# neopix_frame_sched

==> config.mk <==
export PLATFORM = sky130hd
export DESIGN_NAME = neopix_frame_sched
export DESIGN_NICKNAME = d
export VERILOG_FILES = /design/src/rtl/neopix_pkg.sv /design/src/rtl/neopix_refresh_timer.sv /design/src/rtl/neopix_frame_sched.sv
export SDC_FILE = /design/constraint.sdc
export NUM_CORES = 1
export LEC_CHECK = 0
export ABC_AREA = 1
export CAP_MARGIN = 20
export CORE_MARGIN = 8
export CORE_UTILIZATION = 35
export CTS_CLUSTER_SIZE = 40
export DETAILED_ROUTE_END_ITERATION = 6
export DONT_BUFFER_PORTS = 1
export PLACE_DENSITY_LB_ADDON = 0.08
export SLEW_MARGIN = 15
export SYNTH_ARGS = -nofsm -noshare
export SYNTH_HDL_FRONTEND = slang
export SYNTH_SLANG_ARGS = --single-unit
==> constraint.sdc <==
create_clock -name CLK -period 2.8 [get_ports CLK]
set_input_delay 0.7 -clock CLK [delete_from_list [all_inputs] [get_ports CLK]]
set_output_delay 0.7 -clock CLK [all_outputs]
set_load 0.01 [all_outputs]
==> src/rtl/neopix_pkg.sv <==
// Shared types and helpers for the neopixel frame scheduler.
// Holds FSM states, count-width and refresh-period helpers.
package neopix_pkg;

  typedef enum logic [1:0] {
    IDLE  = 2'd0,
    START = 2'd1,
    RUN   = 2'd2
  } state_t;

  localparam int START_TIMEOUT = 4;

  function automatic int cw_f(input int n);
    return $clog2(n) + 1;
  endfunction

  // hz == 0 disables refresh; keep a sane nonzero period anyway
  function automatic int period_f(input int clk_hz, input int hz);
    return (hz == 0) ? clk_hz : clk_hz / hz;
  endfunction

endpackage

==> src/rtl/neopix_refresh_timer.sv <==
// Free-running refresh timer: counts 0..PERIOD-1, latches due.
// Ports: CLK, RESET, i_clear (reload + drop due), o_due.
module neopix_refresh_timer #(
  parameter int PERIOD = 100
) (
  input  logic CLK,
  input  logic RESET,
  input  logic i_clear,
  output logic o_due
);

  localparam int TW = $clog2(PERIOD) + 1;
  localparam logic [TW-1:0] TERM = TW'(PERIOD - 1);

  logic [TW-1:0] r_cnt;
  logic          r_due;
  logic          w_term;

  assign w_term = (r_cnt == TERM);
  // due is visible in the terminal-count cycle itself
  assign o_due  = r_due | w_term;

  always_ff @(posedge CLK) begin
    if (RESET) begin
      r_cnt <= '0;
      r_due <= 1'b0;
    end else if (i_clear) begin
      r_cnt <= '0;
      r_due <= 1'b0;
    end else begin
      r_due <= r_due | w_term;
      r_cnt <= w_term ? '0 : r_cnt + 1'b1;
    end
  end

endmodule

==> src/rtl/neopix_frame_sched.sv <==
// Frame scheduler: ping-pong bank ownership, swap and refresh starts.
// Ports: writer (wr_*), driver (ws_*, disp_*), auto_en, dropped, frames_shown.
module neopix_frame_sched
  import neopix_pkg::*;
#(
  parameter  int NUM_LEDS     = 8,
  parameter  int SYSTEM_CLOCK = 50000000,
  parameter  int REFRESH_HZ   = 30,
  localparam int CW           = cw_f(NUM_LEDS)
) (
  input  logic          CLK,
  input  logic          RESET,
  input  logic          wr_active,
  input  logic          wr_commit,
  input  logic [CW-1:0] wr_count,
  output logic          wr_bank,
  output logic          disp_bank,
  output logic [CW-1:0] disp_count,
  input  logic          ws_ready,
  output logic          ws_start,
  input  logic          auto_en,
  output logic          dropped,
  output logic [15:0]   frames_shown
);

  localparam int PERIOD = period_f(SYSTEM_CLOCK, REFRESH_HZ);
  localparam bit AUTO_ON = (REFRESH_HZ != 0);

  state_t        r_state;
  state_t        w_next;
  logic          r_wr_bank;
  logic          r_disp_bank;
  logic [CW-1:0] r_disp_count;
  logic [CW-1:0] r_pend_count;
  logic          r_pending;
  logic          r_ws_start;
  logic          r_dropped;
  logic [15:0]   r_frames;
  logic [1:0]    r_st_cnt;
  logic          w_due;
  logic          w_swap_ok;
  logic          w_ref_ok;
  logic          w_swap;
  logic          w_refresh;
  logic          w_st_to;
  logic [CW-1:0] w_clip;

  assign w_clip = (wr_count > CW'(NUM_LEDS)) ? CW'(NUM_LEDS) : wr_count;

  // a commit in the same cycle wins; swap retries next cycle
  assign w_swap_ok = r_pending & ws_ready & ~wr_active & ~wr_commit;
  assign w_ref_ok  = AUTO_ON & w_due & auto_en & ws_ready;
  assign w_st_to   = (r_st_cnt == 2'(START_TIMEOUT - 1));

  neopix_refresh_timer #(
    .PERIOD (PERIOD)
  ) u_timer (
    .CLK     (CLK),
    .RESET   (RESET),
    .i_clear (w_swap | w_refresh),
    .o_due   (w_due)
  );

  always_comb begin
    w_next    = r_state;
    w_swap    = 1'b0;
    w_refresh = 1'b0;
    unique case (r_state)
      IDLE: begin
        if (w_swap_ok) begin
          w_swap = 1'b1;
          w_next = START;
        end else if (w_ref_ok) begin
          w_refresh = 1'b1;
          w_next    = START;
        end
      end
      START: begin
        // driver may never drop ready; don't hang here
        if (!ws_ready || w_st_to) w_next = RUN;
      end
      RUN: begin
        if (ws_ready) w_next = IDLE;
      end
      default: w_next = IDLE;
    endcase
  end

  always_ff @(posedge CLK) begin
    if (RESET) r_state <= IDLE;
    else       r_state <= w_next;
  end

  always_ff @(posedge CLK) begin
    if (RESET) begin
      r_wr_bank    <= 1'b0;
      r_disp_bank  <= 1'b1;
      r_disp_count <= '0;
      r_pend_count <= '0;
      r_pending    <= 1'b0;
      r_ws_start   <= 1'b0;
      r_dropped    <= 1'b0;
      r_frames     <= '0;
      r_st_cnt     <= '0;
    end else begin
      r_ws_start <= w_swap | w_refresh;
      r_dropped  <= wr_commit & r_pending;
      if (wr_commit) begin
        r_pending    <= 1'b1;
        r_pend_count <= w_clip;
      end else if (w_swap) begin
        r_pending <= 1'b0;
      end
      if (w_swap) begin
        r_disp_bank  <= r_wr_bank;
        r_wr_bank    <= r_disp_bank;
        r_disp_count <= r_pend_count;
      end
      if (r_state == RUN && ws_ready) r_frames <= r_frames + 16'd1;
      r_st_cnt <= (r_state == START) ? r_st_cnt + 2'd1 : 2'd0;
    end
  end

  assign wr_bank      = r_wr_bank;
  assign disp_bank    = r_disp_bank;
  assign disp_count   = r_disp_count;
  assign ws_start     = r_ws_start;
  assign dropped      = r_dropped;
  assign frames_shown = r_frames;

endmodule

==> results.txt <==
This note records the results obtained with Yosys and OpenROAD.

Run status
The flow ran to the end, and the final reports show no timing, DRC or antenna violations.

Placement
The post-place instance area is 0.00274 sq mm. The routability congestion estimate from global placement is 0.831.

Synth
The number of synthesis warnings is 0. The area fraction in full adders, half adders and majority gates is under 10%. In the synthesized netlist, the dominant kind of combinational cell is simple AND/OR/NAND/NOR gates.

Final layout
The register ranked first by flip-flop count is u_timer.r_cnt. The leading cell category by total area is multi-input combinational cells.

Critical path
The required arrival time at the worst endpoint is 3.03 ns. The critical-path cell with the highest stage delay is sky130_fd_sc_hd__dfxtp_1.

Clocking
The number of buffers between clock root and the deepest sink is 2. The number of clock sinks is between 50 and 60. The clock insertion delay at the later pin of the skew report is about 0.31 ns.

The clock buffer count from CTS is 5.

Timing
The final count of pins violating max slew is 0.

Routing
The number of DRC markers in iteration 0 is 94. For this run, design rule violations remaining after detail routing come to 0.

Die
The die extent in x is 103 um.
### Gate families picked out, neopix_frame_sched

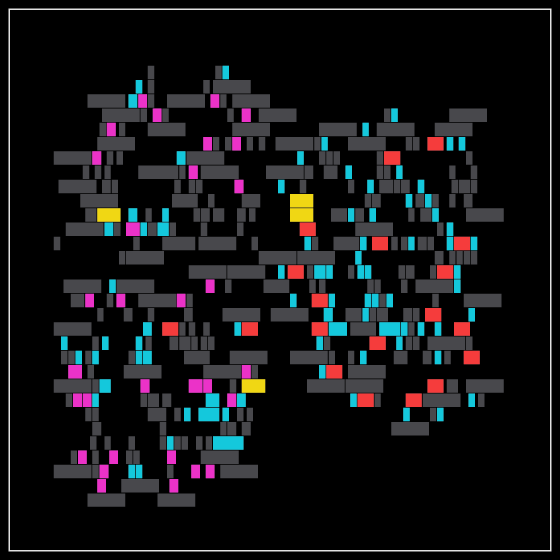
| color | family | cells | most used |
|---|---|---|---|
| yellow | adder and majority cells | 4 | ha_1 |
| red | XOR/XNOR gates | 19 | xor2_1 |
| cyan | NOR gates | 82 | nor2_1 |
| magenta | inverting AOI/OAI gates | 31 | a21oi_1 |

### Met3 routing, neopix_frame_sched

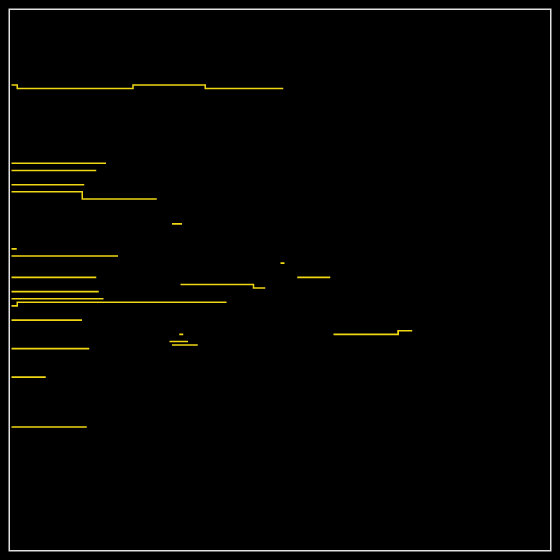
main direction: horizontal
share of all routed wire: 6.1%
wire length on this layer: 337 um


# ysyx_25020047_mem_responder_flat

### Sequential cells colored by netlist name, ysyx_25020047_mem_responder_flat

The bar under the picture is 50 um long.
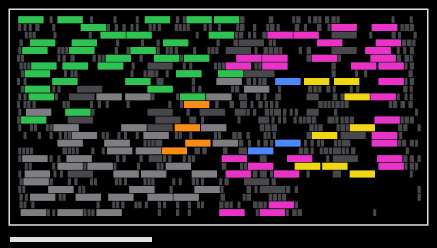
### M2 wires, ysyx_25020047_mem_responder_flat

The bar under the picture is 50 um long.
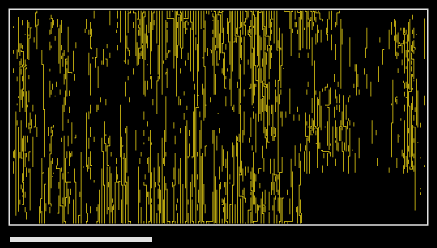
### Gate families picked out, ysyx_25020047_mem_responder_flat

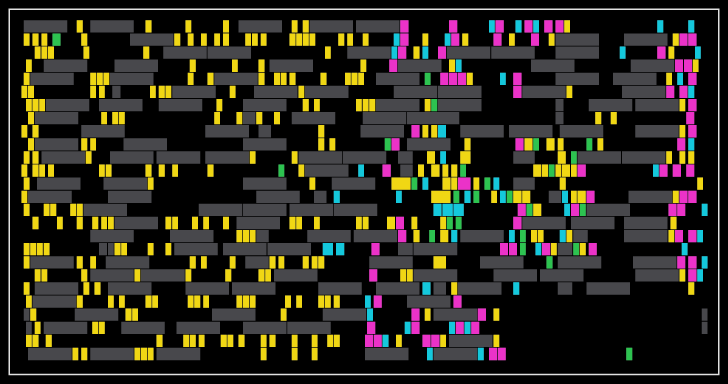
File: src/rtl/ysyx_25020047_mem_responder_if.sv
// ysyx_25020047_mem_responder_if
//   Load/store bus between the LSU (master) and the memory responder (slave).
//   Read channel : arvalid/arready/araddr request, rvalid/rready/rdata/rresp response.
//   Write channel: awvalid/awready/awaddr/wdata/wstrb request (address, data and
//                  byte strobes travel together), bvalid/bready/bresp response.
//   Responses use 2'b00 for OKAY and 2'b10 for SLVERR.
interface ysyx_25020047_mem_responder_if;
  logic        arvalid;
  logic        arready;
  logic [31:0] araddr;
  logic        rvalid;
  logic        rready;
  logic [31:0] rdata;
  logic [1:0]  rresp;
  logic        awvalid;
  logic        awready;
  logic [31:0] awaddr;
  logic [31:0] wdata;
  logic [3:0]  wstrb;
  logic        bvalid;
  logic        bready;
  logic [1:0]  bresp;

  modport master (
    output arvalid, araddr, rready, awvalid, awaddr, wdata, wstrb, bready,
    input  arready, rvalid, rdata, rresp, awready, bvalid, bresp
  );

  modport slave (
    input  arvalid, araddr, rready, awvalid, awaddr, wdata, wstrb, bready,
    output arready, rvalid, rdata, rresp, awready, bvalid, bresp
  );
endinterface

File: src/rtl/ysyx_25020047_mem_responder.sv
// ysyx_25020047_mem_responder
//   Memory-side responder for LSU load/store requests. Accepts one word read or
//   byte-masked write at a time, waits a programmable latency, performs the access
//   on the physical-memory port, then holds the response until the LSU takes it.
// Ports
//   clock       in   system clock, all state on rising edge
//   reset       in   asynchronous active-high reset
//   bus         slave side of the load/store bus interface
//   pmem_ren    out  single-cycle read strobe; pmem_rdata is captured on that edge
//   pmem_wen    out  single-cycle write strobe; exactly one per performed write
//   pmem_addr   out  word-aligned access address
//   pmem_wdata  out  write data (already lane-shifted by the LSU)
//   pmem_wmask  out  byte-lane enables for the write
//   pmem_rdata  in   word read from memory at pmem_addr
module ysyx_25020047_mem_responder #(
  parameter logic [31:0] ADDR_BASE = 32'h8000_0000,
  parameter logic [31:0] MEM_SIZE  = 32'h0800_0000,
  parameter int          LATENCY   = 1,
  parameter int          LAT_W     = 8
) (
  input  logic                         clock,
  input  logic                         reset,
  ysyx_25020047_mem_responder_if.slave bus,
  output logic                         pmem_ren,
  output logic                         pmem_wen,
  output logic [31:0]                  pmem_addr,
  output logic [31:0]                  pmem_wdata,
  output logic [3:0]                   pmem_wmask,
  input  logic [31:0]                  pmem_rdata
);

  typedef enum logic [2:0] {
    IDLE,
    RD_WAIT,
    RD_RESP,
    WR_WAIT,
    WR_RESP
  } state_t;

  localparam logic [1:0] RESP_OKAY   = 2'b00;
  localparam logic [1:0] RESP_SLVERR = 2'b10;

  // The wait state itself already takes one cycle, so the counter is loaded one
  // short; the response then first shows LATENCY+1 cycles after the accept cycle.
  // LATENCY of 0 behaves like 1 because one wait cycle is the minimum.
  localparam logic [LAT_W-1:0] LAT_LOAD = (LATENCY == 0) ? '0 : LAT_W'(LATENCY - 1);

  // 33-bit bounds so ADDR_BASE+MEM_SIZE can reach 2^32 without wrapping.
  localparam logic [32:0] BASE33  = {1'b0, ADDR_BASE};
  localparam logic [32:0] LIMIT33 = {1'b0, ADDR_BASE} + {1'b0, MEM_SIZE};

  state_t           state;
  logic [LAT_W-1:0] counter;
  logic             prio;
  logic [31:0]      addr_q;
  logic [31:0]      wdata_q;
  logic [3:0]       wstrb_q;
  logic             rvalid_q;
  logic             bvalid_q;
  logic [31:0]      rdata_q;
  logic [1:0]       rresp_q;
  logic [1:0]       bresp_q;

  logic grant_rd;
  logic grant_wr;
  logic in_range;
  logic access_now;

  // Arbitration: a lone request always wins; when both are pending, prio picks
  // the channel (0 = read) and is flipped after each grant so they alternate.
  assign grant_rd = (state == IDLE) && bus.arvalid && (!bus.awvalid || !prio);
  assign grant_wr = (state == IDLE) && bus.awvalid && (!bus.arvalid || prio);

  assign in_range   = ({1'b0, addr_q} >= BASE33) && ({1'b0, addr_q} < LIMIT33);
  assign access_now = (counter == '0);

  assign pmem_addr  = {addr_q[31:2], 2'b00};
  assign pmem_wdata = wdata_q;
  assign pmem_wmask = wstrb_q;
  assign pmem_ren   = (state == RD_WAIT) && access_now && in_range;
  assign pmem_wen   = (state == WR_WAIT) && access_now && in_range && (wstrb_q != 4'b0000);

  assign bus.arready = grant_rd;
  assign bus.awready = grant_wr;
  assign bus.rvalid  = rvalid_q;
  assign bus.rdata   = rdata_q;
  assign bus.rresp   = rresp_q;
  assign bus.bvalid  = bvalid_q;
  assign bus.bresp   = bresp_q;

  // Transaction FSM: accept, count down, access on the final wait edge, then
  // hold the response until the initiator's ready is sampled high.
  always_ff @(posedge clock or posedge reset) begin
    if (reset) begin
      state    <= IDLE;
      counter  <= '0;
      prio     <= 1'b0;
      addr_q   <= '0;
      wdata_q  <= '0;
      wstrb_q  <= '0;
      rvalid_q <= 1'b0;
      bvalid_q <= 1'b0;
      rdata_q  <= '0;
      rresp_q  <= RESP_OKAY;
      bresp_q  <= RESP_OKAY;
    end else begin
      case (state)
        IDLE: begin
          if (grant_rd) begin
            addr_q  <= bus.araddr;
            counter <= LAT_LOAD;
            prio    <= 1'b1;
            state   <= RD_WAIT;
          end else if (grant_wr) begin
            addr_q  <= bus.awaddr;
            wdata_q <= bus.wdata;
            wstrb_q <= bus.wstrb;
            counter <= LAT_LOAD;
            prio    <= 1'b0;
            state   <= WR_WAIT;
          end
        end
        RD_WAIT: begin
          if (!access_now) begin
            counter <= counter - 1'b1;
          end else begin
            rdata_q  <= in_range ? pmem_rdata : 32'h0;
            rresp_q  <= in_range ? RESP_OKAY : RESP_SLVERR;
            rvalid_q <= 1'b1;
            state    <= RD_RESP;
          end
        end
        RD_RESP: begin
          if (bus.rready) begin
            rvalid_q <= 1'b0;
            state    <= IDLE;
          end
        end
        WR_WAIT: begin
          if (!access_now) begin
            counter <= counter - 1'b1;
          end else begin
            bresp_q  <= in_range ? RESP_OKAY : RESP_SLVERR;
            bvalid_q <= 1'b1;
            state    <= WR_RESP;
          end
        end
        WR_RESP: begin
          if (bus.bready) begin
            bvalid_q <= 1'b0;
            state    <= IDLE;
          end
        end
        default: state <= IDLE;
      endcase
    end
  end

endmodule

File: src/flat_wrapper.sv
// flat-port wrapper written by rule: the top's interface ports become plain ports
module ysyx_25020047_mem_responder_flat 
#(
  parameter logic [31:0] ADDR_BASE = 32'h8000_0000,
  parameter logic [31:0] MEM_SIZE  = 32'h0800_0000,
  parameter int          LATENCY   = 1,
  parameter int          LAT_W     = 8
)
  (clock, reset, pmem_ren, pmem_wen, pmem_addr, pmem_wdata, pmem_wmask, pmem_rdata, bus_arvalid, bus_araddr, bus_rready, bus_awvalid, bus_awaddr, bus_wdata, bus_wstrb, bus_bready, bus_arready, bus_rvalid, bus_rdata, bus_rresp, bus_awready, bus_bvalid, bus_bresp);
  ysyx_25020047_mem_responder_if bus_i ();
  input  logic clock;
  input  logic reset;
  output logic pmem_ren;
  output logic pmem_wen;
  output logic [31:0] pmem_addr;
  output logic [31:0] pmem_wdata;
  output logic [3:0] pmem_wmask;
  input  logic [31:0] pmem_rdata;
  input wire logic [$bits(bus_i.arvalid)-1:0] bus_arvalid;
  input wire logic [$bits(bus_i.araddr)-1:0] bus_araddr;
  input wire logic [$bits(bus_i.rready)-1:0] bus_rready;
  input wire logic [$bits(bus_i.awvalid)-1:0] bus_awvalid;
  input wire logic [$bits(bus_i.awaddr)-1:0] bus_awaddr;
  input wire logic [$bits(bus_i.wdata)-1:0] bus_wdata;
  input wire logic [$bits(bus_i.wstrb)-1:0] bus_wstrb;
  input wire logic [$bits(bus_i.bready)-1:0] bus_bready;
  output wire logic [$bits(bus_i.arready)-1:0] bus_arready;
  output wire logic [$bits(bus_i.rvalid)-1:0] bus_rvalid;
  output wire logic [$bits(bus_i.rdata)-1:0] bus_rdata;
  output wire logic [$bits(bus_i.rresp)-1:0] bus_rresp;
  output wire logic [$bits(bus_i.awready)-1:0] bus_awready;
  output wire logic [$bits(bus_i.bvalid)-1:0] bus_bvalid;
  output wire logic [$bits(bus_i.bresp)-1:0] bus_bresp;
  assign bus_i.arvalid = bus_arvalid;
  assign bus_i.araddr = bus_araddr;
  assign bus_i.rready = bus_rready;
  assign bus_i.awvalid = bus_awvalid;
  assign bus_i.awaddr = bus_awaddr;
  assign bus_i.wdata = bus_wdata;
  assign bus_i.wstrb = bus_wstrb;
  assign bus_i.bready = bus_bready;
  assign bus_arready = bus_i.arready;
  assign bus_rvalid = bus_i.rvalid;
  assign bus_rdata = bus_i.rdata;
  assign bus_rresp = bus_i.rresp;
  assign bus_awready = bus_i.awready;
  assign bus_bvalid = bus_i.bvalid;
  assign bus_bresp = bus_i.bresp;
  ysyx_25020047_mem_responder #(.ADDR_BASE(ADDR_BASE), .MEM_SIZE(MEM_SIZE), .LATENCY(LATENCY), .LAT_W(LAT_W)) u_core (.clock(clock), .reset(reset), .bus(bus_i), .pmem_ren(pmem_ren), .pmem_wen(pmem_wen), .pmem_addr(pmem_addr), .pmem_wdata(pmem_wdata), .pmem_wmask(pmem_wmask), .pmem_rdata(pmem_rdata));
endmodule
File: config.mk
export PLATFORM = sky130hd
export DESIGN_NAME = ysyx_25020047_mem_responder_flat
export DESIGN_NICKNAME = d
export VERILOG_FILES = /design/src/rtl/ysyx_25020047_mem_responder_if.sv /design/src/rtl/ysyx_25020047_mem_responder.sv /design/src/flat_wrapper.sv
export SDC_FILE = /design/constraint.sdc
export NUM_CORES = 1
export LEC_CHECK = 0
export ABC_AREA = 1
export CORE_ASPECT_RATIO = 0.5
export CORE_MARGIN = 2
export CORE_UTILIZATION = 50
export CTS_CLUSTER_SIZE = 8
export DETAILED_ROUTE_END_ITERATION = 10
export DONT_BUFFER_PORTS = 1
export PLACE_DENSITY_LB_ADDON = 0.08
export RECOVER_POWER = 100
export SLEW_MARGIN = 5
export SYNTH_ARGS = -nofsm -noshare
export SYNTH_HDL_FRONTEND = slang
export SYNTH_SLANG_ARGS = --single-unit
File: constraint.sdc
create_clock -name clock -period 8.1 [get_ports clock]
set_input_delay 2.025 -clock clock [delete_from_list [all_inputs] [get_ports clock]]
set_output_delay 2.025 -clock clock [all_outputs]
set_load 0.01 [all_outputs]
==> results.txt <==
This note records the results obtained with Yosys and OpenROAD.

Run status
The run finished, with violations left. The checks that failed: max-capacitance violations, max-slew violations.

Synth
The synthesized cell area is 0.00511 sq mm. Of all cell types, the one taking the most synthesized area is sky130_fd_sc_hd__dfrtp_1. The number of synthesis warnings is 0. Ranked by total cell area, the synthesized netlist is headed by sky130_fd_sc_hd__dfrtp_1 (56%), sky130_fd_sc_hd__nand2_1 (19%), sky130_fd_sc_hd__buf_4 (5.7%).

Final layout
The share of post-route cells with drive strength above 1 is 6.78%. Among all cell classes, the greatest summed area belongs to sequential cells. The number of sequential cells is 114.

The count of clock buffers in the final design is 19.

Routing
The final wirelength is 11,600 um. The number of DRC markers in iteration 0 is 257. The via total after detailed routing is between 3,000 and 4,000.

Job
The run reported a max-capacitance violation count of 4.

Timing
Per the final report, max-transition violations number 156.

Critical path
The capturing element of the worst setup path is bus_arready.

Clocking
CTS reports a maximum clock tree buffer depth of 2.
About 'Sequential cells colored by netlist name' of ysyx_25020047_mem_responder_flat:
| color | signal | sequential cells |
|---|---|---|
| magenta | u_core.addr_q | 30 |
| green | u_core.bus.rdata | 32 |
| blue | u_core.state | 3 |
| yellow | u_core.counter | 8 |
| orange | u_core.pmem_wmask | 4 |
not colored: 37

About 'M2 wires' of ysyx_25020047_mem_responder_flat:
longest straight run: 48.6 um
main direction: vertical
wire length on this layer: 5,510 um

About 'Gate families picked out' of ysyx_25020047_mem_responder_flat:
| color | family | cells | most used |
|---|---|---|---|
| cyan | NOR gates | 52 | nor2_1 |
| green | inverters | 25 | inv_1 |
| yellow | NAND gates | 283 | nand2_1 |
| magenta | inverting AOI/OAI gates | 74 | o21ai_0 |


# conv_a2_sched_flat

## src/rtl/conv_a2_sched_pkg.sv

```systemverilog
// Shared layer constants, FSM state encoding and address-width helpers for the
// 5x5 convolution sequencer.
package conv_a2_sched_pkg;

  typedef enum logic [1:0] {
    ST_IDLE  = 2'd0,
    ST_RUN   = 2'd1,
    ST_DRAIN = 2'd2,
    ST_DONE  = 2'd3
  } sched_state_t;

  localparam int unsigned DEF_IFM_SIZE          = 14;
  localparam int unsigned DEF_IFM_DEPTH         = 3;
  localparam int unsigned DEF_KERNAL_SIZE       = 5;
  localparam int unsigned DEF_NUMBER_OF_FILTERS = 2;
  localparam int unsigned DEF_PIPE_LATENCY      = 6;
  localparam int unsigned DEF_READ_LATENCY      = 1;

  // Minimum width 1 so single-entry ranges still get a real bit.
  function automatic int unsigned width_of(input int unsigned n);
    return (n <= 1) ? 1 : $clog2(n);
  endfunction

  function automatic int unsigned ifm_aw(input int unsigned size, input int unsigned depth);
    return width_of(size * size * depth);
  endfunction

  function automatic int unsigned wm_aw(input int unsigned nf, input int unsigned depth);
    return width_of(nf * depth);
  endfunction

  function automatic int unsigned ofm_aw(input int unsigned size, input int unsigned k,
                                         input int unsigned nf);
    return width_of((size - k + 1) * (size - k + 1) * nf);
  endfunction

endpackage

```

## src/rtl/conv_a2_sched_if.sv

```systemverilog
// Sequencer-facing bundle: layer control, source handshake, memory addresses,
// datapath enable and tagged result strobes.
interface conv_a2_sched_if
  import conv_a2_sched_pkg::*;
#(
  parameter int unsigned IFM_AW = ifm_aw(DEF_IFM_SIZE, DEF_IFM_DEPTH),
  parameter int unsigned WM_AW  = wm_aw(DEF_NUMBER_OF_FILTERS, DEF_IFM_DEPTH),
  parameter int unsigned OFM_AW = ofm_aw(DEF_IFM_SIZE, DEF_KERNAL_SIZE, DEF_NUMBER_OF_FILTERS)
);
  logic              start;
  logic              src_valid;
  logic              issue;
  logic [IFM_AW-1:0] ifm_addr;
  logic [WM_AW-1:0]  wm_addr;
  logic              conv_enable;
  logic              res_valid;
  logic              acc_first;
  logic              acc_last;
  logic [OFM_AW-1:0] ofm_addr;
  logic              busy;
  logic              done;

  modport master (
    input  start, src_valid,
    output issue, ifm_addr, wm_addr, conv_enable,
           res_valid, acc_first, acc_last, ofm_addr, busy, done
  );

  modport slave (
    output start, src_valid,
    input  issue, ifm_addr, wm_addr, conv_enable,
           res_valid, acc_first, acc_last, ofm_addr, busy, done
  );
endinterface

```

## src/rtl/conv_a2_sched_tag_pipe.sv

```systemverilog
// Free-running valid/tag delay line; bubbles carry an all-zero tag so idle
// outputs read as 0.
module conv_tag_pipe #(
  parameter int unsigned DEPTH = 7,
  parameter int unsigned TAG_W = 10
) (
  input  logic             clk,
  input  logic             reset,
  input  logic             in_valid,
  input  logic [TAG_W-1:0] in_tag,
  output logic             out_valid,
  output logic [TAG_W-1:0] out_tag,
  output logic             any_valid
);
  logic [DEPTH-1:0] vld;
  logic [TAG_W-1:0] tag_q [DEPTH];

  always_ff @(posedge clk or posedge reset) begin
    if (reset) begin
      vld <= '0;
      for (int unsigned i = 0; i < DEPTH; i++) tag_q[i] <= '0;
    end else begin
      vld[0]   <= in_valid;
      tag_q[0] <= in_valid ? in_tag : '0;
      for (int unsigned i = 1; i < DEPTH; i++) begin
        vld[i]   <= vld[i-1];
        tag_q[i] <= tag_q[i-1];
      end
    end
  end

  assign out_valid = vld[DEPTH-1];
  assign out_tag   = tag_q[DEPTH-1];
  assign any_valid = |vld;
endmodule

```

## src/rtl/conv_a2_sched.sv

```systemverilog
// Layer sequencer: walks filter x output pixel x input channel, issues one
// window per accepted step and tags each issue through to the datapath result.
module conv_a2_sched
  import conv_a2_sched_pkg::*;
#(
  parameter int unsigned IFM_SIZE          = DEF_IFM_SIZE,
  parameter int unsigned IFM_DEPTH         = DEF_IFM_DEPTH,
  parameter int unsigned KERNAL_SIZE       = DEF_KERNAL_SIZE,
  parameter int unsigned NUMBER_OF_FILTERS = DEF_NUMBER_OF_FILTERS,
  parameter int unsigned PIPE_LATENCY      = DEF_PIPE_LATENCY,
  parameter int unsigned READ_LATENCY      = DEF_READ_LATENCY
) (
  input  logic             clk,
  input  logic             reset,
  conv_a2_sched_if.master  bus
);
  localparam int unsigned OSZ       = IFM_SIZE - KERNAL_SIZE + 1;
  localparam int unsigned TAG_DEPTH = READ_LATENCY + PIPE_LATENCY;
  localparam int unsigned IFM_AW    = ifm_aw(IFM_SIZE, IFM_DEPTH);
  localparam int unsigned WM_AW     = wm_aw(NUMBER_OF_FILTERS, IFM_DEPTH);
  localparam int unsigned OFM_AW    = ofm_aw(IFM_SIZE, KERNAL_SIZE, NUMBER_OF_FILTERS);
  localparam int unsigned D_W       = width_of(IFM_DEPTH);
  localparam int unsigned P_W       = width_of(OSZ);
  localparam int unsigned F_W       = width_of(NUMBER_OF_FILTERS);
  localparam int unsigned TAG_W     = OFM_AW + 2;

  sched_state_t      state;
  logic [D_W-1:0]    d_cnt;
  logic [P_W-1:0]    col_cnt;
  logic [P_W-1:0]    row_cnt;
  logic [F_W-1:0]    f_cnt;

  logic              issue_w;
  logic              d_last, col_last, row_last, f_last;
  logic [OFM_AW-1:0] ofm_addr_w;
  logic [TAG_W-1:0]  tag_in, tag_out;
  logic              tag_any;

  always_comb begin
    issue_w  = (state == ST_RUN) && bus.src_valid;
    d_last   = (d_cnt   == D_W'(IFM_DEPTH - 1));
    col_last = (col_cnt == P_W'(OSZ - 1));
    row_last = (row_cnt == P_W'(OSZ - 1));
    f_last   = (f_cnt   == F_W'(NUMBER_OF_FILTERS - 1));
    ofm_addr_w = OFM_AW'(OSZ * OSZ * 32'(f_cnt) + OSZ * 32'(row_cnt) + 32'(col_cnt));
    tag_in   = {(d_cnt == '0), d_last, ofm_addr_w};
  end

  assign bus.issue    = issue_w;
  assign bus.ifm_addr = IFM_AW'(IFM_SIZE * IFM_SIZE * 32'(d_cnt)
                                + IFM_SIZE * 32'(row_cnt) + 32'(col_cnt));
  assign bus.wm_addr  = WM_AW'(IFM_DEPTH * 32'(f_cnt) + 32'(d_cnt));
  assign bus.busy     = (state != ST_IDLE);
  assign bus.done     = (state == ST_DONE);

  // Counters roll innermost-first: channel, column, row, filter.
  always_ff @(posedge clk or posedge reset) begin
    if (reset) begin
      state   <= ST_IDLE;
      d_cnt   <= '0;
      col_cnt <= '0;
      row_cnt <= '0;
      f_cnt   <= '0;
    end else begin
      case (state)
        ST_IDLE: begin
          if (bus.start) begin
            state   <= ST_RUN;
            d_cnt   <= '0;
            col_cnt <= '0;
            row_cnt <= '0;
            f_cnt   <= '0;
          end
        end
        ST_RUN: begin
          if (issue_w) begin
            if (!d_last) d_cnt <= d_cnt + 1'b1;
            else begin
              d_cnt <= '0;
              if (!col_last) col_cnt <= col_cnt + 1'b1;
              else begin
                col_cnt <= '0;
                if (!row_last) row_cnt <= row_cnt + 1'b1;
                else begin
                  row_cnt <= '0;
                  if (!f_last) f_cnt <= f_cnt + 1'b1;
                  else begin
                    f_cnt <= '0;
                    state <= ST_DRAIN;
                  end
                end
              end
            end
          end
        end
        ST_DRAIN: if (!tag_any) state <= ST_DONE;
        ST_DONE:  state <= ST_IDLE;
        default:  state <= ST_IDLE;
      endcase
    end
  end

  generate
    if (READ_LATENCY == 0) begin : g_ce_direct
      assign bus.conv_enable = issue_w;
    end else begin : g_ce_pipe
      logic [READ_LATENCY-1:0] ce_q;
      always_ff @(posedge clk or posedge reset) begin
        if (reset) ce_q <= '0;
        else       ce_q <= READ_LATENCY'({ce_q, issue_w});
      end
      assign bus.conv_enable = ce_q[READ_LATENCY-1];
    end
  endgenerate

  // Shifts every cycle: the adder tree free-runs, so stalls become bubbles.
  conv_tag_pipe #(
    .DEPTH (TAG_DEPTH),
    .TAG_W (TAG_W)
  ) u_tag_pipe (
    .clk       (clk),
    .reset     (reset),
    .in_valid  (issue_w),
    .in_tag    (tag_in),
    .out_valid (bus.res_valid),
    .out_tag   (tag_out),
    .any_valid (tag_any)
  );

  assign bus.acc_first = tag_out[TAG_W-1];
  assign bus.acc_last  = tag_out[TAG_W-2];
  assign bus.ofm_addr  = tag_out[OFM_AW-1:0];
endmodule

```

## src/flat_wrapper.sv

```systemverilog
// flat-port wrapper written by rule: the top's interface ports become plain ports
module conv_a2_sched_flat import conv_a2_sched_pkg::*;
#(
  parameter int unsigned IFM_SIZE          = DEF_IFM_SIZE,
  parameter int unsigned IFM_DEPTH         = DEF_IFM_DEPTH,
  parameter int unsigned KERNAL_SIZE       = DEF_KERNAL_SIZE,
  parameter int unsigned NUMBER_OF_FILTERS = DEF_NUMBER_OF_FILTERS,
  parameter int unsigned PIPE_LATENCY      = DEF_PIPE_LATENCY,
  parameter int unsigned READ_LATENCY      = DEF_READ_LATENCY
)
  (clk, reset, bus_start, bus_src_valid, bus_issue, bus_ifm_addr, bus_wm_addr, bus_conv_enable, bus_res_valid, bus_acc_first, bus_acc_last, bus_ofm_addr, bus_busy, bus_done);
  conv_a2_sched_if bus_i ();
  input  logic clk;
  input  logic reset;
  input wire logic [$bits(bus_i.start)-1:0] bus_start;
  input wire logic [$bits(bus_i.src_valid)-1:0] bus_src_valid;
  output wire logic [$bits(bus_i.issue)-1:0] bus_issue;
  output wire logic [$bits(bus_i.ifm_addr)-1:0] bus_ifm_addr;
  output wire logic [$bits(bus_i.wm_addr)-1:0] bus_wm_addr;
  output wire logic [$bits(bus_i.conv_enable)-1:0] bus_conv_enable;
  output wire logic [$bits(bus_i.res_valid)-1:0] bus_res_valid;
  output wire logic [$bits(bus_i.acc_first)-1:0] bus_acc_first;
  output wire logic [$bits(bus_i.acc_last)-1:0] bus_acc_last;
  output wire logic [$bits(bus_i.ofm_addr)-1:0] bus_ofm_addr;
  output wire logic [$bits(bus_i.busy)-1:0] bus_busy;
  output wire logic [$bits(bus_i.done)-1:0] bus_done;
  assign bus_i.start = bus_start;
  assign bus_i.src_valid = bus_src_valid;
  assign bus_issue = bus_i.issue;
  assign bus_ifm_addr = bus_i.ifm_addr;
  assign bus_wm_addr = bus_i.wm_addr;
  assign bus_conv_enable = bus_i.conv_enable;
  assign bus_res_valid = bus_i.res_valid;
  assign bus_acc_first = bus_i.acc_first;
  assign bus_acc_last = bus_i.acc_last;
  assign bus_ofm_addr = bus_i.ofm_addr;
  assign bus_busy = bus_i.busy;
  assign bus_done = bus_i.done;
  conv_a2_sched #(.IFM_SIZE(IFM_SIZE), .IFM_DEPTH(IFM_DEPTH), .KERNAL_SIZE(KERNAL_SIZE), .NUMBER_OF_FILTERS(NUMBER_OF_FILTERS), .PIPE_LATENCY(PIPE_LATENCY), .READ_LATENCY(READ_LATENCY)) u_core (.clk(clk), .reset(reset), .bus(bus_i));
endmodule
```

## config.mk

```make
export PLATFORM = sky130hd
export DESIGN_NAME = conv_a2_sched_flat
export DESIGN_NICKNAME = d
export VERILOG_FILES = /design/src/rtl/conv_a2_sched_pkg.sv /design/src/rtl/conv_a2_sched_if.sv /design/src/rtl/conv_a2_sched_tag_pipe.sv /design/src/rtl/conv_a2_sched.sv /design/src/flat_wrapper.sv
export SDC_FILE = /design/constraint.sdc
export NUM_CORES = 1
export LEC_CHECK = 0
export ABC_AREA = 1
export CELL_PAD_IN_SITES_DETAIL_PLACEMENT = 1
export CELL_PAD_IN_SITES_GLOBAL_PLACEMENT = 2
export CORE_AREA = 2 2 74 147
export DETAILED_ROUTE_END_ITERATION = 7
export DIE_AREA = 0 0 76 149
export PLACE_DENSITY = 0.81
export REMOVE_ABC_BUFFERS = 1
export SYNTH_ARGS = -nofsm -noshare
export SYNTH_HDL_FRONTEND = slang
export SYNTH_SLANG_ARGS = --single-unit
```

## constraint.sdc

```tcl
create_clock -name clk -period 4.4 [get_ports clk]
set_input_delay 0.66 -clock clk [delete_from_list [all_inputs] [get_ports clk]]
set_output_delay 0.66 -clock clk [all_outputs]
set_load 0.005 [all_outputs]
```

### Gate families picked out, conv_a2_sched_flat

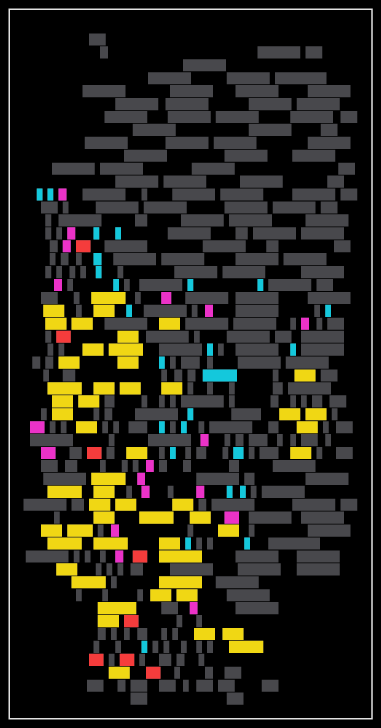
| color | family | cells | most used |
|---|---|---|---|
| cyan | NOR gates | 25 | nor2_1 |
| yellow | adder and majority cells | 52 | ha_1 |
| red | XOR/XNOR gates | 8 | xor2_1 |
| magenta | inverting AOI/OAI gates | 18 | o21ai_0 |

==> results.txt <==
This note records the results obtained with Yosys and OpenROAD.

Final layout
The repair_antennas step left the layout with diodes totalling 0. The final design was reported to hold multi-input combinational gates totalling 185.

Run status
The run finished with clean final reports.

Critical path
The start point of the critical path is u_core.row_cnt[1]. The cell seen most often among critical-path stages is sky130_fd_sc_hd__nand2_1.

Global route
The number of antenna violations at the first check in global routing is 0.

Clocking
The number of gates resized after CTS was 0. The clock buffer count from CTS is 9.

Die
For this floorplan the total number of well-tap instances is 137. The die extent in x is 76 um.

Timing
Looking at the max-slew report, the worst-margin pin has a slew of 0.678 ns.

Routing
The number of detailed-route iterations in the first pass is 4.

Synth
The portion of the post-synthesis area used by sequential elements is 57.6%. After synthesis, the cell types taking the most area are sky130_fd_sc_hd__dfrtp_1 (58%), sky130_fd_sc_hd__ha_1 (13%), sky130_fd_sc_hd__fa_1 (5.6%).

Placement
The routability congestion estimate from global placement is 0.805. Timing analysis after detailed placement gives a worst setup slack of 0.385 ns.
### Track usage over the die, conv_a2_sched_flat

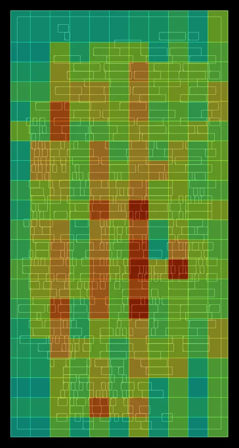
aggregate global-route resource usage: 13.5%
global-route met3 utilization: 3.09%


# logic_gates

### Nets reached from selected ports, logic_gates

The bar under the picture is 10 um long.
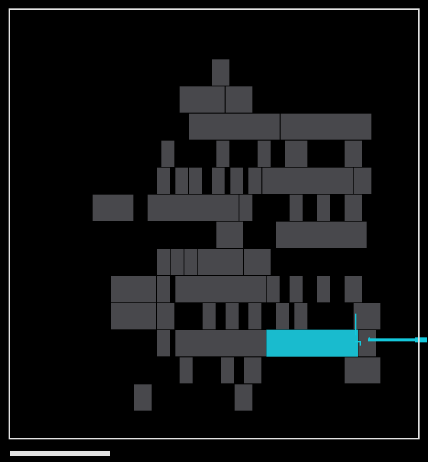
### Met3 routing, logic_gates

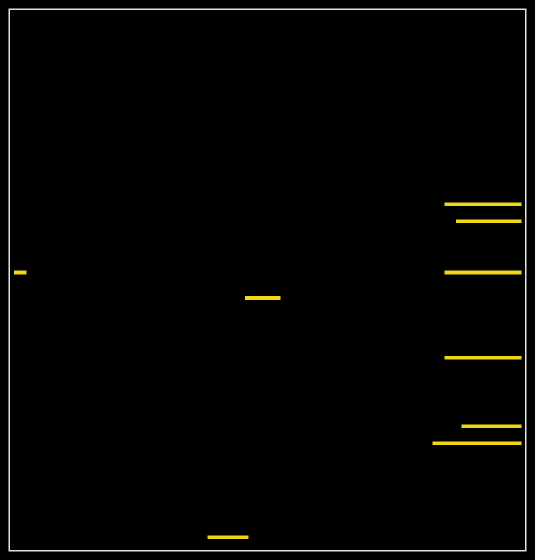
<file path="src/rtl/logic_gates.sv">
// logic_gates: bitwise two-input gate stage (AND/OR/NOT/NAND/NOR/XOR/XNOR)
// with all results registered together, an enable for sampling, and a
// valid flag that rises on the first enabled capture after reset.
module logic_gates #(
  parameter int unsigned WIDTH = 1
) (
  input  logic             iClk,
  input  logic             iRst_n,
  input  logic             iEn,
  input  logic [WIDTH-1:0] iA,
  input  logic [WIDTH-1:0] iB,
  output logic [WIDTH-1:0] oAnd,
  output logic [WIDTH-1:0] oOr,
  output logic [WIDTH-1:0] oNot,
  output logic [WIDTH-1:0] oNand,
  output logic [WIDTH-1:0] oNor,
  output logic [WIDTH-1:0] oXor,
  output logic [WIDTH-1:0] oXnor,
  output logic             oValid
);

  logic [WIDTH-1:0] andNext;
  logic [WIDTH-1:0] orNext;
  logic [WIDTH-1:0] notNext;
  logic [WIDTH-1:0] nandNext;
  logic [WIDTH-1:0] norNext;
  logic [WIDTH-1:0] xorNext;
  logic [WIDTH-1:0] xnorNext;

  // Combinational gate functions of the current operands.
  always_comb begin
    andNext  = iA & iB;
    orNext   = iA | iB;
    notNext  = ~iA;
    nandNext = ~(iA & iB);
    norNext  = ~(iA | iB);
    xorNext  = iA ^ iB;
    xnorNext = ~(iA ^ iB);
  end

  // Result registers: cleared (including the inverting outputs) on reset,
  // loaded together when enabled, otherwise held.
  always_ff @(posedge iClk or negedge iRst_n) begin
    if (!iRst_n) begin
      oAnd   <= '0;
      oOr    <= '0;
      oNot   <= '0;
      oNand  <= '0;
      oNor   <= '0;
      oXor   <= '0;
      oXnor  <= '0;
      oValid <= 1'b0;
    end else if (iEn) begin
      oAnd   <= andNext;
      oOr    <= orNext;
      oNot   <= notNext;
      oNand  <= nandNext;
      oNor   <= norNext;
      oXor   <= xorNext;
      oXnor  <= xnorNext;
      oValid <= 1'b1;
    end
  end

endmodule

</file>
<file path="config.mk">
export PLATFORM = sky130hd
export DESIGN_NAME = logic_gates
export DESIGN_NICKNAME = d
export VERILOG_FILES = /design/src/rtl/logic_gates.sv
export SDC_FILE = /design/constraint.sdc
export NUM_CORES = 1
export LEC_CHECK = 0
export ABC_AREA = 1
export CORE_AREA = 2 2 39 41
export DETAILED_ROUTE_END_ITERATION = 16
export DIE_AREA = 0 0 41 43
export GPL_TIMING_DRIVEN = 0
export HOLD_SLACK_MARGIN = 0.08
export SLEW_MARGIN = 20
export SYNTH_ARGS = -nofsm -noshare
export SYNTH_HDL_FRONTEND = slang
export SYNTH_SLANG_ARGS = --single-unit
</file>
<file path="constraint.sdc">
create_clock -name iClk -period 0.86 [get_ports iClk]
set_clock_uncertainty 0.05 [all_clocks]
set_input_delay 0.172 -clock iClk [delete_from_list [all_inputs] [get_ports iClk]]
set_output_delay 0.172 -clock iClk [all_outputs]
set_load 0.005 [all_outputs]
</file>
==> results.txt <==
This note records the results obtained with Yosys and OpenROAD.

Synth
Per the synthesis report, the adder-cell share of the synthesized area is 13.6%.

Critical path
According to the timing report, the data required time at the worst endpoint equals roughly 0.64 ns. The category of the critical setup timing path is flip-flop to output port.

Clocking
Post-CTS repair changed the size of 32 cells. The number of buffers inserted by post-CTS setup repair is 1. The longest clock path from root to sink contains 2 buffers. Counting the buffers created by CTS gives 3.

Timing
Across all setup checks in the final design, the least slack found is -0.112 ns. The count of endpoints failing setup in the final report is 8.

Run status
The checks that failed: negative setup slack. The flow ran to the end, but the final reports show violations.

Routing
Wire segments on met2 add up to 309 um in the final route.

Power
The power attributed to sequential cells is 423 uW. Of the total power, the share spent switching nets is 23.8%. The relative contribution of sequential cells to total power is 51.5%. Summed over all combinational cells, the power is 122 uW.
About 'Nets reached from selected ports' of logic_gates:
| color | port | bits | direction | end cells | buffers | wire |
|---|---|---|---|---|---|---|
| cyan | oNot | 1 | output | 1 | 1 | 7.50 um |

About 'Met3 routing' of logic_gates:
nets with wire on the layer: 8
wire length on this layer: 40.0 um
longest straight run: 6.80 um
main direction: horizontal
share of all routed wire: 6.2%


# serial_adder

### Track usage over the die, serial_adder

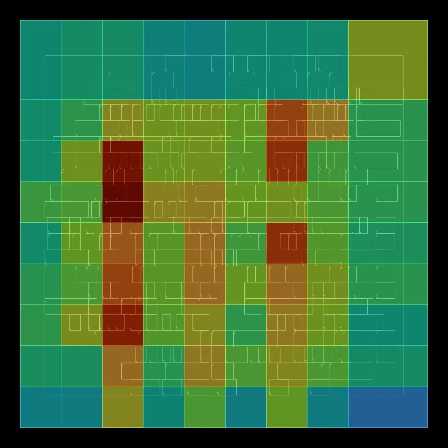
### Gate families picked out, serial_adder

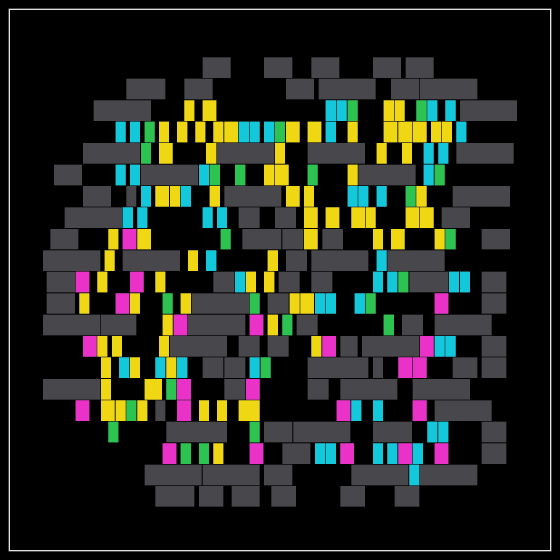
### src/rtl/serial_adder.sv
// serial_adder: bit-serial unsigned adder with a valid/ready handshake on both sides.
// Operands are latched on acceptance. One bit pair is added per cycle, LSB first.
// The result is held until the consumer takes it.
// Optional build macro SERIAL_ADDER_SUB_EN adds a 'sub' input.
// When sub=1 the block computes a - b as a + ~b + 1, and carry=1 then means no borrow.
module serial_adder #(
  parameter int unsigned WIDTH = 8
) (
  input  logic             clk,
  input  logic             rst_n,
  input  logic             in_valid,
  output logic             in_ready,
  input  logic [WIDTH-1:0] a,
  input  logic [WIDTH-1:0] b,
  output logic             out_valid,
  input  logic             out_ready,
  output logic [WIDTH-1:0] sum,
  output logic             carry
`ifdef SERIAL_ADDER_SUB_EN
  ,
  input  logic             sub
`endif
);

  localparam int unsigned    CW   = $clog2(WIDTH) + 1;
  localparam logic [CW-1:0] LAST = CW'(WIDTH - 1);

  typedef enum logic [1:0] {
    IDLE,
    BUSY,
    DONE
  } state_t;

  state_t           state;
  logic [WIDTH-1:0] a_sh;
  logic [WIDTH-1:0] b_sh;
  logic [CW-1:0]    cnt;
  logic             bit_sum;
  logic             bit_carry;

  // Full adder on the current LSBs; 'carry' doubles as the running carry flop
  always_comb begin
    bit_sum   = a_sh[0] ^ b_sh[0] ^ carry;
    bit_carry = (a_sh[0] & b_sh[0]) | (carry & (a_sh[0] ^ b_sh[0]));
  end

  // Handshake FSM, operand shifters, bit counter and result registers
  always_ff @(posedge clk) begin
    if (!rst_n) begin
      state     <= IDLE;
      in_ready  <= 1'b1;
      out_valid <= 1'b0;
      a_sh      <= '0;
      b_sh      <= '0;
      cnt       <= '0;
      sum       <= '0;
      carry     <= 1'b0;
    end else begin
      case (state)
        IDLE: begin
          if (in_valid) begin
            a_sh     <= a;
`ifdef SERIAL_ADDER_SUB_EN
            // Subtraction: invert b once here and preset the carry to supply the +1
            b_sh     <= sub ? ~b : b;
            carry    <= sub;
`else
            b_sh     <= b;
            carry    <= 1'b0;
`endif
            cnt      <= '0;
            in_ready <= 1'b0;
            state    <= BUSY;
          end
        end
        BUSY: begin
          a_sh  <= {1'b0, a_sh[WIDTH-1:1]};
          b_sh  <= {1'b0, b_sh[WIDTH-1:1]};
          sum   <= {bit_sum, sum[WIDTH-1:1]};
          carry <= bit_carry;
          cnt   <= cnt + CW'(1);
          if (cnt == LAST) begin
            out_valid <= 1'b1;
            state     <= DONE;
          end
        end
        DONE: begin
          if (out_ready) begin
            out_valid <= 1'b0;
            in_ready  <= 1'b1;
            state     <= IDLE;
          end
        end
        default: begin
          out_valid <= 1'b0;
          in_ready  <= 1'b1;
          state     <= IDLE;
        end
      endcase
    end
  end

endmodule

### config.mk
export PLATFORM = sky130hd
export DESIGN_NAME = serial_adder
export DESIGN_NICKNAME = d
export VERILOG_FILES = /design/src/rtl/serial_adder.sv
export SDC_FILE = /design/constraint.sdc
export NUM_CORES = 1
export LEC_CHECK = 0
export ABC_AREA = 1
export ABC_CLOCK_PERIOD_IN_PS = 1400
export CORE_MARGIN = 4
export CORE_UTILIZATION = 40
export DETAILED_ROUTE_END_ITERATION = 8
export PLACE_DENSITY = 0.65
export SYNTH_ARGS = -nofsm -noshare
export SYNTH_HDL_FRONTEND = slang
export SYNTH_SLANG_ARGS = --single-unit
### constraint.sdc
create_clock -name clk -period 1.4 [get_ports clk]
set_clock_uncertainty 0.05 [all_clocks]
set_input_delay 0.14 -clock clk [delete_from_list [all_inputs] [get_ports clk]]
set_output_delay 0.14 -clock clk [all_outputs]
set_load 0.02 [all_outputs]
==> results.txt <==
This note records the results obtained with Yosys and OpenROAD.

Min path
Along the worst hold path, the cell count comes to 3. The startpoint identified for the worst hold timing path is b[7].

Critical path
Walking the critical path from launch to capture passes 4 cell instances. Looking at the critical path, the highest net fanout was 3.

Final layout
In the layout the commonest cells are sky130_fd_sc_hd__nor2_1 (52), sky130_fd_sc_hd__nand2_1 (50), sky130_fd_sc_hd__dfxtp_1 (31). The sequential fraction of total cell area is 33.8%.

Timing
The final tally of hold violations is 0. The upper clock frequency limit is around 760 MHz. The worst-case max-slew headroom was logged as between 80% and 90%.

Clocking
The clock insertion delay at the later pin of the skew report is roughly 0.29 ns.

Die
The floorplan has 21 rows. According to the floorplan report, the die height is 68.5 um. The floorplan report gives the top-level pin count as 31.

Synth
The cell-mix breakdown from Yosys lists the simple-gate area share as a little over a third. The synthesis report gives the async set-or-reset register share as 0%.

Run status
The run finished with clean final reports.

Power
The switching share of power is approximately a quarter. The heaviest power group is registers.

Placement
The number of placed instances, taps included, is 302.
## Picture notes: 'Track usage over the die' of serial_adder
final design utilization: 57.1%
aggregate global-route resource usage: 16.5%
routing usage on met1: 19.5%

## Picture notes: 'Gate families picked out' of serial_adder
| color | family | cells |
|---|---|---|
| green | inverters | 25 |
| cyan | NOR gates | 52 |
| magenta | inverting AOI/OAI gates | 23 |
| yellow | NAND gates | 73 |


# prog_loader

### Sequential cells colored by netlist name, prog_loader

The bar under the picture is 50 um long.
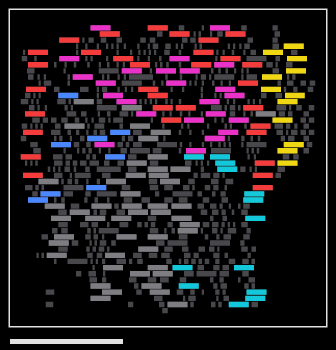
$ cat src/rtl/prog_loader_pkg.sv
// Shared types and constants for the serial program loader.
package prog_loader_pkg;

  localparam int unsigned BYTE_W     = 8;
  localparam int unsigned WORD_W     = 32;
  localparam int unsigned HDR_BYTES  = 4;
  localparam int unsigned WORD_BYTES = 4;

  typedef enum logic [2:0] {
    ST_HDR  = 3'd0,
    ST_LOAD = 3'd1,
    ST_CHK  = 3'd2,
    ST_DONE = 3'd3,
    ST_ERR  = 3'd4
  } state_e;

endpackage

$ cat src/rtl/prog_loader_asm.sv
// Packs little-endian bytes into 32-bit words; emits a registered one-cycle word strobe.
module prog_loader_asm
  import prog_loader_pkg::*;
(
  input  logic              clk,
  input  logic              rst_n,
  input  logic [BYTE_W-1:0] byte_data,
  input  logic              byte_valid,
  output logic              byte_last_c,
  output logic [WORD_W-1:0] word_data,
  output logic              word_valid
);

  localparam int unsigned CNT_W  = $clog2(WORD_BYTES);
  localparam int unsigned PART_W = (WORD_BYTES - 1) * BYTE_W;

  logic [CNT_W-1:0]  cnt_q;
  logic [PART_W-1:0] part_q;
  logic [WORD_W-1:0] word_q;
  logic              valid_q;

  assign byte_last_c = (cnt_q == CNT_W'(WORD_BYTES - 1));
  assign word_data   = word_q;
  assign word_valid  = valid_q;

  // Earlier bytes shift down so byte0 ends up in the lowest lane.
  always_ff @(posedge clk or negedge rst_n) begin
    if (!rst_n) begin
      cnt_q   <= '0;
      part_q  <= '0;
      word_q  <= '0;
      valid_q <= 1'b0;
    end else begin
      valid_q <= byte_valid && byte_last_c;
      if (byte_valid) begin
        cnt_q  <= cnt_q + CNT_W'(1);
        part_q <= {byte_data, part_q[PART_W-1:BYTE_W]};
        if (byte_last_c) begin
          word_q <= {byte_data, part_q};
        end
      end
    end
  end

endmodule

$ cat src/rtl/prog_loader.sv
// Boot loader: parses a length-prefixed, checksummed byte image into instruction memory,
// then releases the core from reset.
module prog_loader
  import prog_loader_pkg::*;
#(
  parameter int unsigned ADDR_W    = 12,
  parameter int unsigned BASE_ADDR = 0
) (
  input  logic              clk,
  input  logic              rst_n,
  input  logic [BYTE_W-1:0] in_data,
  input  logic              in_valid,
  output logic              in_ready,
  output logic              imem_we,
  output logic [ADDR_W-1:0] imem_addr,
  output logic [WORD_W-1:0] imem_wdata,
  output logic              core_rst_n,
  output logic              done,
  output logic              err
);

  localparam int unsigned CNT_W       = ADDR_W + 1;
  localparam int unsigned HDR_CNT_W   = $clog2(HDR_BYTES);
  localparam int unsigned HDR_SHIFT_W = (HDR_BYTES - 1) * BYTE_W;
  localparam logic [WORD_W:0] CAPACITY = (WORD_W + 1)'(1) << ADDR_W;

  state_e state_q, state_d;

  logic [HDR_CNT_W-1:0]   hdr_cnt_q;
  logic [HDR_SHIFT_W-1:0] hdr_q;
  logic [CNT_W-1:0]       n_q;
  logic [CNT_W-1:0]       word_cnt_q;
  logic [BYTE_W-1:0]      sum_q;
  logic [ADDR_W-1:0]      addr_q;
  logic                   in_ready_q;
  logic                   core_rst_n_q;
  logic                   done_q;
  logic                   err_q;

  logic                   accept_c;
  logic                   hdr_byte_c;
  logic                   hdr_last_c;
  logic                   load_byte_c;
  logic                   byte_last_c;
  logic                   word_last_c;
  logic                   n_zero_c;
  logic                   n_over_c;
  logic [WORD_W-1:0]      n_word_c;
  logic [WORD_W-1:0]      asm_word;
  logic                   asm_valid;

  assign accept_c    = in_valid && in_ready_q;
  assign hdr_byte_c  = accept_c && (state_q == ST_HDR);
  assign load_byte_c = accept_c && (state_q == ST_LOAD);
  assign hdr_last_c  = (hdr_cnt_q == HDR_CNT_W'(HDR_BYTES - 1));
  assign n_word_c    = {in_data, hdr_q};
  assign n_zero_c    = (n_word_c == '0);
  assign n_over_c    = ({1'b0, n_word_c} > CAPACITY);
  assign word_last_c = ((word_cnt_q + CNT_W'(1)) == n_q);

  prog_loader_asm u_asm (
    .clk         (clk),
    .rst_n       (rst_n),
    .byte_data   (in_data),
    .byte_valid  (load_byte_c),
    .byte_last_c (byte_last_c),
    .word_data   (asm_word),
    .word_valid  (asm_valid)
  );

  // State register.
  always_ff @(posedge clk or negedge rst_n) begin
    if (!rst_n) begin
      state_q <= ST_HDR;
    end else begin
      state_q <= state_d;
    end
  end

  // Next-state logic; DONE and ERR hold until reset.
  always_comb begin
    state_d = state_q;
    case (state_q)
      ST_HDR: begin
        if (hdr_byte_c && hdr_last_c) begin
          if (n_zero_c)      state_d = ST_CHK;
          else if (n_over_c) state_d = ST_ERR;
          else               state_d = ST_LOAD;
        end
      end
      ST_LOAD: begin
        if (load_byte_c && byte_last_c && word_last_c) state_d = ST_CHK;
      end
      ST_CHK: begin
        if (accept_c) state_d = (in_data == sum_q) ? ST_DONE : ST_ERR;
      end
      ST_DONE: state_d = ST_DONE;
      ST_ERR:  state_d = ST_ERR;
      default: state_d = ST_HDR;
    endcase
  end

  // Status outputs are registered from the next state so they track the state register.
  always_ff @(posedge clk or negedge rst_n) begin
    if (!rst_n) begin
      in_ready_q   <= 1'b0;
      core_rst_n_q <= 1'b0;
      done_q       <= 1'b0;
      err_q        <= 1'b0;
    end else begin
      in_ready_q   <= (state_d == ST_HDR) || (state_d == ST_LOAD) || (state_d == ST_CHK);
      core_rst_n_q <= (state_d == ST_DONE);
      done_q       <= (state_d == ST_DONE);
      err_q        <= (state_d == ST_ERR);
    end
  end

  // Header capture, word/byte bookkeeping and write address.
  always_ff @(posedge clk or negedge rst_n) begin
    if (!rst_n) begin
      hdr_cnt_q  <= '0;
      hdr_q      <= '0;
      n_q        <= '0;
      word_cnt_q <= '0;
      sum_q      <= '0;
      addr_q     <= ADDR_W'(BASE_ADDR);
    end else begin
      if (hdr_byte_c) begin
        hdr_cnt_q <= hdr_cnt_q + HDR_CNT_W'(1);
        hdr_q     <= {in_data, hdr_q[HDR_SHIFT_W-1:BYTE_W]};
        if (hdr_last_c) n_q <= CNT_W'(n_word_c);
      end
      if (load_byte_c) begin
        sum_q <= sum_q + in_data;
        if (byte_last_c) word_cnt_q <= word_cnt_q + CNT_W'(1);
      end
      // Advance after each write so word k lands at BASE_ADDR + k.
      if (asm_valid) addr_q <= addr_q + ADDR_W'(1);
    end
  end

  assign in_ready   = in_ready_q;
  assign imem_we    = asm_valid;
  assign imem_addr  = addr_q;
  assign imem_wdata = asm_word;
  assign core_rst_n = core_rst_n_q;
  assign done       = done_q;
  assign err        = err_q;

endmodule

$ cat config.mk
export PLATFORM = sky130hd
export DESIGN_NAME = prog_loader
export DESIGN_NICKNAME = d
export VERILOG_FILES = /design/src/rtl/prog_loader_pkg.sv /design/src/rtl/prog_loader_asm.sv /design/src/rtl/prog_loader.sv
export SDC_FILE = /design/constraint.sdc
export NUM_CORES = 1
export LEC_CHECK = 0
export ABC_AREA = 0
export CELL_PAD_IN_SITES_DETAIL_PLACEMENT = 1
export CELL_PAD_IN_SITES_GLOBAL_PLACEMENT = 2
export CORE_MARGIN = 4
export CORE_UTILIZATION = 35
export DETAILED_ROUTE_END_ITERATION = 10
export PLACE_DENSITY = 0.82
export SLEW_MARGIN = 20
export SYNTH_ARGS = -nofsm -noshare
export SYNTH_HDL_FRONTEND = slang
export SYNTH_SLANG_ARGS = --single-unit
$ cat constraint.sdc
create_clock -name clk -period 2.96 [get_ports clk]
set_input_delay 0.444 -clock clk [delete_from_list [all_inputs] [get_ports clk]]
set_output_delay 0.444 -clock clk [all_outputs]
set_load 0.1 [all_outputs]
==> results.txt <==
This note records the results obtained with Yosys and OpenROAD.

Timing
The worst path needs 2.36 ns of the cycle, external delays included.

Die
The initial core utilization is 36.2%.

Synth
The number of cells reported by Yosys stat comes to 594. In this run, synthesis inferred 0 flip-flops with an integrated enable. The area fraction of the largest cell type after synthesis is 56.4%.

Power
The analysis reports a worst IR drop on VDD of 0.481 mV. The total power is between 5 and 6 mW.

Final layout
Leaving out the clock tree, the finished layout contains a buffer count of 73. In the layout the commonest cells are sky130_fd_sc_hd__nand2_1 (199), sky130_fd_sc_hd__dfrtp_1 (137), sky130_fd_sc_hd__buf_4 (62).

Run status
The run finished with clean final reports.

Critical path
Walking the worst path, the cells encountered are ha_1 > and3_2 > nand3_1 > a2111oi_0 > nor4b_1 > and4bb_1 > or3_1. The capture point of the worst register-to-register path is recorded as state_q[1].

Clocking
The number of buffers inserted by post-CTS setup repair is 0.

Placement
Including well taps, the total number of placed cells is 861.

Global route
Global routing used 16.2% of the available tracks across all layers.
About 'Sequential cells colored by netlist name' of prog_loader:
| color | signal | sequential cells |
|---|---|---|
| yellow | imem_addr | 12 |
| blue | sum_q | 8 |
| cyan | word_cnt_q | 13 |
| magenta | u_asm.part_q | 24 |
| red | u_asm.word_data | 32 |
not colored: 48


# scrambler_pcie_nbyte

File: config.mk
export PLATFORM = sky130hd
export DESIGN_NAME = scrambler_pcie_nbyte
export DESIGN_NICKNAME = d
export VERILOG_FILES = /design/src/rtl/scrambler_pcie_nbyte.sv
export SDC_FILE = /design/constraint.sdc
export NUM_CORES = 1
export LEC_CHECK = 0
export ABC_AREA = 0
export CORE_UTILIZATION = 50
export CTS_CLUSTER_SIZE = 20
export DETAILED_ROUTE_END_ITERATION = 10
export PLACE_DENSITY = 0.82
export SLEW_MARGIN = 20
export SYNTH_ARGS = -nofsm -noshare
export SYNTH_HDL_FRONTEND = slang
export SYNTH_SLANG_ARGS = --single-unit
File: constraint.sdc
create_clock -name clk -period 2.3 [get_ports clk]
set_clock_uncertainty 0.1 [all_clocks]
set_input_delay 0.345 -clock clk [delete_from_list [all_inputs] [get_ports clk]]
set_output_delay 0.345 -clock clk [all_outputs]
set_load 0.02 [all_outputs]
File: src/rtl/scrambler_pcie_nbyte.sv
// PCIe Gen1/Gen2 scrambler/descrambler, BYTES symbols per clock, per-byte K flags.
// Latency 1 clk (2 clk when SCRAMBLER_PIPE_EN is defined); one beat per clock.
// No backpressure: every valid_in beat is accepted; idle cycles hold the LFSR.
//
// Optional build macro: SCRAMBLER_PIPE_EN adds a second output register stage.
// lfsr_state still updates one cycle after each accepted beat.
//
// Ports:
//   clk, rst_b                    clock, asynchronous active-low reset
//   valid_in, din, k_in           input beat: BYTES symbols, byte 0 earliest in time
//   dis_scrambler_in              bypass the XOR for this beat; the LFSR still runs
//   valid_out, dout, k_out        output beat, aligned with the data
//   dis_scrambler_out             dis_scrambler_in, aligned with the data
//   lfsr_state                    LFSR value after the last accepted beat (debug)
// Legal BYTES values: 1, 2, 4.
module scrambler_pcie_nbyte #(
  parameter int          BYTES = 1,
  parameter logic [15:0] SEED  = 16'hFFFF
) (
  input  logic                 clk,
  input  logic                 rst_b,
  input  logic                 valid_in,
  input  logic [8*BYTES-1:0]   din,
  input  logic [BYTES-1:0]     k_in,
  input  logic                 dis_scrambler_in,
  output logic                 valid_out,
  output logic [8*BYTES-1:0]   dout,
  output logic [BYTES-1:0]     k_out,
  output logic                 dis_scrambler_out,
  output logic [15:0]          lfsr_state
);

  localparam logic [7:0]  COM_SYM = 8'hBC;
  localparam logic [7:0]  SKP_SYM = 8'h1C;
  // Galois taps for x^16+x^5+x^4+x^3+1.
  localparam logic [15:0] TAPS    = 16'h0039;

  logic [15:0]        lfsr_q;
  logic [15:0]        lfsr_nxt;
  logic [15:0]        lfsr_c;
  logic [15:0]        step_c;
  logic [7:0]         ks_c;
  logic [7:0]         byte_c;
  logic [8*BYTES-1:0] dout_c;

  // Byte lanes are chained in time order: each lane starts from the LFSR
  // value left by the previous lane, so a COM in lane i reseeds lanes > i.
  always_comb begin
    lfsr_c = lfsr_q;
    dout_c = '0;
    step_c = '0;
    ks_c   = '0;
    byte_c = '0;
    for (int b = 0; b < BYTES; b++) begin
      byte_c = din[8*b +: 8];
      step_c = lfsr_c;
      for (int j = 0; j < 8; j++) begin
        ks_c[j] = step_c[15];
        step_c  = {step_c[14:0], 1'b0} ^ (step_c[15] ? TAPS : 16'h0000);
      end
      if (k_in[b] && (byte_c == COM_SYM)) begin
        dout_c[8*b +: 8] = byte_c;
        lfsr_c           = SEED;
      end else if (k_in[b] && (byte_c == SKP_SYM)) begin
        // SKPs may be added/removed by retimers, so they must not move the LFSR.
        dout_c[8*b +: 8] = byte_c;
      end else begin
        // Bypass keeps advancing the LFSR so re-enabling stays in lock-step
        // with the far end.
        dout_c[8*b +: 8] = (k_in[b] || dis_scrambler_in) ? byte_c : (byte_c ^ ks_c);
        lfsr_c           = step_c;
      end
    end
    lfsr_nxt = lfsr_c;
  end

  always_ff @(posedge clk or negedge rst_b) begin
    if (!rst_b) begin
      lfsr_q <= SEED;
    end else if (valid_in) begin
      lfsr_q <= lfsr_nxt;
    end
  end

  assign lfsr_state = lfsr_q;

  // First output stage: data registers hold on idle cycles.
  logic               vld_s1;
  logic [8*BYTES-1:0] dout_s1;
  logic [BYTES-1:0]   k_s1;
  logic               dis_s1;

  always_ff @(posedge clk or negedge rst_b) begin
    if (!rst_b) begin
      vld_s1  <= 1'b0;
      dout_s1 <= '0;
      k_s1    <= '0;
      dis_s1  <= 1'b0;
    end else begin
      vld_s1 <= valid_in;
      if (valid_in) begin
        dout_s1 <= dout_c;
        k_s1    <= k_in;
        dis_s1  <= dis_scrambler_in;
      end
    end
  end

`ifdef SCRAMBLER_PIPE_EN
  logic               vld_s2;
  logic [8*BYTES-1:0] dout_s2;
  logic [BYTES-1:0]   k_s2;
  logic               dis_s2;

  always_ff @(posedge clk or negedge rst_b) begin
    if (!rst_b) begin
      vld_s2  <= 1'b0;
      dout_s2 <= '0;
      k_s2    <= '0;
      dis_s2  <= 1'b0;
    end else begin
      vld_s2 <= vld_s1;
      if (vld_s1) begin
        dout_s2 <= dout_s1;
        k_s2    <= k_s1;
        dis_s2  <= dis_s1;
      end
    end
  end

  assign valid_out         = vld_s2;
  assign dout              = dout_s2;
  assign k_out             = k_s2;
  assign dis_scrambler_out = dis_s2;
`else
  assign valid_out         = vld_s1;
  assign dout              = dout_s1;
  assign k_out             = k_s1;
  assign dis_scrambler_out = dis_s1;
`endif

endmodule
### Gate families picked out, scrambler_pcie_nbyte

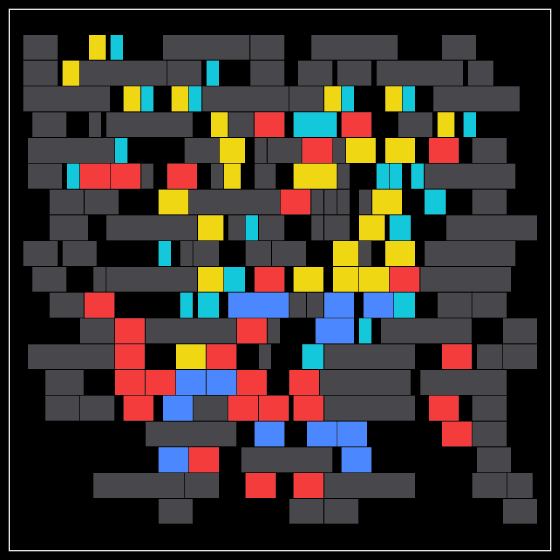
| color | family | cells | most used |
|---|---|---|---|
| yellow | inverting AOI/OAI gates | 24 | a21oi_1 |
| red | XOR/XNOR gates | 29 | xnor2_1 |
| cyan | NOR gates | 23 | nor2_1 |
| blue | AND-OR and OR-AND gates | 12 | o22a_1 |

### M2 wires, scrambler_pcie_nbyte

The bar under the picture is 20 um long.
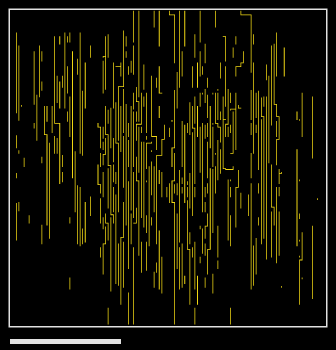
main direction: vertical
nets with wire on the layer: 180
longest straight run: 29.2 um

==> results.txt <==
This note records the results obtained with Yosys and OpenROAD.

Final layout
The area taken by multi-input combinational cells is reported as 759 sq um. The layout report lists the non-clock buffer share of cell area as 21.9%. The register with the most flip-flops in the layout has 16 of them. The total non-filler cell area in the finished layout is 0.00195 sq mm.

The net count of the finished layout is 199. The count of clock buffers in the final design is 4.

Routing
The script parses the final routing iteration and logs DRC violations as 3. The total length of routed met3 wires is 199 um.

Run status
The run finished, with violations left. The checks that failed: design-rule violations.

Power
The fraction of power consumed by combinational cells is between 50% and 60%.

Clocking
The later pin in the worst-skew pair is clocked with a latency of around 0.33 ns. The deepest level of the CTS H-tree is 1. The post-cts sizing count is 0.

Critical path
The cell sequence reported for the critical path is clkdlybuf4s50_1. The required arrival time at the worst endpoint is around 1.9 ns.

Placement
At the placement stage, the worst setup path has a slack of 0.240 ns.

Timing
Setup repair after global routing left no endpoint under its margin.

Die
In this run the standard cell core region covers 0.00281 sq mm.

# t5_wbarb

### Sequential cells colored by netlist name, t5_wbarb

The bar under the picture is 20 um long.
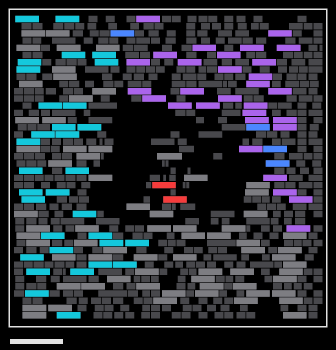
### Track usage over the die, t5_wbarb

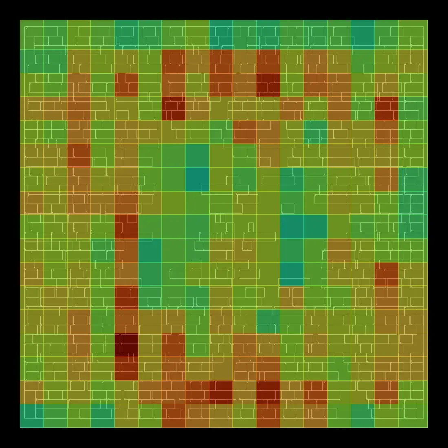
## src/rtl/t5_wbarb_pkg.sv

```systemverilog
// Shared constants for the t5 instruction/data Wishbone arbiter.
package t5_wbarb_pkg;

    localparam logic [1:0] IDLE = 2'd0;
    localparam logic [1:0] BUSY = 2'd1;
    localparam logic [1:0] DONE = 2'd2;

    localparam logic GNT_I = 1'b0;
    localparam logic GNT_D = 1'b1;

    localparam int CNT_W = 16;

endpackage

```

## src/rtl/t5_wbarb_tout.sv

```systemverilog
// Watchdog for the arbiter's BUSY phase: flags the TOUT-th consecutive BUSY cycle.
module t5_wbarb_tout
    import t5_wbarb_pkg::*;
#(
    parameter int TOUT = 255
) (
    input  logic i_clk,
    input  logic i_rst,
    input  logic i_busy,
    output logic o_hit
);

    localparam logic [CNT_W-1:0] LIM = CNT_W'(TOUT - 1);

    logic [CNT_W-1:0] r_cnt;

    // Held at zero outside BUSY, so every BUSY entry starts a fresh count.
    always_ff @(posedge i_clk or posedge i_rst) begin
        if (i_rst)
            r_cnt <= '0;
        else if (!i_busy)
            r_cnt <= '0;
        else
            r_cnt <= r_cnt + 1'b1;
    end

    assign o_hit = i_busy && (r_cnt == LIM);

endmodule

```

## src/rtl/t5_wbarb.sv

```systemverilog
// Two-master (iwb/dwb) to one-slave Wishbone arbiter for the t5 core.
// Optional watchdog on the slave phase: define T5_WBARB_TOUT_EN.
module t5_wbarb
    import t5_wbarb_pkg::*;
#(
    parameter int DPRI = 0,
    parameter int TOUT = 255
) (
    input  logic        sys_clk,
    input  logic        sys_rst,
    input  logic [29:0] iwb_adr,
    input  logic        iwb_stb,
    input  logic [3:0]  iwb_sel,
    output logic [31:0] iwb_dat,
    output logic        iwb_ack,
    input  logic [29:0] dwb_adr,
    input  logic [31:0] dwb_dto,
    input  logic [3:0]  dwb_sel,
    input  logic        dwb_wre,
    input  logic        dwb_stb,
    output logic [31:0] dwb_dti,
    output logic        dwb_ack,
    output logic [29:0] mwb_adr,
    output logic [31:0] mwb_dto,
    output logic [3:0]  mwb_sel,
    output logic        mwb_wre,
    output logic        mwb_stb,
    output logic        mwb_cyc,
    input  logic [31:0] mwb_dti,
    input  logic        mwb_ack,
    output logic        mwb_err
);

    if ((TOUT < 1) || (TOUT > 65535)) begin : g_bad_tout
        $error("t5_wbarb: TOUT must be in 1..65535");
    end

    logic [1:0]  r_state;
    logic        r_gnt;
    logic        r_last;
    logic [29:0] r_adr;
    logic [31:0] r_dto;
    logic [3:0]  r_sel;
    logic        r_wre;
    logic        r_stb;
    logic [31:0] r_idat;
    logic        r_iack;
    logic [31:0] r_ddat;
    logic        r_dack;
    logic        w_pick_d;
    logic        w_tout;

    // dwb wins if alone, under fixed priority, or when iwb was served last.
    assign w_pick_d = dwb_stb && (!iwb_stb || (DPRI != 0) || (r_last == GNT_I));

`ifdef T5_WBARB_TOUT_EN
    logic r_err;

    t5_wbarb_tout #(
        .TOUT (TOUT)
    ) u_tout (
        .i_clk  (sys_clk),
        .i_rst  (sys_rst),
        .i_busy (r_state == BUSY),
        .o_hit  (w_tout)
    );

    assign mwb_err = r_err;
`else
    assign w_tout  = 1'b0;
    assign mwb_err = 1'b0;
`endif

    always_ff @(posedge sys_clk or posedge sys_rst) begin
        if (sys_rst) begin
            r_state <= IDLE;
            r_gnt   <= GNT_I;
            r_last  <= GNT_D;
            r_adr   <= '0;
            r_dto   <= '0;
            r_sel   <= '0;
            r_wre   <= 1'b0;
            r_stb   <= 1'b0;
            r_idat  <= '0;
            r_iack  <= 1'b0;
            r_ddat  <= '0;
            r_dack  <= 1'b0;
`ifdef T5_WBARB_TOUT_EN
            r_err   <= 1'b0;
`endif
        end else begin
            case (r_state)
                IDLE: begin
                    if (iwb_stb || dwb_stb) begin
                        r_gnt   <= w_pick_d ? GNT_D : GNT_I;
                        r_adr   <= w_pick_d ? dwb_adr : iwb_adr;
                        r_sel   <= w_pick_d ? dwb_sel : iwb_sel;
                        r_dto   <= w_pick_d ? dwb_dto : 32'h0;
                        r_wre   <= w_pick_d && dwb_wre;
                        r_stb   <= 1'b1;
                        r_state <= BUSY;
                    end
                end
                BUSY: begin
                    // A real ack beats a watchdog expiry in the same cycle.
                    if (mwb_ack || w_tout) begin
                        r_stb   <= 1'b0;
                        r_last  <= r_gnt;
                        r_state <= DONE;
                        if (r_gnt == GNT_D) begin
                            r_ddat <= mwb_ack ? mwb_dti : 32'h0;
                            r_dack <= 1'b1;
                        end else begin
                            r_idat <= mwb_ack ? mwb_dti : 32'h0;
                            r_iack <= 1'b1;
                        end
`ifdef T5_WBARB_TOUT_EN
                        r_err  <= !mwb_ack;
`endif
                    end
                end
                DONE: begin
                    r_iack  <= 1'b0;
                    r_dack  <= 1'b0;
`ifdef T5_WBARB_TOUT_EN
                    r_err   <= 1'b0;
`endif
                    r_state <= IDLE;
                end
                default: r_state <= IDLE;
            endcase
        end
    end

    assign mwb_adr = r_adr;
    assign mwb_dto = r_dto;
    assign mwb_sel = r_sel;
    assign mwb_wre = r_wre;
    assign mwb_stb = r_stb;
    assign mwb_cyc = r_stb;
    assign iwb_dat = r_idat;
    assign iwb_ack = r_iack;
    assign dwb_dti = r_ddat;
    assign dwb_ack = r_dack;

endmodule

```

## config.mk

```make
export PLATFORM = sky130hd
export DESIGN_NAME = t5_wbarb
export DESIGN_NICKNAME = d
export VERILOG_FILES = /design/src/rtl/t5_wbarb_pkg.sv /design/src/rtl/t5_wbarb_tout.sv /design/src/rtl/t5_wbarb.sv
export SDC_FILE = /design/constraint.sdc
export NUM_CORES = 1
export LEC_CHECK = 0
export CAP_MARGIN = 20
export CORE_UTILIZATION = 41
export CTS_CLUSTER_SIZE = 14
export DETAILED_ROUTE_END_ITERATION = 10
export PLACE_DENSITY = 0.84
export SYNTH_ARGS = -nofsm -noshare
export SYNTH_HDL_FRONTEND = slang
export SYNTH_SLANG_ARGS = --single-unit
```

## constraint.sdc

```tcl
create_clock -name sys_clk -period 7.2 [get_ports sys_clk]
set_clock_uncertainty 0.1 [all_clocks]
set_input_delay 1.8 -clock sys_clk [delete_from_list [all_inputs] [get_ports sys_clk]]
set_output_delay 1.8 -clock sys_clk [all_outputs]
set_load 0.005 [all_outputs]
```

==> results.txt <==
This note records the results obtained with Yosys and OpenROAD.

Run status
The run finished with clean final reports.

Placement
The post-place instance area is 0.00844 sq mm. The total half-perimeter wirelength after legalization and detailed placement is 10,400 um.

Power
The relative contribution of the clock network to total power is 22.4%. Overall power consumption after layout is estimated at 3.88 mW.

Synth
Synthesis instantiated 22 different standard cells from the library. Per the synth stats, the proportion of register bits with asynchronous set or reset is 100%. Yosys printed 0 warnings. The most used flip-flop cell after synthesis is sky130_fd_sc_hd__dfrtp_1.

Final layout
The layout report lists the clock-cell share of area as 6.53%. The non-clock inverter instance count of the final layout is 2.

Global route
Global routing used a little under a quarter of the available met1 tracks. The number of antenna violations at the first check in global routing is 0. The wire length of the first global-routing pass is 22,800 um. The via count of the first global-routing pass was 4,401.

Timing
Setup repair after global routing left no endpoint under its margin. Looking at the max-slew report, the worst-margin pin has a slew of between 0.9 and 1 ns. Across all hold checks on the routed design, the worst slack comes to 0.382 ns. Post-route period utilization is reported as 52.1%. Per the final report, max-transition violations number 0.

Clocking
TritonCTS built the clock tree. Per the repair_timing log after CTS, setup buffers inserted total 0.

Job
The stage-log warning count is 26.

Critical path
The worst setup path is captured at a flip-flop.

Routing
The via count normalized by instance count is 4.96.
Notes on 'Sequential cells colored by netlist name' of t5_wbarb above:
| color | signal | sequential cells |
|---|---|---|
| cyan | iwb_dat | 32 |
| blue | mwb_sel | 4 |
| purple | mwb_adr | 30 |
| red | r_state | 2 |
not colored: 70

Notes on 'Track usage over the die' of t5_wbarb above:
Global Route met2 Usage: 36.8%
aggregate global-route resource usage: 21.3%
global-route met3 utilization: 9.20%
mean routed wirelength per cell: 18.2 um
layer with the highest usage after global routing: met2


# fetch_queue

[src/rtl/cpu_pkg.sv]
// Shared fetch-path types and constants.
// The 64-bit fetch entry carries the PC alongside its instruction word.
package cpu_pkg;

  localparam logic [31:0] NOP_INST = 32'h0000_0000;
  localparam logic [31:0] PC_STEP  = 32'd4;

  typedef struct packed {
    logic [31:0] pc;
    logic [31:0] inst;
  } fetch_entry_t;

endpackage

[src/rtl/fetch_fifo.sv]
// Generic DEPTH-entry FIFO with flush. Head is read combinationally, so a write is visible one cycle later.
// Backpressure: a push while full is dropped unless a pop happens on the same edge.
module fetch_fifo #(
  parameter int WIDTH = 64,
  parameter int DEPTH = 4
) (
  input  logic                       clk,
  input  logic                       rst,
  input  logic                       flush,
  input  logic                       push,
  input  logic                       pop,
  input  logic [WIDTH-1:0]           wdata,
  output logic [WIDTH-1:0]           rdata,
  output logic [$clog2(DEPTH+1)-1:0] count,
  output logic                       full,
  output logic                       empty
);

  localparam int AW = $clog2(DEPTH);
  localparam int CW = $clog2(DEPTH+1);

  logic [WIDTH-1:0] mem [DEPTH];
  logic [AW-1:0]    rd_ptr;
  logic [AW-1:0]    wr_ptr;
  logic [CW-1:0]    cnt;
  logic             do_push;
  logic             do_pop;

  assign full    = (cnt == CW'(DEPTH));
  assign empty   = (cnt == '0);
  assign do_pop  = pop && !empty;
  assign do_push = push && (!full || do_pop);

  // DEPTH is a power of two, so the pointers wrap by plain overflow.
  always_ff @(posedge clk or posedge rst) begin
    if (rst) begin
      rd_ptr <= '0;
      wr_ptr <= '0;
      cnt    <= '0;
    end else if (flush) begin
      rd_ptr <= '0;
      wr_ptr <= '0;
      cnt    <= '0;
    end else begin
      if (do_push) wr_ptr <= wr_ptr + 1'b1;
      if (do_pop)  rd_ptr <= rd_ptr + 1'b1;
      cnt <= cnt + CW'(do_push) - CW'(do_pop);
    end
  end

  always_ff @(posedge clk) begin
    if (do_push && !flush) mem[wr_ptr] <= wdata;
  end

  assign rdata = mem[rd_ptr];
  assign count = cnt;

endmodule

[src/rtl/fetch_queue.sv]
// IF stage: PC register feeding a prefetch FIFO; fetched words reach out_* one cycle later.
// Backpressure: out_ready low stalls the queue; when full the PC holds. redirect flushes and reloads.
module fetch_queue
  import cpu_pkg::*;
#(
  parameter int          DEPTH     = 4,
  parameter int          IM_ADDR_W = 7,
  parameter logic [31:0] RESET_PC  = 32'h0000_0000
) (
  input  logic                       clk,
  input  logic                       rst,
  input  logic                       fetch_en,
  output logic [IM_ADDR_W-1:0]       im_addr,
  input  logic [31:0]                im_rdata,
  input  logic                       redirect,
  input  logic [31:0]                redirect_pc,
  output logic                       out_valid,
  input  logic                       out_ready,
  output logic [31:0]                out_inst,
  output logic [31:0]                out_pc,
  output logic [31:0]                out_pcplus4,
  output logic [$clog2(DEPTH+1)-1:0] count,
  output logic [31:0]                fetch_pc
);

  logic [31:0]  pc;
  fetch_entry_t head;
  fetch_entry_t wentry;
  logic         full;
  logic         empty;
  logic         push;
  logic         pop;
  logic         unused_rpc_bits;

  assign unused_rpc_bits = ^redirect_pc[1:0];

  assign out_valid = !empty;
  assign pop       = out_valid && out_ready && !redirect;
  assign push      = fetch_en && !redirect && (!full || pop);

  assign wentry.pc   = pc;
  assign wentry.inst = im_rdata;

  fetch_fifo #(
    .WIDTH ($bits(fetch_entry_t)),
    .DEPTH (DEPTH)
  ) u_fifo (
    .clk   (clk),
    .rst   (rst),
    .flush (redirect),
    .push  (push),
    .pop   (pop),
    .wdata (wentry),
    .rdata (head),
    .count (count),
    .full  (full),
    .empty (empty)
  );

  // im_addr comes only from the PC register, keeping out_ready off the memory address path.
  always_ff @(posedge clk or posedge rst) begin
    if (rst)           pc <= RESET_PC;
    else if (redirect) pc <= {redirect_pc[31:2], 2'b00};
    else if (push)     pc <= pc + PC_STEP;
  end

  assign im_addr  = pc[IM_ADDR_W+1:2];
  assign fetch_pc = pc;

  // Empty queue presents a NOP bubble to decode.
  assign out_inst    = out_valid ? head.inst : NOP_INST;
  assign out_pc      = out_valid ? head.pc : 32'h0;
  assign out_pcplus4 = out_valid ? head.pc + PC_STEP : 32'h0;

endmodule

[config.mk]
export PLATFORM = sky130hd
export DESIGN_NAME = fetch_queue
export DESIGN_NICKNAME = d
export VERILOG_FILES = /design/src/rtl/cpu_pkg.sv /design/src/rtl/fetch_fifo.sv /design/src/rtl/fetch_queue.sv
export SDC_FILE = /design/constraint.sdc
export NUM_CORES = 1
export LEC_CHECK = 0
export CELL_PAD_IN_SITES_DETAIL_PLACEMENT = 2
export CELL_PAD_IN_SITES_GLOBAL_PLACEMENT = 2
export CORE_MARGIN = 4
export CORE_UTILIZATION = 35
export DETAILED_ROUTE_END_ITERATION = 10
export PLACE_DENSITY_LB_ADDON = 0.1
export SLEW_MARGIN = 20
export SYNTH_ARGS = -nofsm -noshare
export SYNTH_HDL_FRONTEND = slang
export SYNTH_HIERARCHICAL = 1
export SYNTH_SLANG_ARGS = --single-unit
[constraint.sdc]
create_clock -name clk -period 3.9 [get_ports clk]
set_input_delay 0.78 -clock clk [delete_from_list [all_inputs] [get_ports clk]]
set_output_delay 0.78 -clock clk [all_outputs]
set_load 0.1 [all_outputs]
### Sequential cells colored by netlist name, fetch_queue

The bar under the picture is 50 um long.
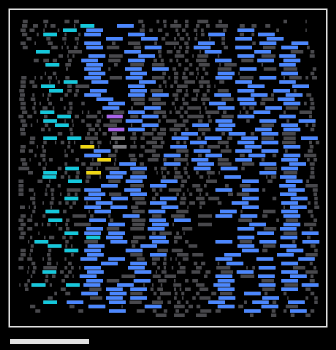
| color | signal | sequential cells |
|---|---|---|
| blue | u_fifo/mem | 256 |
| cyan | fetch_pc | 30 |
| purple | u_fifo/rd_ptr | 2 |
| yellow | u_fifo/count | 3 |

### Gate families picked out, fetch_queue

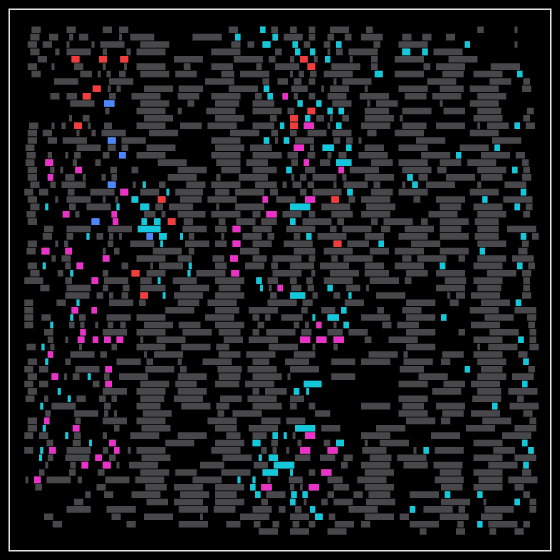
| color | family | cells | most used |
|---|---|---|---|
| cyan | NOR gates | 127 | nor2b_1 |
| magenta | AND and OR gates | 55 | or4_1 |
| blue | AND-OR and OR-AND gates | 6 | a211o_1 |
| red | XOR/XNOR gates | 17 | xnor2_1 |

==> results.txt <==
This note records the results obtained with Yosys and OpenROAD.

Run status
The run finished, with violations left. The final reports fail on negative setup slack.

Synth
The dominant cell by count in the synthesized netlist is sky130_fd_sc_hd__edfxtp_1. A synthesized cell averages 15.9 sq um.

Timing
Setup repair after global routing could not meet its margin everywhere. After layout, the setup clock skew is reported as 0.0158 ns. The end-of-flow timing check tallies setup violations at 16. The setup slack of the critical path after layout is -0.190 ns.

Global route
On met2, the global router reports a usage of 31.8%. Entering global routing, the biggest net connects 96 pins.

Final layout
The number of fill cells is 3,340. Among all cell classes, the greatest summed area belongs to sequential cells.

Critical path
The cell depth of the worst setup path is 8. The highest fanout seen on the critical path is 15. The worst setup path is captured at an output port.

The start point of the critical path is u_fifo/rd_ptr[0].

Placement
Routability-driven placement finished with a final weighted congestion of 0.734.

Clocking
The TritonCTS clock tree is done. At the later pin of the worst-skew pair, clock insertion delay measures 0.50 ns.

Power
The share of total power dissipated in sequential elements is 28.9%.

Min path
The type of the worst min-delay path is flip-flop to flip-flop.
### M2 wires, fetch_queue

The bar under the picture is 50 um long.
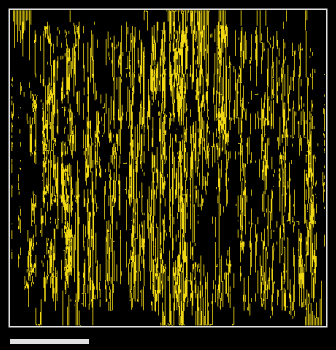
longest straight run: 104 um
nets with wire on the layer: 1,050
wire length on this layer: 18,900 um


# hamming_scrub_reader

### Track usage over the die, hamming_scrub_reader

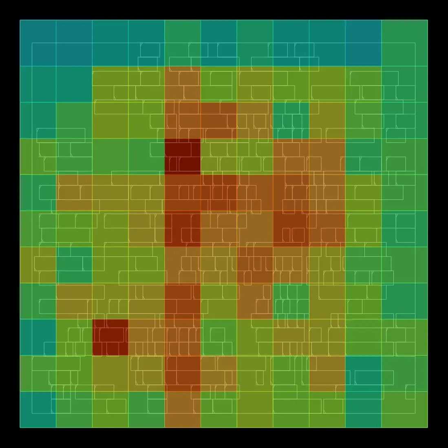
### Met3 routing, hamming_scrub_reader

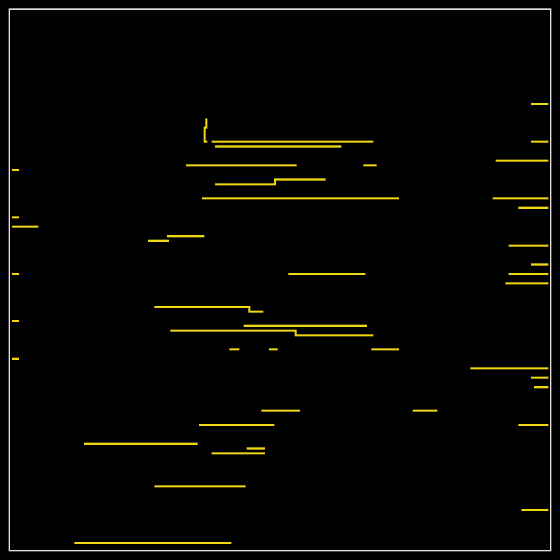
`config.mk`:
```
export PLATFORM = sky130hd
export DESIGN_NAME = hamming_scrub_reader
export DESIGN_NICKNAME = d
export VERILOG_FILES = /design/src/rtl/hamming_pkg.sv /design/src/rtl/hamming74_block_fix.sv /design/src/rtl/hamming_scrub_reader.sv
export SDC_FILE = /design/constraint.sdc
export NUM_CORES = 1
export LEC_CHECK = 0
export CORE_MARGIN = 2
export CORE_UTILIZATION = 45
export DETAILED_ROUTE_END_ITERATION = 12
export GPL_TIMING_DRIVEN = 0
export MAX_ROUTING_LAYER = met4
export PLACE_DENSITY = 0.69
export SLEW_MARGIN = 20
export SYNTH_ARGS = -nofsm -noshare
export SYNTH_HDL_FRONTEND = slang
export SYNTH_SLANG_ARGS = --single-unit
export TNS_END_PERCENT = 30
```
`constraint.sdc`:
```
create_clock -name clk -period 3.3 [get_ports clk]
set_input_delay 0.66 -clock clk [delete_from_list [all_inputs] [get_ports clk]]
set_output_delay 0.66 -clock clk [all_outputs]
set_load 0.05 [all_outputs]
```
`src/rtl/hamming_pkg.sv`:
```
`default_nettype none
// ============================================================================
// Module      : hamming_pkg
// Description : Shared types and Hamming(7,4) helpers for the scrub reader.
// Revision    : 1.0 - initial release
// ============================================================================
package hamming_pkg;

  typedef enum logic [1:0] {
    IDLE   = 2'd0,
    CHECK  = 2'd1,
    COMMIT = 2'd2
  } state_t;

  // Syndrome value that identifies each flippable bit of a 7-bit block
  localparam logic [2:0] c_syn_d0 = 3'b111;
  localparam logic [2:0] c_syn_d1 = 3'b011;
  localparam logic [2:0] c_syn_d2 = 3'b101;
  localparam logic [2:0] c_syn_d3 = 3'b110;
  localparam logic [2:0] c_syn_p0 = 3'b001;
  localparam logic [2:0] c_syn_p1 = 3'b010;
  localparam logic [2:0] c_syn_p2 = 3'b100;

  function automatic logic [2:0] hamming74_parity(input logic [3:0] d);
    return {d[0] ^ d[2] ^ d[3], d[0] ^ d[1] ^ d[3], d[0] ^ d[1] ^ d[2]};
  endfunction

endpackage
`default_nettype wire

```
`src/rtl/hamming74_block_fix.sv`:
```
`default_nettype none
// ============================================================================
// Module      : hamming74_block_fix
// Description : Combinational single-error corrector for one 4+3 bit block.
// Revision    : 1.0 - initial release
// ============================================================================
module hamming74_block_fix
  import hamming_pkg::*;
(
  input  logic [3:0] i_data,
  input  logic [2:0] i_parity,
  output logic [3:0] o_data,
  output logic [2:0] o_parity,
  output logic       o_corrected
);

  logic [2:0] w_syndrome;

  always_comb begin
    w_syndrome  = i_parity ^ hamming74_parity(i_data);
    o_data      = i_data;
    o_parity    = i_parity;
    o_corrected = |w_syndrome;
    case (w_syndrome)
      c_syn_d0: o_data[0]   = ~i_data[0];
      c_syn_d1: o_data[1]   = ~i_data[1];
      c_syn_d2: o_data[2]   = ~i_data[2];
      c_syn_d3: o_data[3]   = ~i_data[3];
      c_syn_p0: o_parity[0] = ~i_parity[0];
      c_syn_p1: o_parity[1] = ~i_parity[1];
      c_syn_p2: o_parity[2] = ~i_parity[2];
      default: ;
    endcase
  end

endmodule
`default_nettype wire

```
`src/rtl/hamming_scrub_reader.sv`:
```
`default_nettype none
// ============================================================================
// Module      : hamming_scrub_reader
// Description : Scrubs one Hamming(7,4)-protected word a block per cycle.
// Revision    : 1.0 - initial release
// ============================================================================
module hamming_scrub_reader
  import hamming_pkg::*;
#(
  parameter int WIDTH       = 8,
  parameter int BLOCKS      = WIDTH / 4,
  parameter int PARITY_BITS = BLOCKS * 3,
  parameter int CNT_W       = 8
) (
  input  logic                   clk,
  input  logic                   rst_n,
  input  logic                   start,
  input  logic [WIDTH-1:0]       data_in,
  input  logic [PARITY_BITS-1:0] parity_in,
  input  logic                   err_clr,
  output logic                   busy,
  output logic [WIDTH-1:0]       data_out,
  output logic [PARITY_BITS-1:0] parity_out,
  output logic                   wr_en,
  output logic                   done,
  output logic [BLOCKS-1:0]      corr_mask,
  output logic [CNT_W-1:0]       err_count
);

  localparam int IDX_W = (BLOCKS > 1) ? $clog2(BLOCKS) : 1;

  generate
    if ((WIDTH % 4) != 0) begin : g_width_check
      $error("hamming_scrub_reader: WIDTH must be a multiple of 4");
    end
  endgenerate

  state_t                 state_q, state_d;
  logic [IDX_W-1:0]       idx_q, idx_d;
  logic [WIDTH-1:0]       work_data_q, work_data_d;
  logic [PARITY_BITS-1:0] work_par_q, work_par_d;
  logic [BLOCKS-1:0]      corr_mask_q, corr_mask_d;
  logic [CNT_W-1:0]       err_count_q, err_count_d;
  logic [WIDTH-1:0]       data_out_q, data_out_d;
  logic [PARITY_BITS-1:0] parity_out_q, parity_out_d;
  logic                   wr_en_q, wr_en_d;
  logic                   done_q, done_d;

  logic [3:0] w_nib, w_fix_nib;
  logic [2:0] w_par, w_fix_par;
  logic       w_fix_corrected;

  assign w_nib = work_data_q[int'(idx_q)*4 +: 4];
  assign w_par = work_par_q[int'(idx_q)*3 +: 3];

  hamming74_block_fix u_fix (
    .i_data      (w_nib),
    .i_parity    (w_par),
    .o_data      (w_fix_nib),
    .o_parity    (w_fix_par),
    .o_corrected (w_fix_corrected)
  );

  always_comb begin
    state_d      = state_q;
    idx_d        = idx_q;
    work_data_d  = work_data_q;
    work_par_d   = work_par_q;
    corr_mask_d  = corr_mask_q;
    err_count_d  = err_count_q;
    data_out_d   = data_out_q;
    parity_out_d = parity_out_q;
    wr_en_d      = 1'b0;
    done_d       = 1'b0;

    case (state_q)
      IDLE: begin
        if (start) begin
          work_data_d = data_in;
          work_par_d  = parity_in;
          corr_mask_d = '0;
          idx_d       = '0;
          state_d     = CHECK;
        end
      end
      CHECK: begin
        work_data_d[int'(idx_q)*4 +: 4] = w_fix_nib;
        work_par_d[int'(idx_q)*3 +: 3]  = w_fix_par;
        if (w_fix_corrected) begin
          corr_mask_d[idx_q] = 1'b1;
          if (err_count_q != '1) begin
            err_count_d = err_count_q + CNT_W'(1);
          end
        end
        if (idx_q == IDX_W'(BLOCKS - 1)) begin
          state_d = COMMIT;
        end else begin
          idx_d = idx_q + IDX_W'(1);
        end
      end
      COMMIT: begin
        // Strobes are registered, so they appear in the cycle after COMMIT
        data_out_d   = work_data_q;
        parity_out_d = work_par_q;
        wr_en_d      = |corr_mask_q;
        done_d       = 1'b1;
        state_d      = IDLE;
      end
      default: state_d = IDLE;
    endcase

    if (err_clr) begin
      err_count_d = '0;
    end
  end

  always_ff @(posedge clk or negedge rst_n) begin
    if (!rst_n) begin
      state_q      <= IDLE;
      idx_q        <= '0;
      work_data_q  <= '0;
      work_par_q   <= '0;
      corr_mask_q  <= '0;
      err_count_q  <= '0;
      data_out_q   <= '0;
      parity_out_q <= '0;
      wr_en_q      <= 1'b0;
      done_q       <= 1'b0;
    end else begin
      state_q      <= state_d;
      idx_q        <= idx_d;
      work_data_q  <= work_data_d;
      work_par_q   <= work_par_d;
      corr_mask_q  <= corr_mask_d;
      err_count_q  <= err_count_d;
      data_out_q   <= data_out_d;
      parity_out_q <= parity_out_d;
      wr_en_q      <= wr_en_d;
      done_q       <= done_d;
    end
  end

  assign busy       = (state_q == CHECK) || (state_q == COMMIT);
  assign data_out   = data_out_q;
  assign parity_out = parity_out_q;
  assign wr_en      = wr_en_q;
  assign done       = done_q;
  assign corr_mask  = corr_mask_q;
  assign err_count  = err_count_q;

endmodule
`default_nettype wire

```
==> results.txt <==
This note records the results obtained with Yosys and OpenROAD.

Run status
The run finished with clean final reports.

Global route
The wire length of the first global-routing pass is between 9000 and 10,000 um. The global-route track usage on met2 is slightly above 30%.

Critical path
The most critical setup path has its endpoint at work_data_q[2]. The critical path is of the input pin to flip-flop type. The register-to-register path setup slack is 0.77 ns.

Walking the worst path, the cells encountered are clkdlybuf4s50_1 > nand2b_1 > o21ai_0 > a21oi_1 > nand2_1 > or3_2 > nand3_1. The slowest stage of the critical path is the sky130_fd_sc_hd__clkdlybuf4s50_1 cell. The endpoint identified for the worst register-to-register timing path is work_data_q[2].

Final layout
The area of the multi-input gates is 0.00128 sq mm. Between the synthesized netlist and the finished layout, the area growth was recorded as 25.1%. Fill cells in the final layout number roughly 460. The sequential cells in the finished layout cover a total of between 0.001 and 0.0015 sq mm.

The total number of multi-input combinational cells is around 170. The final layout contains a sequential cell count of between 40 and 50. The count of clock buffers in the final design is 6.

Routing
In this run the remaining antenna-violating nets after routing total 0. The total length of routed met3 wires is 345 um. The DRC violation total left in the routed layout is recorded as 0.

Placement
Per the post-place timing report, worst setup slack is 0.251 ns.

Synth
The post-synth register bit count is 43. The biggest area contributor in the post-synthesis netlist is sky130_fd_sc_hd__dfrtp_1.

Power
The relative contribution of sequential cells to total power is 24.1%. The total internal power is 1.81 mW.

Timing
The count of endpoints failing setup in the final report is 0.
About 'Track usage over the die' of hamming_scrub_reader:
aggregate global-route resource usage: 20.3%
mean routed wirelength per cell: 16.2 um
final design utilization: 59.3%

About 'Met3 routing' of hamming_scrub_reader:
share of all routed wire: 6.1%
longest straight run: 28.1 um
main direction: horizontal
nets with wire on the layer: 39


# mux_scan_sequencer

`src/rtl/mux_scan_sequencer.sv`:
```
// Scanned drive for the three cascaded 8:1 analog mux banks: break-before-make
// parking, settling delay and one ADC conversion handshake per channel.
module mux_scan_sequencer #(
    parameter int NUM_CH         = 6,
    parameter int BREAK_CYCLES   = 2,
    parameter int SETTLE_CYCLES  = 1000,
    parameter int TIMEOUT_CYCLES = 4096
) (
    input  logic       clk,
    input  logic       rst,
    input  logic       start,
    input  logic       stop,
    input  logic       continuous,
    input  logic       sample_ack,
    output logic [2:0] f1_sel,
    output logic [2:0] f2_sel,
    output logic [2:0] f3_sel,
    output logic [2:0] cur_ch,
    output logic       sample_req,
    output logic       busy,
    output logic       frame_done,
    output logic       timeout_err
);

    localparam int MAX_BS = (BREAK_CYCLES > SETTLE_CYCLES) ? BREAK_CYCLES : SETTLE_CYCLES;
    localparam int MAX_P  = (MAX_BS > TIMEOUT_CYCLES) ? MAX_BS : TIMEOUT_CYCLES;
    localparam int CW     = $clog2(MAX_P) + 1;

    localparam logic [CW-1:0] BREAK_LAST   = CW'(BREAK_CYCLES - 1);
    localparam logic [CW-1:0] SETTLE_LAST  = CW'(SETTLE_CYCLES - 1);
    localparam logic [CW-1:0] TIMEOUT_LAST = CW'(TIMEOUT_CYCLES - 1);
    localparam logic [2:0]    LAST_CH      = 3'(NUM_CH - 1);
    localparam logic [8:0]    PARK_CODE    = 9'd0;

    typedef enum logic [2:0] {
        S_IDLE    = 3'd0,
        S_PARK    = 3'd1,
        S_SETTLE  = 3'd2,
        S_SAMPLE  = 3'd3,
        S_ADVANCE = 3'd4
    } state_t;

    // Channel routing table, packed as {f1, f2, f3}.
    function automatic logic [8:0] route(input logic [2:0] ch);
        logic [8:0] r;
        case (ch)
            3'd0:    r = {3'd2, 3'd1, 3'd0};
            3'd1:    r = {3'd3, 3'd0, 3'd0};
            3'd2:    r = {3'd6, 3'd1, 3'd0};
            3'd3:    r = {3'd2, 3'd3, 3'd0};
            3'd4:    r = {3'd3, 3'd4, 3'd0};
            3'd5:    r = {3'd6, 3'd3, 3'd0};
            default: r = 9'd0;
        endcase
        return r;
    endfunction

    state_t        state_q, state_d;
    logic [CW-1:0] cnt_q, cnt_d;
    logic [8:0]    sel_q, sel_d;
    logic [2:0]    ch_q, ch_d;
    logic          req_q, req_d;
    logic          busy_q, busy_d;
    logic          done_q, done_d;
    logic          terr_q, terr_d;
    logic          cont_q, cont_d;
    logic          pend_q, pend_d;
    logic          stop_now;

    assign stop_now = pend_q | stop;

    // Next-state and registered-output logic.
    always_comb begin
        state_d = state_q;
        cnt_d   = cnt_q;
        sel_d   = sel_q;
        ch_d    = ch_q;
        req_d   = req_q;
        done_d  = 1'b0;
        terr_d  = terr_q;
        cont_d  = cont_q;
        pend_d  = pend_q;

        case (state_q)
            S_IDLE: begin
                sel_d = PARK_CODE;
                req_d = 1'b0;
                if (start && !stop) begin
                    state_d = S_PARK;
                    ch_d    = 3'd0;
                    cont_d  = continuous;
                    terr_d  = 1'b0;
                end else begin
                    state_d = S_IDLE;
                end
            end
            S_PARK: begin
                if (stop) begin
                    state_d = S_IDLE;
                    sel_d   = PARK_CODE;
                end else if (cnt_q == BREAK_LAST) begin
                    state_d = S_SETTLE;
                    sel_d   = route(ch_q);
                end else begin
                    cnt_d = cnt_q + CW'(1);
                end
            end
            S_SETTLE: begin
                if (stop) begin
                    state_d = S_IDLE;
                    sel_d   = PARK_CODE;
                end else if (cnt_q == SETTLE_LAST) begin
                    state_d = S_SAMPLE;
                    req_d   = 1'b1;
                end else begin
                    cnt_d = cnt_q + CW'(1);
                end
            end
            S_SAMPLE: begin
                pend_d = stop_now;
                // Ack wins over a timeout landing on the same edge.
                if (sample_ack) begin
                    state_d = S_ADVANCE;
                    req_d   = 1'b0;
                end else if (cnt_q == TIMEOUT_LAST) begin
                    state_d = S_ADVANCE;
                    req_d   = 1'b0;
                    terr_d  = 1'b1;
                end else begin
                    cnt_d = cnt_q + CW'(1);
                end
            end
            S_ADVANCE: begin
                sel_d = PARK_CODE;
                if (ch_q == LAST_CH) begin
                    done_d = 1'b1;
                    if (cont_q && !stop_now) begin
                        state_d = S_PARK;
                        ch_d    = 3'd0;
                    end else begin
                        state_d = S_IDLE;
                    end
                end else if (stop_now) begin
                    state_d = S_IDLE;
                end else begin
                    state_d = S_PARK;
                    ch_d    = ch_q + 3'd1;
                end
            end
            default: begin
                state_d = S_IDLE;
                sel_d   = PARK_CODE;
                req_d   = 1'b0;
            end
        endcase

        // Every state entry restarts the shared cycle counter.
        if (state_d != state_q) begin
            cnt_d = {CW{1'b0}};
        end else begin
            cnt_d = cnt_d;
        end

        if (state_d == S_IDLE) begin
            pend_d = 1'b0;
        end else begin
            pend_d = pend_d;
        end

        busy_d = (state_d != S_IDLE);
    end

    // State and output registers with asynchronous reset.
    always_ff @(posedge clk or posedge rst) begin
        if (rst) begin
            state_q <= S_IDLE;
            cnt_q   <= {CW{1'b0}};
            sel_q   <= PARK_CODE;
            ch_q    <= 3'd0;
            req_q   <= 1'b0;
            busy_q  <= 1'b0;
            done_q  <= 1'b0;
            terr_q  <= 1'b0;
            cont_q  <= 1'b0;
            pend_q  <= 1'b0;
        end else begin
            state_q <= state_d;
            cnt_q   <= cnt_d;
            sel_q   <= sel_d;
            ch_q    <= ch_d;
            req_q   <= req_d;
            busy_q  <= busy_d;
            done_q  <= done_d;
            terr_q  <= terr_d;
            cont_q  <= cont_d;
            pend_q  <= pend_d;
        end
    end

    assign f1_sel      = sel_q[8:6];
    assign f2_sel      = sel_q[5:3];
    assign f3_sel      = sel_q[2:0];
    assign cur_ch      = ch_q;
    assign sample_req  = req_q;
    assign busy        = busy_q;
    assign frame_done  = done_q;
    assign timeout_err = terr_q;

endmodule

```
`config.mk`:
```
export PLATFORM = sky130hd
export DESIGN_NAME = mux_scan_sequencer
export DESIGN_NICKNAME = d
export VERILOG_FILES = /design/src/rtl/mux_scan_sequencer.sv
export SDC_FILE = /design/constraint.sdc
export NUM_CORES = 1
export LEC_CHECK = 0
export ABC_AREA = 1
export CORE_MARGIN = 4
export CORE_UTILIZATION = 35
export DETAILED_ROUTE_END_ITERATION = 8
export PLACE_DENSITY = 0.66
export SYNTH_ARGS = -nofsm -noshare
export SYNTH_HDL_FRONTEND = slang
export SYNTH_SLANG_ARGS = --single-unit
export TNS_END_PERCENT = 100
```
`constraint.sdc`:
```
create_clock -name clk -period 1.65 [get_ports clk]
set_input_delay 0.33 -clock clk [delete_from_list [all_inputs] [get_ports clk]]
set_output_delay 0.33 -clock clk [all_outputs]
set_load 0.05 [all_outputs]
```
### Sequential cells colored by netlist name, mux_scan_sequencer

The bar under the picture is 20 um long.
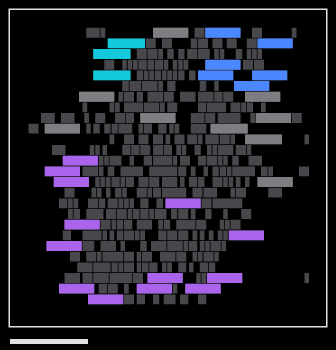
| color | signal | sequential cells |
|---|---|---|
| purple | cnt_q | 13 |
| cyan | cur_ch | 3 |
| blue | sel_q | 6 |
not colored: 9

==> results.txt <==
This note records the results obtained with Yosys and OpenROAD.

Synth
Sorting the synthesized cells by how often they occur yields sky130_fd_sc_hd__nand2_1 (62), sky130_fd_sc_hd__inv_1 (34), sky130_fd_sc_hd__dfrtp_1 (31), sky130_fd_sc_hd__nor2_1 (28), sky130_fd_sc_hd__nand3_1 (15). Of the total synthesized cell area, the portion taken by AND, OR, NAND and NOR gates is 36.8%. The share of async-settable or async-resettable flops after synthesis is 100%. Yosys mapped a number of flops with a built-in enable equal to 0. Yosys attributes the largest share of cell area to sky130_fd_sc_hd__dfrtp_1 (42%), sky130_fd_sc_hd__nand2_1 (13%), sky130_fd_sc_hd__inv_1 (6.9%).

Critical path
The cell seen most often among critical-path stages is sky130_fd_sc_hd__nand2_1. In this run the register-to-register setup slack is -0.15 ns. In this design, the stage delay of the slowest critical-path cell is 0.40 ns. STA classifies the critical path endpoint as a flip-flop.

Power
The heaviest power group is combinational cells. Sequential cells burn 33.2% of the power. Summed over all cells, the static leakage comes to 1.47 nW.

Global route
Per the GRT congestion report, total overflow comes to 0. The number of antenna violations at the first check in global routing is 0.

Clocking
The clock insertion delay at the later pin of the skew report is 0.29 ns. TritonCTS built the clock tree. The number of buffers between clock root and the deepest sink is 2.

Run status
The flow ran to the end, but the final reports show violations. The checks that failed: negative setup slack.

Placement
The total placed cells including tap cells is 383.

Final layout
Registers represent a cell area share of 28.1%.

Timing
The critical path in the final layout is reported with a setup slack of -0.149 ns. The end-of-flow timing check tallies setup violations at 16.

# video_pixel_pipe

--- config.mk ---
export PLATFORM = sky130hd
export DESIGN_NAME = video_pixel_pipe
export DESIGN_NICKNAME = d
export VERILOG_FILES = /design/src/rtl/video_pixel_pipe.sv
export SDC_FILE = /design/constraint.sdc
export NUM_CORES = 1
export LEC_CHECK = 0
export CAP_MARGIN = 40
export CELL_PAD_IN_SITES_DETAIL_PLACEMENT = 0
export CELL_PAD_IN_SITES_GLOBAL_PLACEMENT = 1
export CORE_MARGIN = 2
export CORE_UTILIZATION = 40
export DETAILED_ROUTE_END_ITERATION = 12
export DONT_BUFFER_PORTS = 1
export PLACE_DENSITY_LB_ADDON = 0.1
export SKIP_CTS_REPAIR_TIMING = 1
export SYNTH_ARGS = -nofsm -noshare
export SYNTH_HDL_FRONTEND = slang
export SYNTH_SLANG_ARGS = --single-unit
--- constraint.sdc ---
create_clock -name clk -period 2 [get_ports clk]
set_input_delay 0.5 -clock clk [delete_from_list [all_inputs] [get_ports clk]]
set_output_delay 0.5 -clock clk [all_outputs]
set_load 0.02 [all_outputs]
--- src/rtl/video_pixel_pipe.sv ---
// Windowed framebuffer address generator and 8-bit-to-RGB colouriser. The sync/enable
// signals are delayed so they stay aligned with the colour. Define VIDEO_PIXEL_PIPE_TESTPAT_EN for test bars.
module video_pixel_pipe #(
  parameter int          ADDR_W     = 16,
  parameter int          IMG_W      = 256,
  parameter int          IMG_H      = 256,
  parameter int          X0         = 192,
  parameter int          Y0         = 112,
  parameter int          SCALE_LOG2 = 0,
  parameter int          RD_LAT     = 1,
  parameter logic [7:0]  FG_CODE    = 8'h01,
  parameter logic [23:0] BORDER_RGB = 24'h000000
) (
  input  logic              clk,
  input  logic              rst,
  input  logic [9:0]        x,
  input  logic [9:0]        y,
  input  logic              de,
  input  logic              hsync_in,
  input  logic              vsync_in,
  input  logic [1:0]        mode,
`ifdef VIDEO_PIXEL_PIPE_TESTPAT_EN
  input  logic              test_en,
`endif
  output logic [ADDR_W-1:0] address,
  input  logic [7:0]        pixel,
  output logic [7:0]        r,
  output logic [7:0]        g,
  output logic [7:0]        b,
  output logic              de_out,
  output logic              hsync_out,
  output logic              vsync_out
);

  localparam logic [10:0] X_LO = 11'(X0);
  localparam logic [10:0] X_HI = 11'(X0 + (IMG_W << SCALE_LOG2) - 1);
  localparam logic [10:0] Y_LO = 11'(Y0);
  localparam logic [10:0] Y_HI = 11'(Y0 + (IMG_H << SCALE_LOG2) - 1);

  typedef struct packed {
    logic [1:0] mode;
    logic       in_img;
    logic       de;
    logic       hs;
    logic       vs;
`ifdef VIDEO_PIXEL_PIPE_TESTPAT_EN
    logic       tp;
    logic [2:0] bar;
`endif
  } flags_t;

  logic [10:0]       w_x, w_y, w_xi, w_yi;
  logic              w_in_img;
  logic [ADDR_W-1:0] w_addr;
  flags_t            w_stage0, w_last;
  logic [23:0]       w_rgb;

  logic [ADDR_W-1:0] r_address;
  logic [1:0]        r_mode;
  logic              r_vs_prev, r_armed;
  flags_t            r_pipe [RD_LAT+1];
  logic [23:0]       r_rgb;
  logic              r_de_out, r_hs_out, r_vs_out;

  assign w_x      = {1'b0, x};
  assign w_y      = {1'b0, y};
  assign w_in_img = de && (w_x >= X_LO) && (w_x <= X_HI) && (w_y >= Y_LO) && (w_y <= Y_HI);
  assign w_xi     = (w_x - X_LO) >> SCALE_LOG2;
  assign w_yi     = (w_y - Y_LO) >> SCALE_LOG2;
  assign w_addr   = w_in_img ? (ADDR_W'(w_yi) * ADDR_W'(IMG_W) + ADDR_W'(w_xi)) : '0;

  always_comb begin
    w_stage0        = '0;
    w_stage0.mode   = r_mode;
    w_stage0.in_img = w_in_img;
    w_stage0.de     = de;
    w_stage0.hs     = hsync_in;
    w_stage0.vs     = vsync_in;
`ifdef VIDEO_PIXEL_PIPE_TESTPAT_EN
    w_stage0.tp     = test_en;
    w_stage0.bar    = w_xi[7:5];
`endif
  end

  // r_armed blocks a vsync fall that coincides with the first clock after reset release
  always_ff @(posedge clk or negedge rst) begin
    if (!rst) begin
      r_address <= '0;
      r_mode    <= 2'd0;
      r_vs_prev <= 1'b1;
      r_armed   <= 1'b0;
    end else begin
      r_address <= w_addr;
      r_armed   <= 1'b1;
      r_vs_prev <= vsync_in;
      if (r_armed && r_vs_prev && !vsync_in)
        r_mode <= mode;
    end
  end

  genvar gi;
  generate
    for (gi = 0; gi <= RD_LAT; gi++) begin : g_dly
      always_ff @(posedge clk or negedge rst) begin
        if (!rst) begin
          r_pipe[gi]    <= '0;
          r_pipe[gi].hs <= 1'b1;
          r_pipe[gi].vs <= 1'b1;
        end else if (gi == 0) begin
          r_pipe[gi] <= w_stage0;
        end else begin
          r_pipe[gi] <= r_pipe[(gi == 0) ? 0 : gi-1];
        end
      end
    end
  endgenerate

  assign w_last = r_pipe[RD_LAT];

  always_comb begin
    w_rgb = 24'h000000;
    if (!w_last.de)
      w_rgb = 24'h000000;
    else if (!w_last.in_img)
      w_rgb = BORDER_RGB;
`ifdef VIDEO_PIXEL_PIPE_TESTPAT_EN
    else if (w_last.tp)
      w_rgb = {{8{~w_last.bar[1]}}, {8{~w_last.bar[2]}}, {8{~w_last.bar[0]}}};
`endif
    else begin
      case (w_last.mode)
        2'd1:    w_rgb = {pixel, pixel, pixel};
        2'd2:    w_rgb = {pixel[7:5], pixel[7:5], pixel[7:6],
                          pixel[4:2], pixel[4:2], pixel[4:3],
                          {4{pixel[1:0]}}};
        default: w_rgb = (pixel == FG_CODE) ? 24'hFFFFFF : 24'h000000;
      endcase
    end
  end

  always_ff @(posedge clk or negedge rst) begin
    if (!rst) begin
      r_rgb    <= 24'hFFFFFF;
      r_de_out <= 1'b0;
      r_hs_out <= 1'b1;
      r_vs_out <= 1'b1;
    end else begin
      r_rgb    <= w_rgb;
      r_de_out <= w_last.de;
      r_hs_out <= w_last.hs;
      r_vs_out <= w_last.vs;
    end
  end

  assign address   = r_address;
  assign {r, g, b} = r_rgb;
  assign de_out    = r_de_out;
  assign hsync_out = r_hs_out;
  assign vsync_out = r_vs_out;

endmodule
### Sequential cells colored by netlist name, video_pixel_pipe

The bar under the picture is 20 um long.
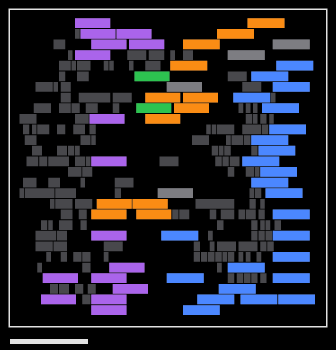
| color | signal | sequential cells |
|---|---|---|
| blue | r_rgb | 24 |
| green | r_mode | 2 |
| purple | address | 16 |
| orange | r_pipe | 12 |
not colored: 4

### Track usage over the die, video_pixel_pipe

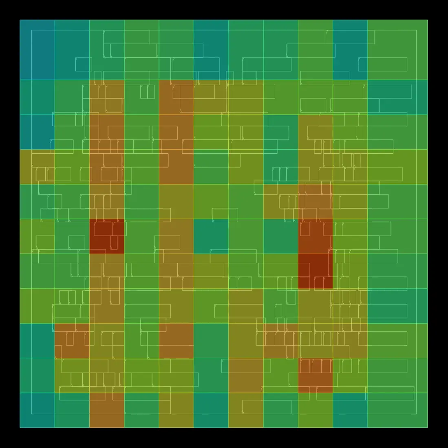
global-route met3 utilization: 8.33%
mean routed wirelength per cell: 16.2 um
routing usage on met1: 15.8%

### Met3 routing, video_pixel_pipe

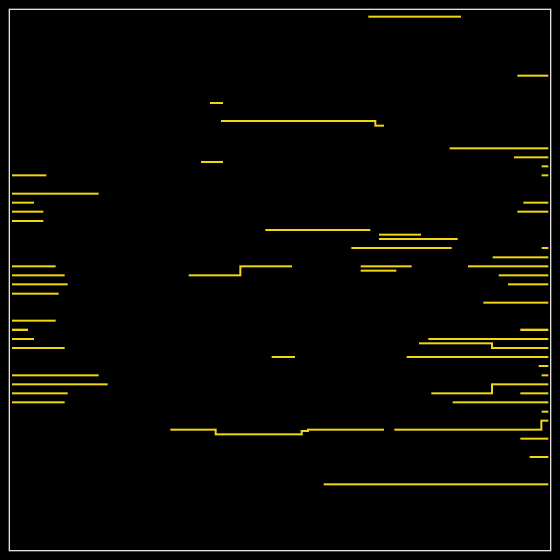
nets with wire on the layer: 50
longest straight run: 33.4 um
wire length on this layer: 516 um
share of all routed wire: 11%
main direction: horizontal

==> results.txt <==
This note records the results obtained with Yosys and OpenROAD.

Run status
The run finished with clean final reports.

Synth
The portion of the post-synthesis area used by sequential elements is approximately 63%. Yosys printed 0 warnings. After synthesis, the netlist uses 38 different library cells.

Die
The count of pins on the block boundary is 78. The flow inserted 75 tap cells.

Power
The combinational power reported by the tool is 358 uW. The worst-case IR drop observed on VDD is 0.351 mV.

Critical path
Per STA, the highest per-stage delay on the worst path measures between 0.4 and 0.5 ns. The cell depth of the worst setup path is 7. The launching element type of the critical path is an input pin. The cell seen most often among critical-path stages is sky130_fd_sc_hd__a21oi_1.

Timing
The post-route setup TNS is 0 ns. The final count of pins violating max slew is 0.

Routing
The via count normalized by instance count is 5.10. In the routed design, unresolved DRC markers number 0.

Final layout
The total non-filler cell area in the finished layout is between 0.002 and 0.003 sq mm. The number of antenna diodes in the final layout is 0. By instance count after routing, the leading logic cell type is sky130_fd_sc_hd__a21oi_1.

The number of cells in the finished layout apart from fillers is 288.

# exp_table

### Gate families picked out, exp_table

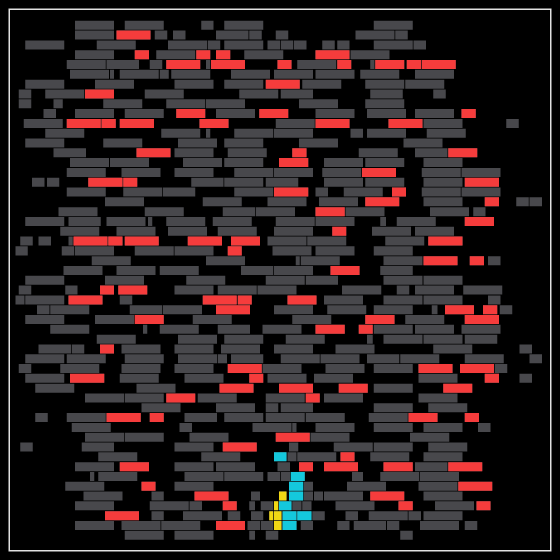
### M2 wires, exp_table

The bar under the picture is 50 um long.
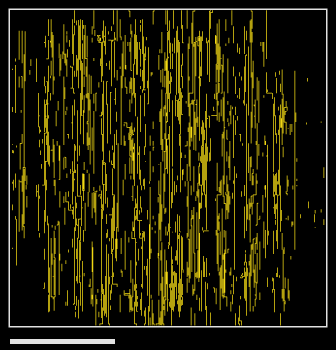
### Met3 routing, exp_table

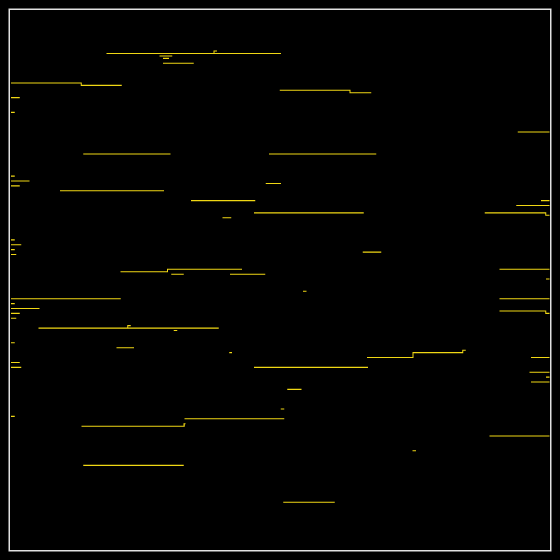
$ cat src/rtl/mips_run_checker_exp_table.sv
// Expected-result register file: NUM_CHK x DATA_W, one synchronous write
// port, one asynchronous read port. Deliberately not reset; contents are
// undefined until written.
//   clk    in  : clock
//   we     in  : write strobe (already qualified by the caller)
//   waddr  in  : write address
//   wdata  in  : write data
//   raddr  in  : read address
//   rdata  out : read data (combinational)
module exp_table #(
  parameter int unsigned DATA_W  = 32,
  parameter int unsigned NUM_CHK = 8,
  parameter int unsigned IDX_W   = 3
) (
  input  logic              clk,
  input  logic              we,
  input  logic [IDX_W-1:0]  waddr,
  input  logic [DATA_W-1:0] wdata,
  input  logic [IDX_W-1:0]  raddr,
  output logic [DATA_W-1:0] rdata
);

  logic [DATA_W-1:0] r_mem [NUM_CHK];

  // Addresses past NUM_CHK-1 (non power-of-two depth) are dropped.
  always_ff @(posedge clk) begin
    if (we && (32'(waddr) < NUM_CHK)) begin
      r_mem[waddr] <= wdata;
    end
  end

  assign rdata = r_mem[raddr];

endmodule

$ cat config.mk
export PLATFORM = sky130hd
export DESIGN_NAME = exp_table
export DESIGN_NICKNAME = d
export VERILOG_FILES = /design/src/rtl/mips_run_checker_exp_table.sv
export SDC_FILE = /design/constraint.sdc
export NUM_CORES = 1
export LEC_CHECK = 0
export CORE_MARGIN = 1
export CORE_UTILIZATION = 45
export DETAILED_ROUTE_END_ITERATION = 6
export HOLD_SLACK_MARGIN = 0.06
export PLACE_DENSITY = 0.62
export SLEW_MARGIN = 20
export SYNTH_ARGS = -nofsm -noshare
export SYNTH_HDL_FRONTEND = slang
export SYNTH_SLANG_ARGS = --single-unit
export TNS_END_PERCENT = 10
$ cat constraint.sdc
create_clock -name clk -period 8.6 [get_ports clk]
set_input_delay 0.86 -clock clk [delete_from_list [all_inputs] [get_ports clk]]
set_output_delay 0.86 -clock clk [all_outputs]
set_load 0.02 [all_outputs]
==> results.txt <==
This note records the results obtained with Yosys and OpenROAD.

Run status
The flow ran to the end, and the final reports show no timing, DRC or antenna violations.

Routing
For this run, the detailed router's first-pass iteration total came to 4. The via count normalized by instance count is 5.44. For this block, the initial DRC count from the detailed router was 269. Across all layers, the routed design uses roughly 4,200 vias.

Clocking
TritonCTS built the clock tree. The clock passes through at most 3 buffers. In this run, post-CTS hold repair placed 0 buffers.

Critical path
The cell seen most often among critical-path stages is sky130_fd_sc_hd__buf_4. The category of the critical setup timing path is input pin to output port.

Min path
The source of the worst hold timing path is wdata[25].

Die
The overall die size recorded for this design is 0.0224 sq mm. Row generation in the floorplan step produced 53 rows.

Power
The clock network accounts for 39.5% of the total power. Of the total power, combinational logic draws under 10%. The net switching power figure is roughly 530 uW.

Global route
The first global-routing pass estimated 26,600 um of wire. The via count of the first global-routing pass came to about 4,500. The global-route track usage on met2 is 28.4%.

Synth
The flip-flop and latch count after synthesis is 256. For this run, the register share of the synthesized area comes to 78.2%. The area fraction in mux cells is 19.9%. Per the Yosys statistics, synthesis produced 383 cells.

Final layout
The area overhead of the layout relative to synthesis is 18.7%. The area of the multi-input gates is 0.00207 sq mm.

Timing
The minimum hold slack is 1.07 ns. The count of endpoints failing setup in the final report is 0.
About 'Gate families picked out' of exp_table:
| color | family | cells | most used | where |
|---|---|---|---|---|
| red | multiplexers | 96 | mux4_1 | widely spread |
| cyan | NOR gates | 8 | nor2_4 | bottom center |
| yellow | NAND gates | 5 | nand2b_1 | bottom center |

About 'M2 wires' of exp_table:
wire length on this layer: 8,910 um
main direction: vertical
share of all routed wire: 51%

About 'Met3 routing' of exp_table:
share of all routed wire: 4.1%
nets with wire on the layer: 44
longest straight run: 49.7 um
wire length on this layer: 702 um
main direction: horizontal



==> layout pictures side by side <==
Gate families picked out.
panel A
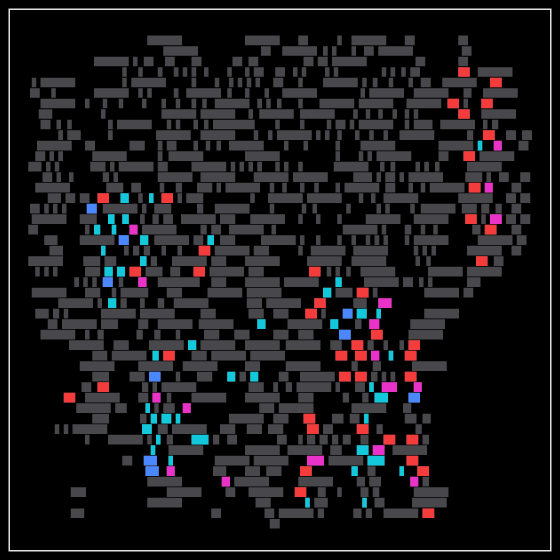
panel B
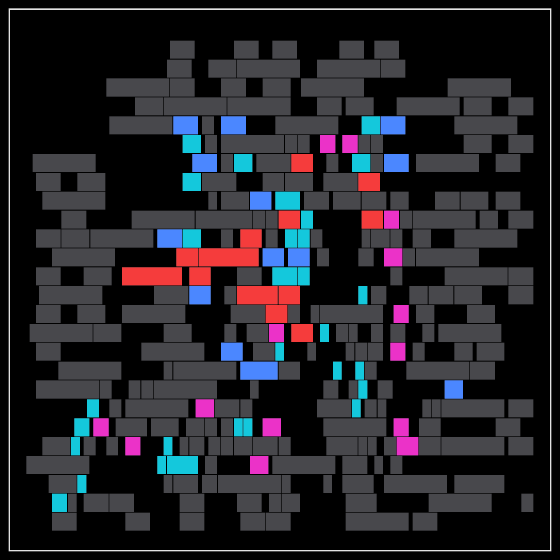
panel C
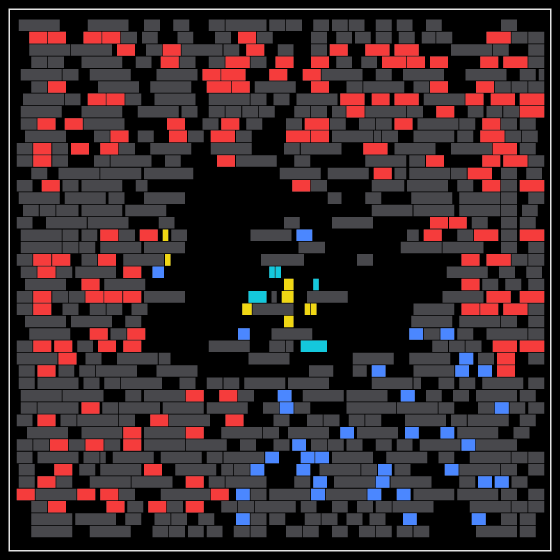
panel D
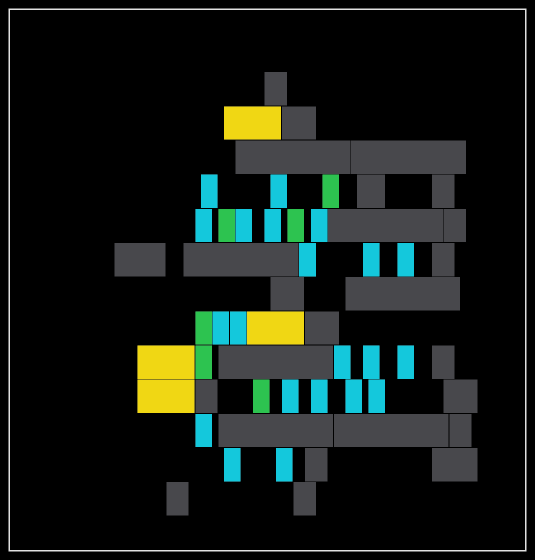
panel E
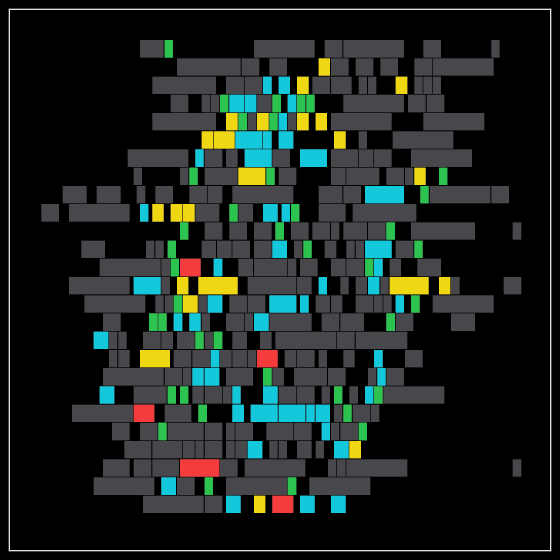
panel F
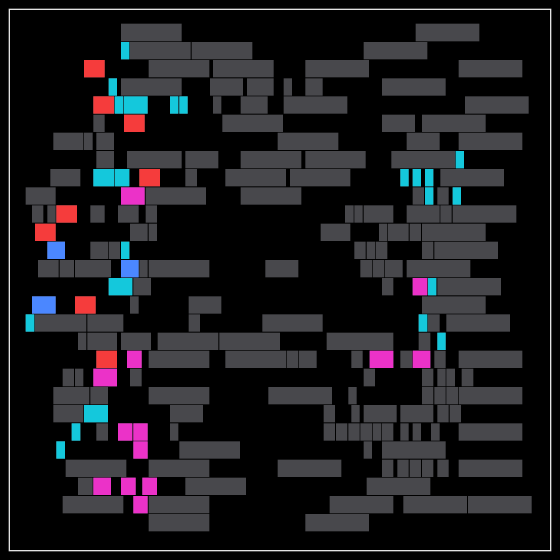
Panel E is mux_scan_sequencer.
Panel B is hamming_scrub_reader.
Panel F is video_pixel_pipe.
Panel D is logic_gates.
Panel A is prog_loader.
Panel C is t5_wbarb.
The one with the fewest cells is panel D.


==> layout pictures side by side <==
Track usage over the die.
shot_01.png
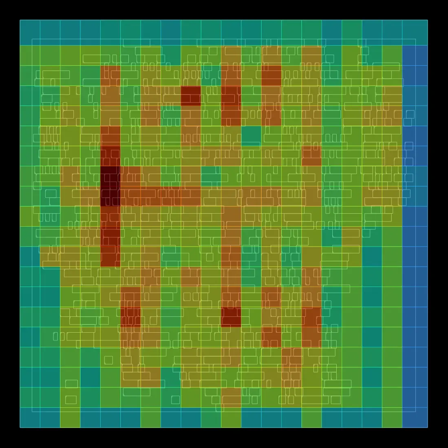
shot_02.png
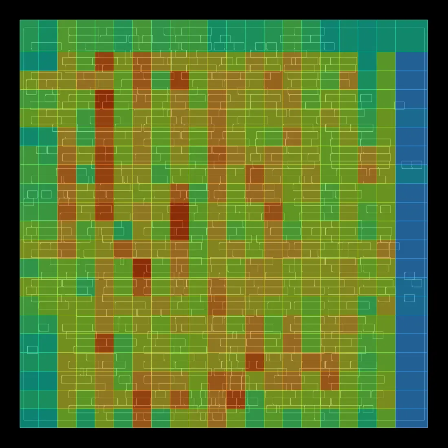
shot_03.png
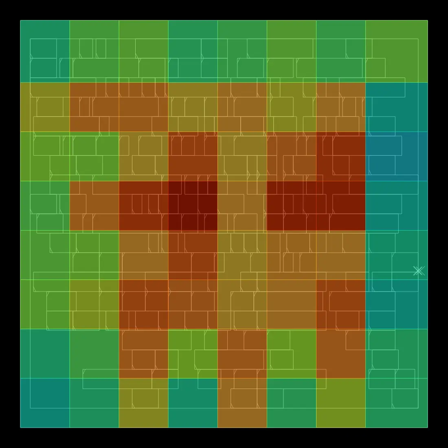
shot_04.png
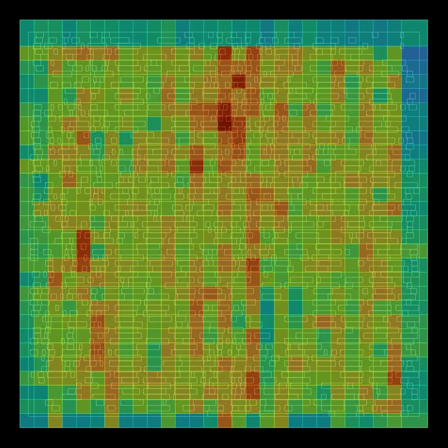
shot_05.png
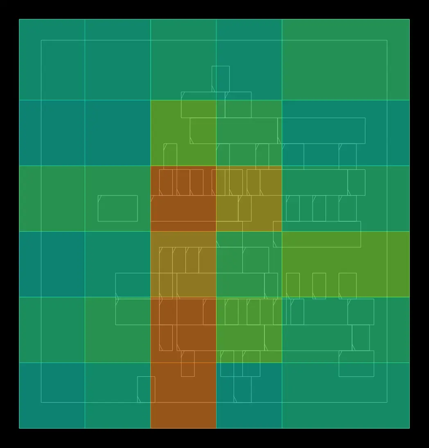
shot_06.png
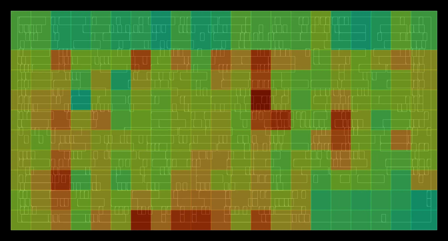
| picture | from |
|---|---|
| shot_06.png | ysyx_25020047_mem_responder_flat |
| shot_02.png | exp_table |
| shot_03.png | scrambler_pcie_nbyte |
| shot_04.png | fetch_queue |
| shot_01.png | prog_loader |
| shot_05.png | logic_gates |

No activity file was given, so power comes from the tool's default toggle rates.
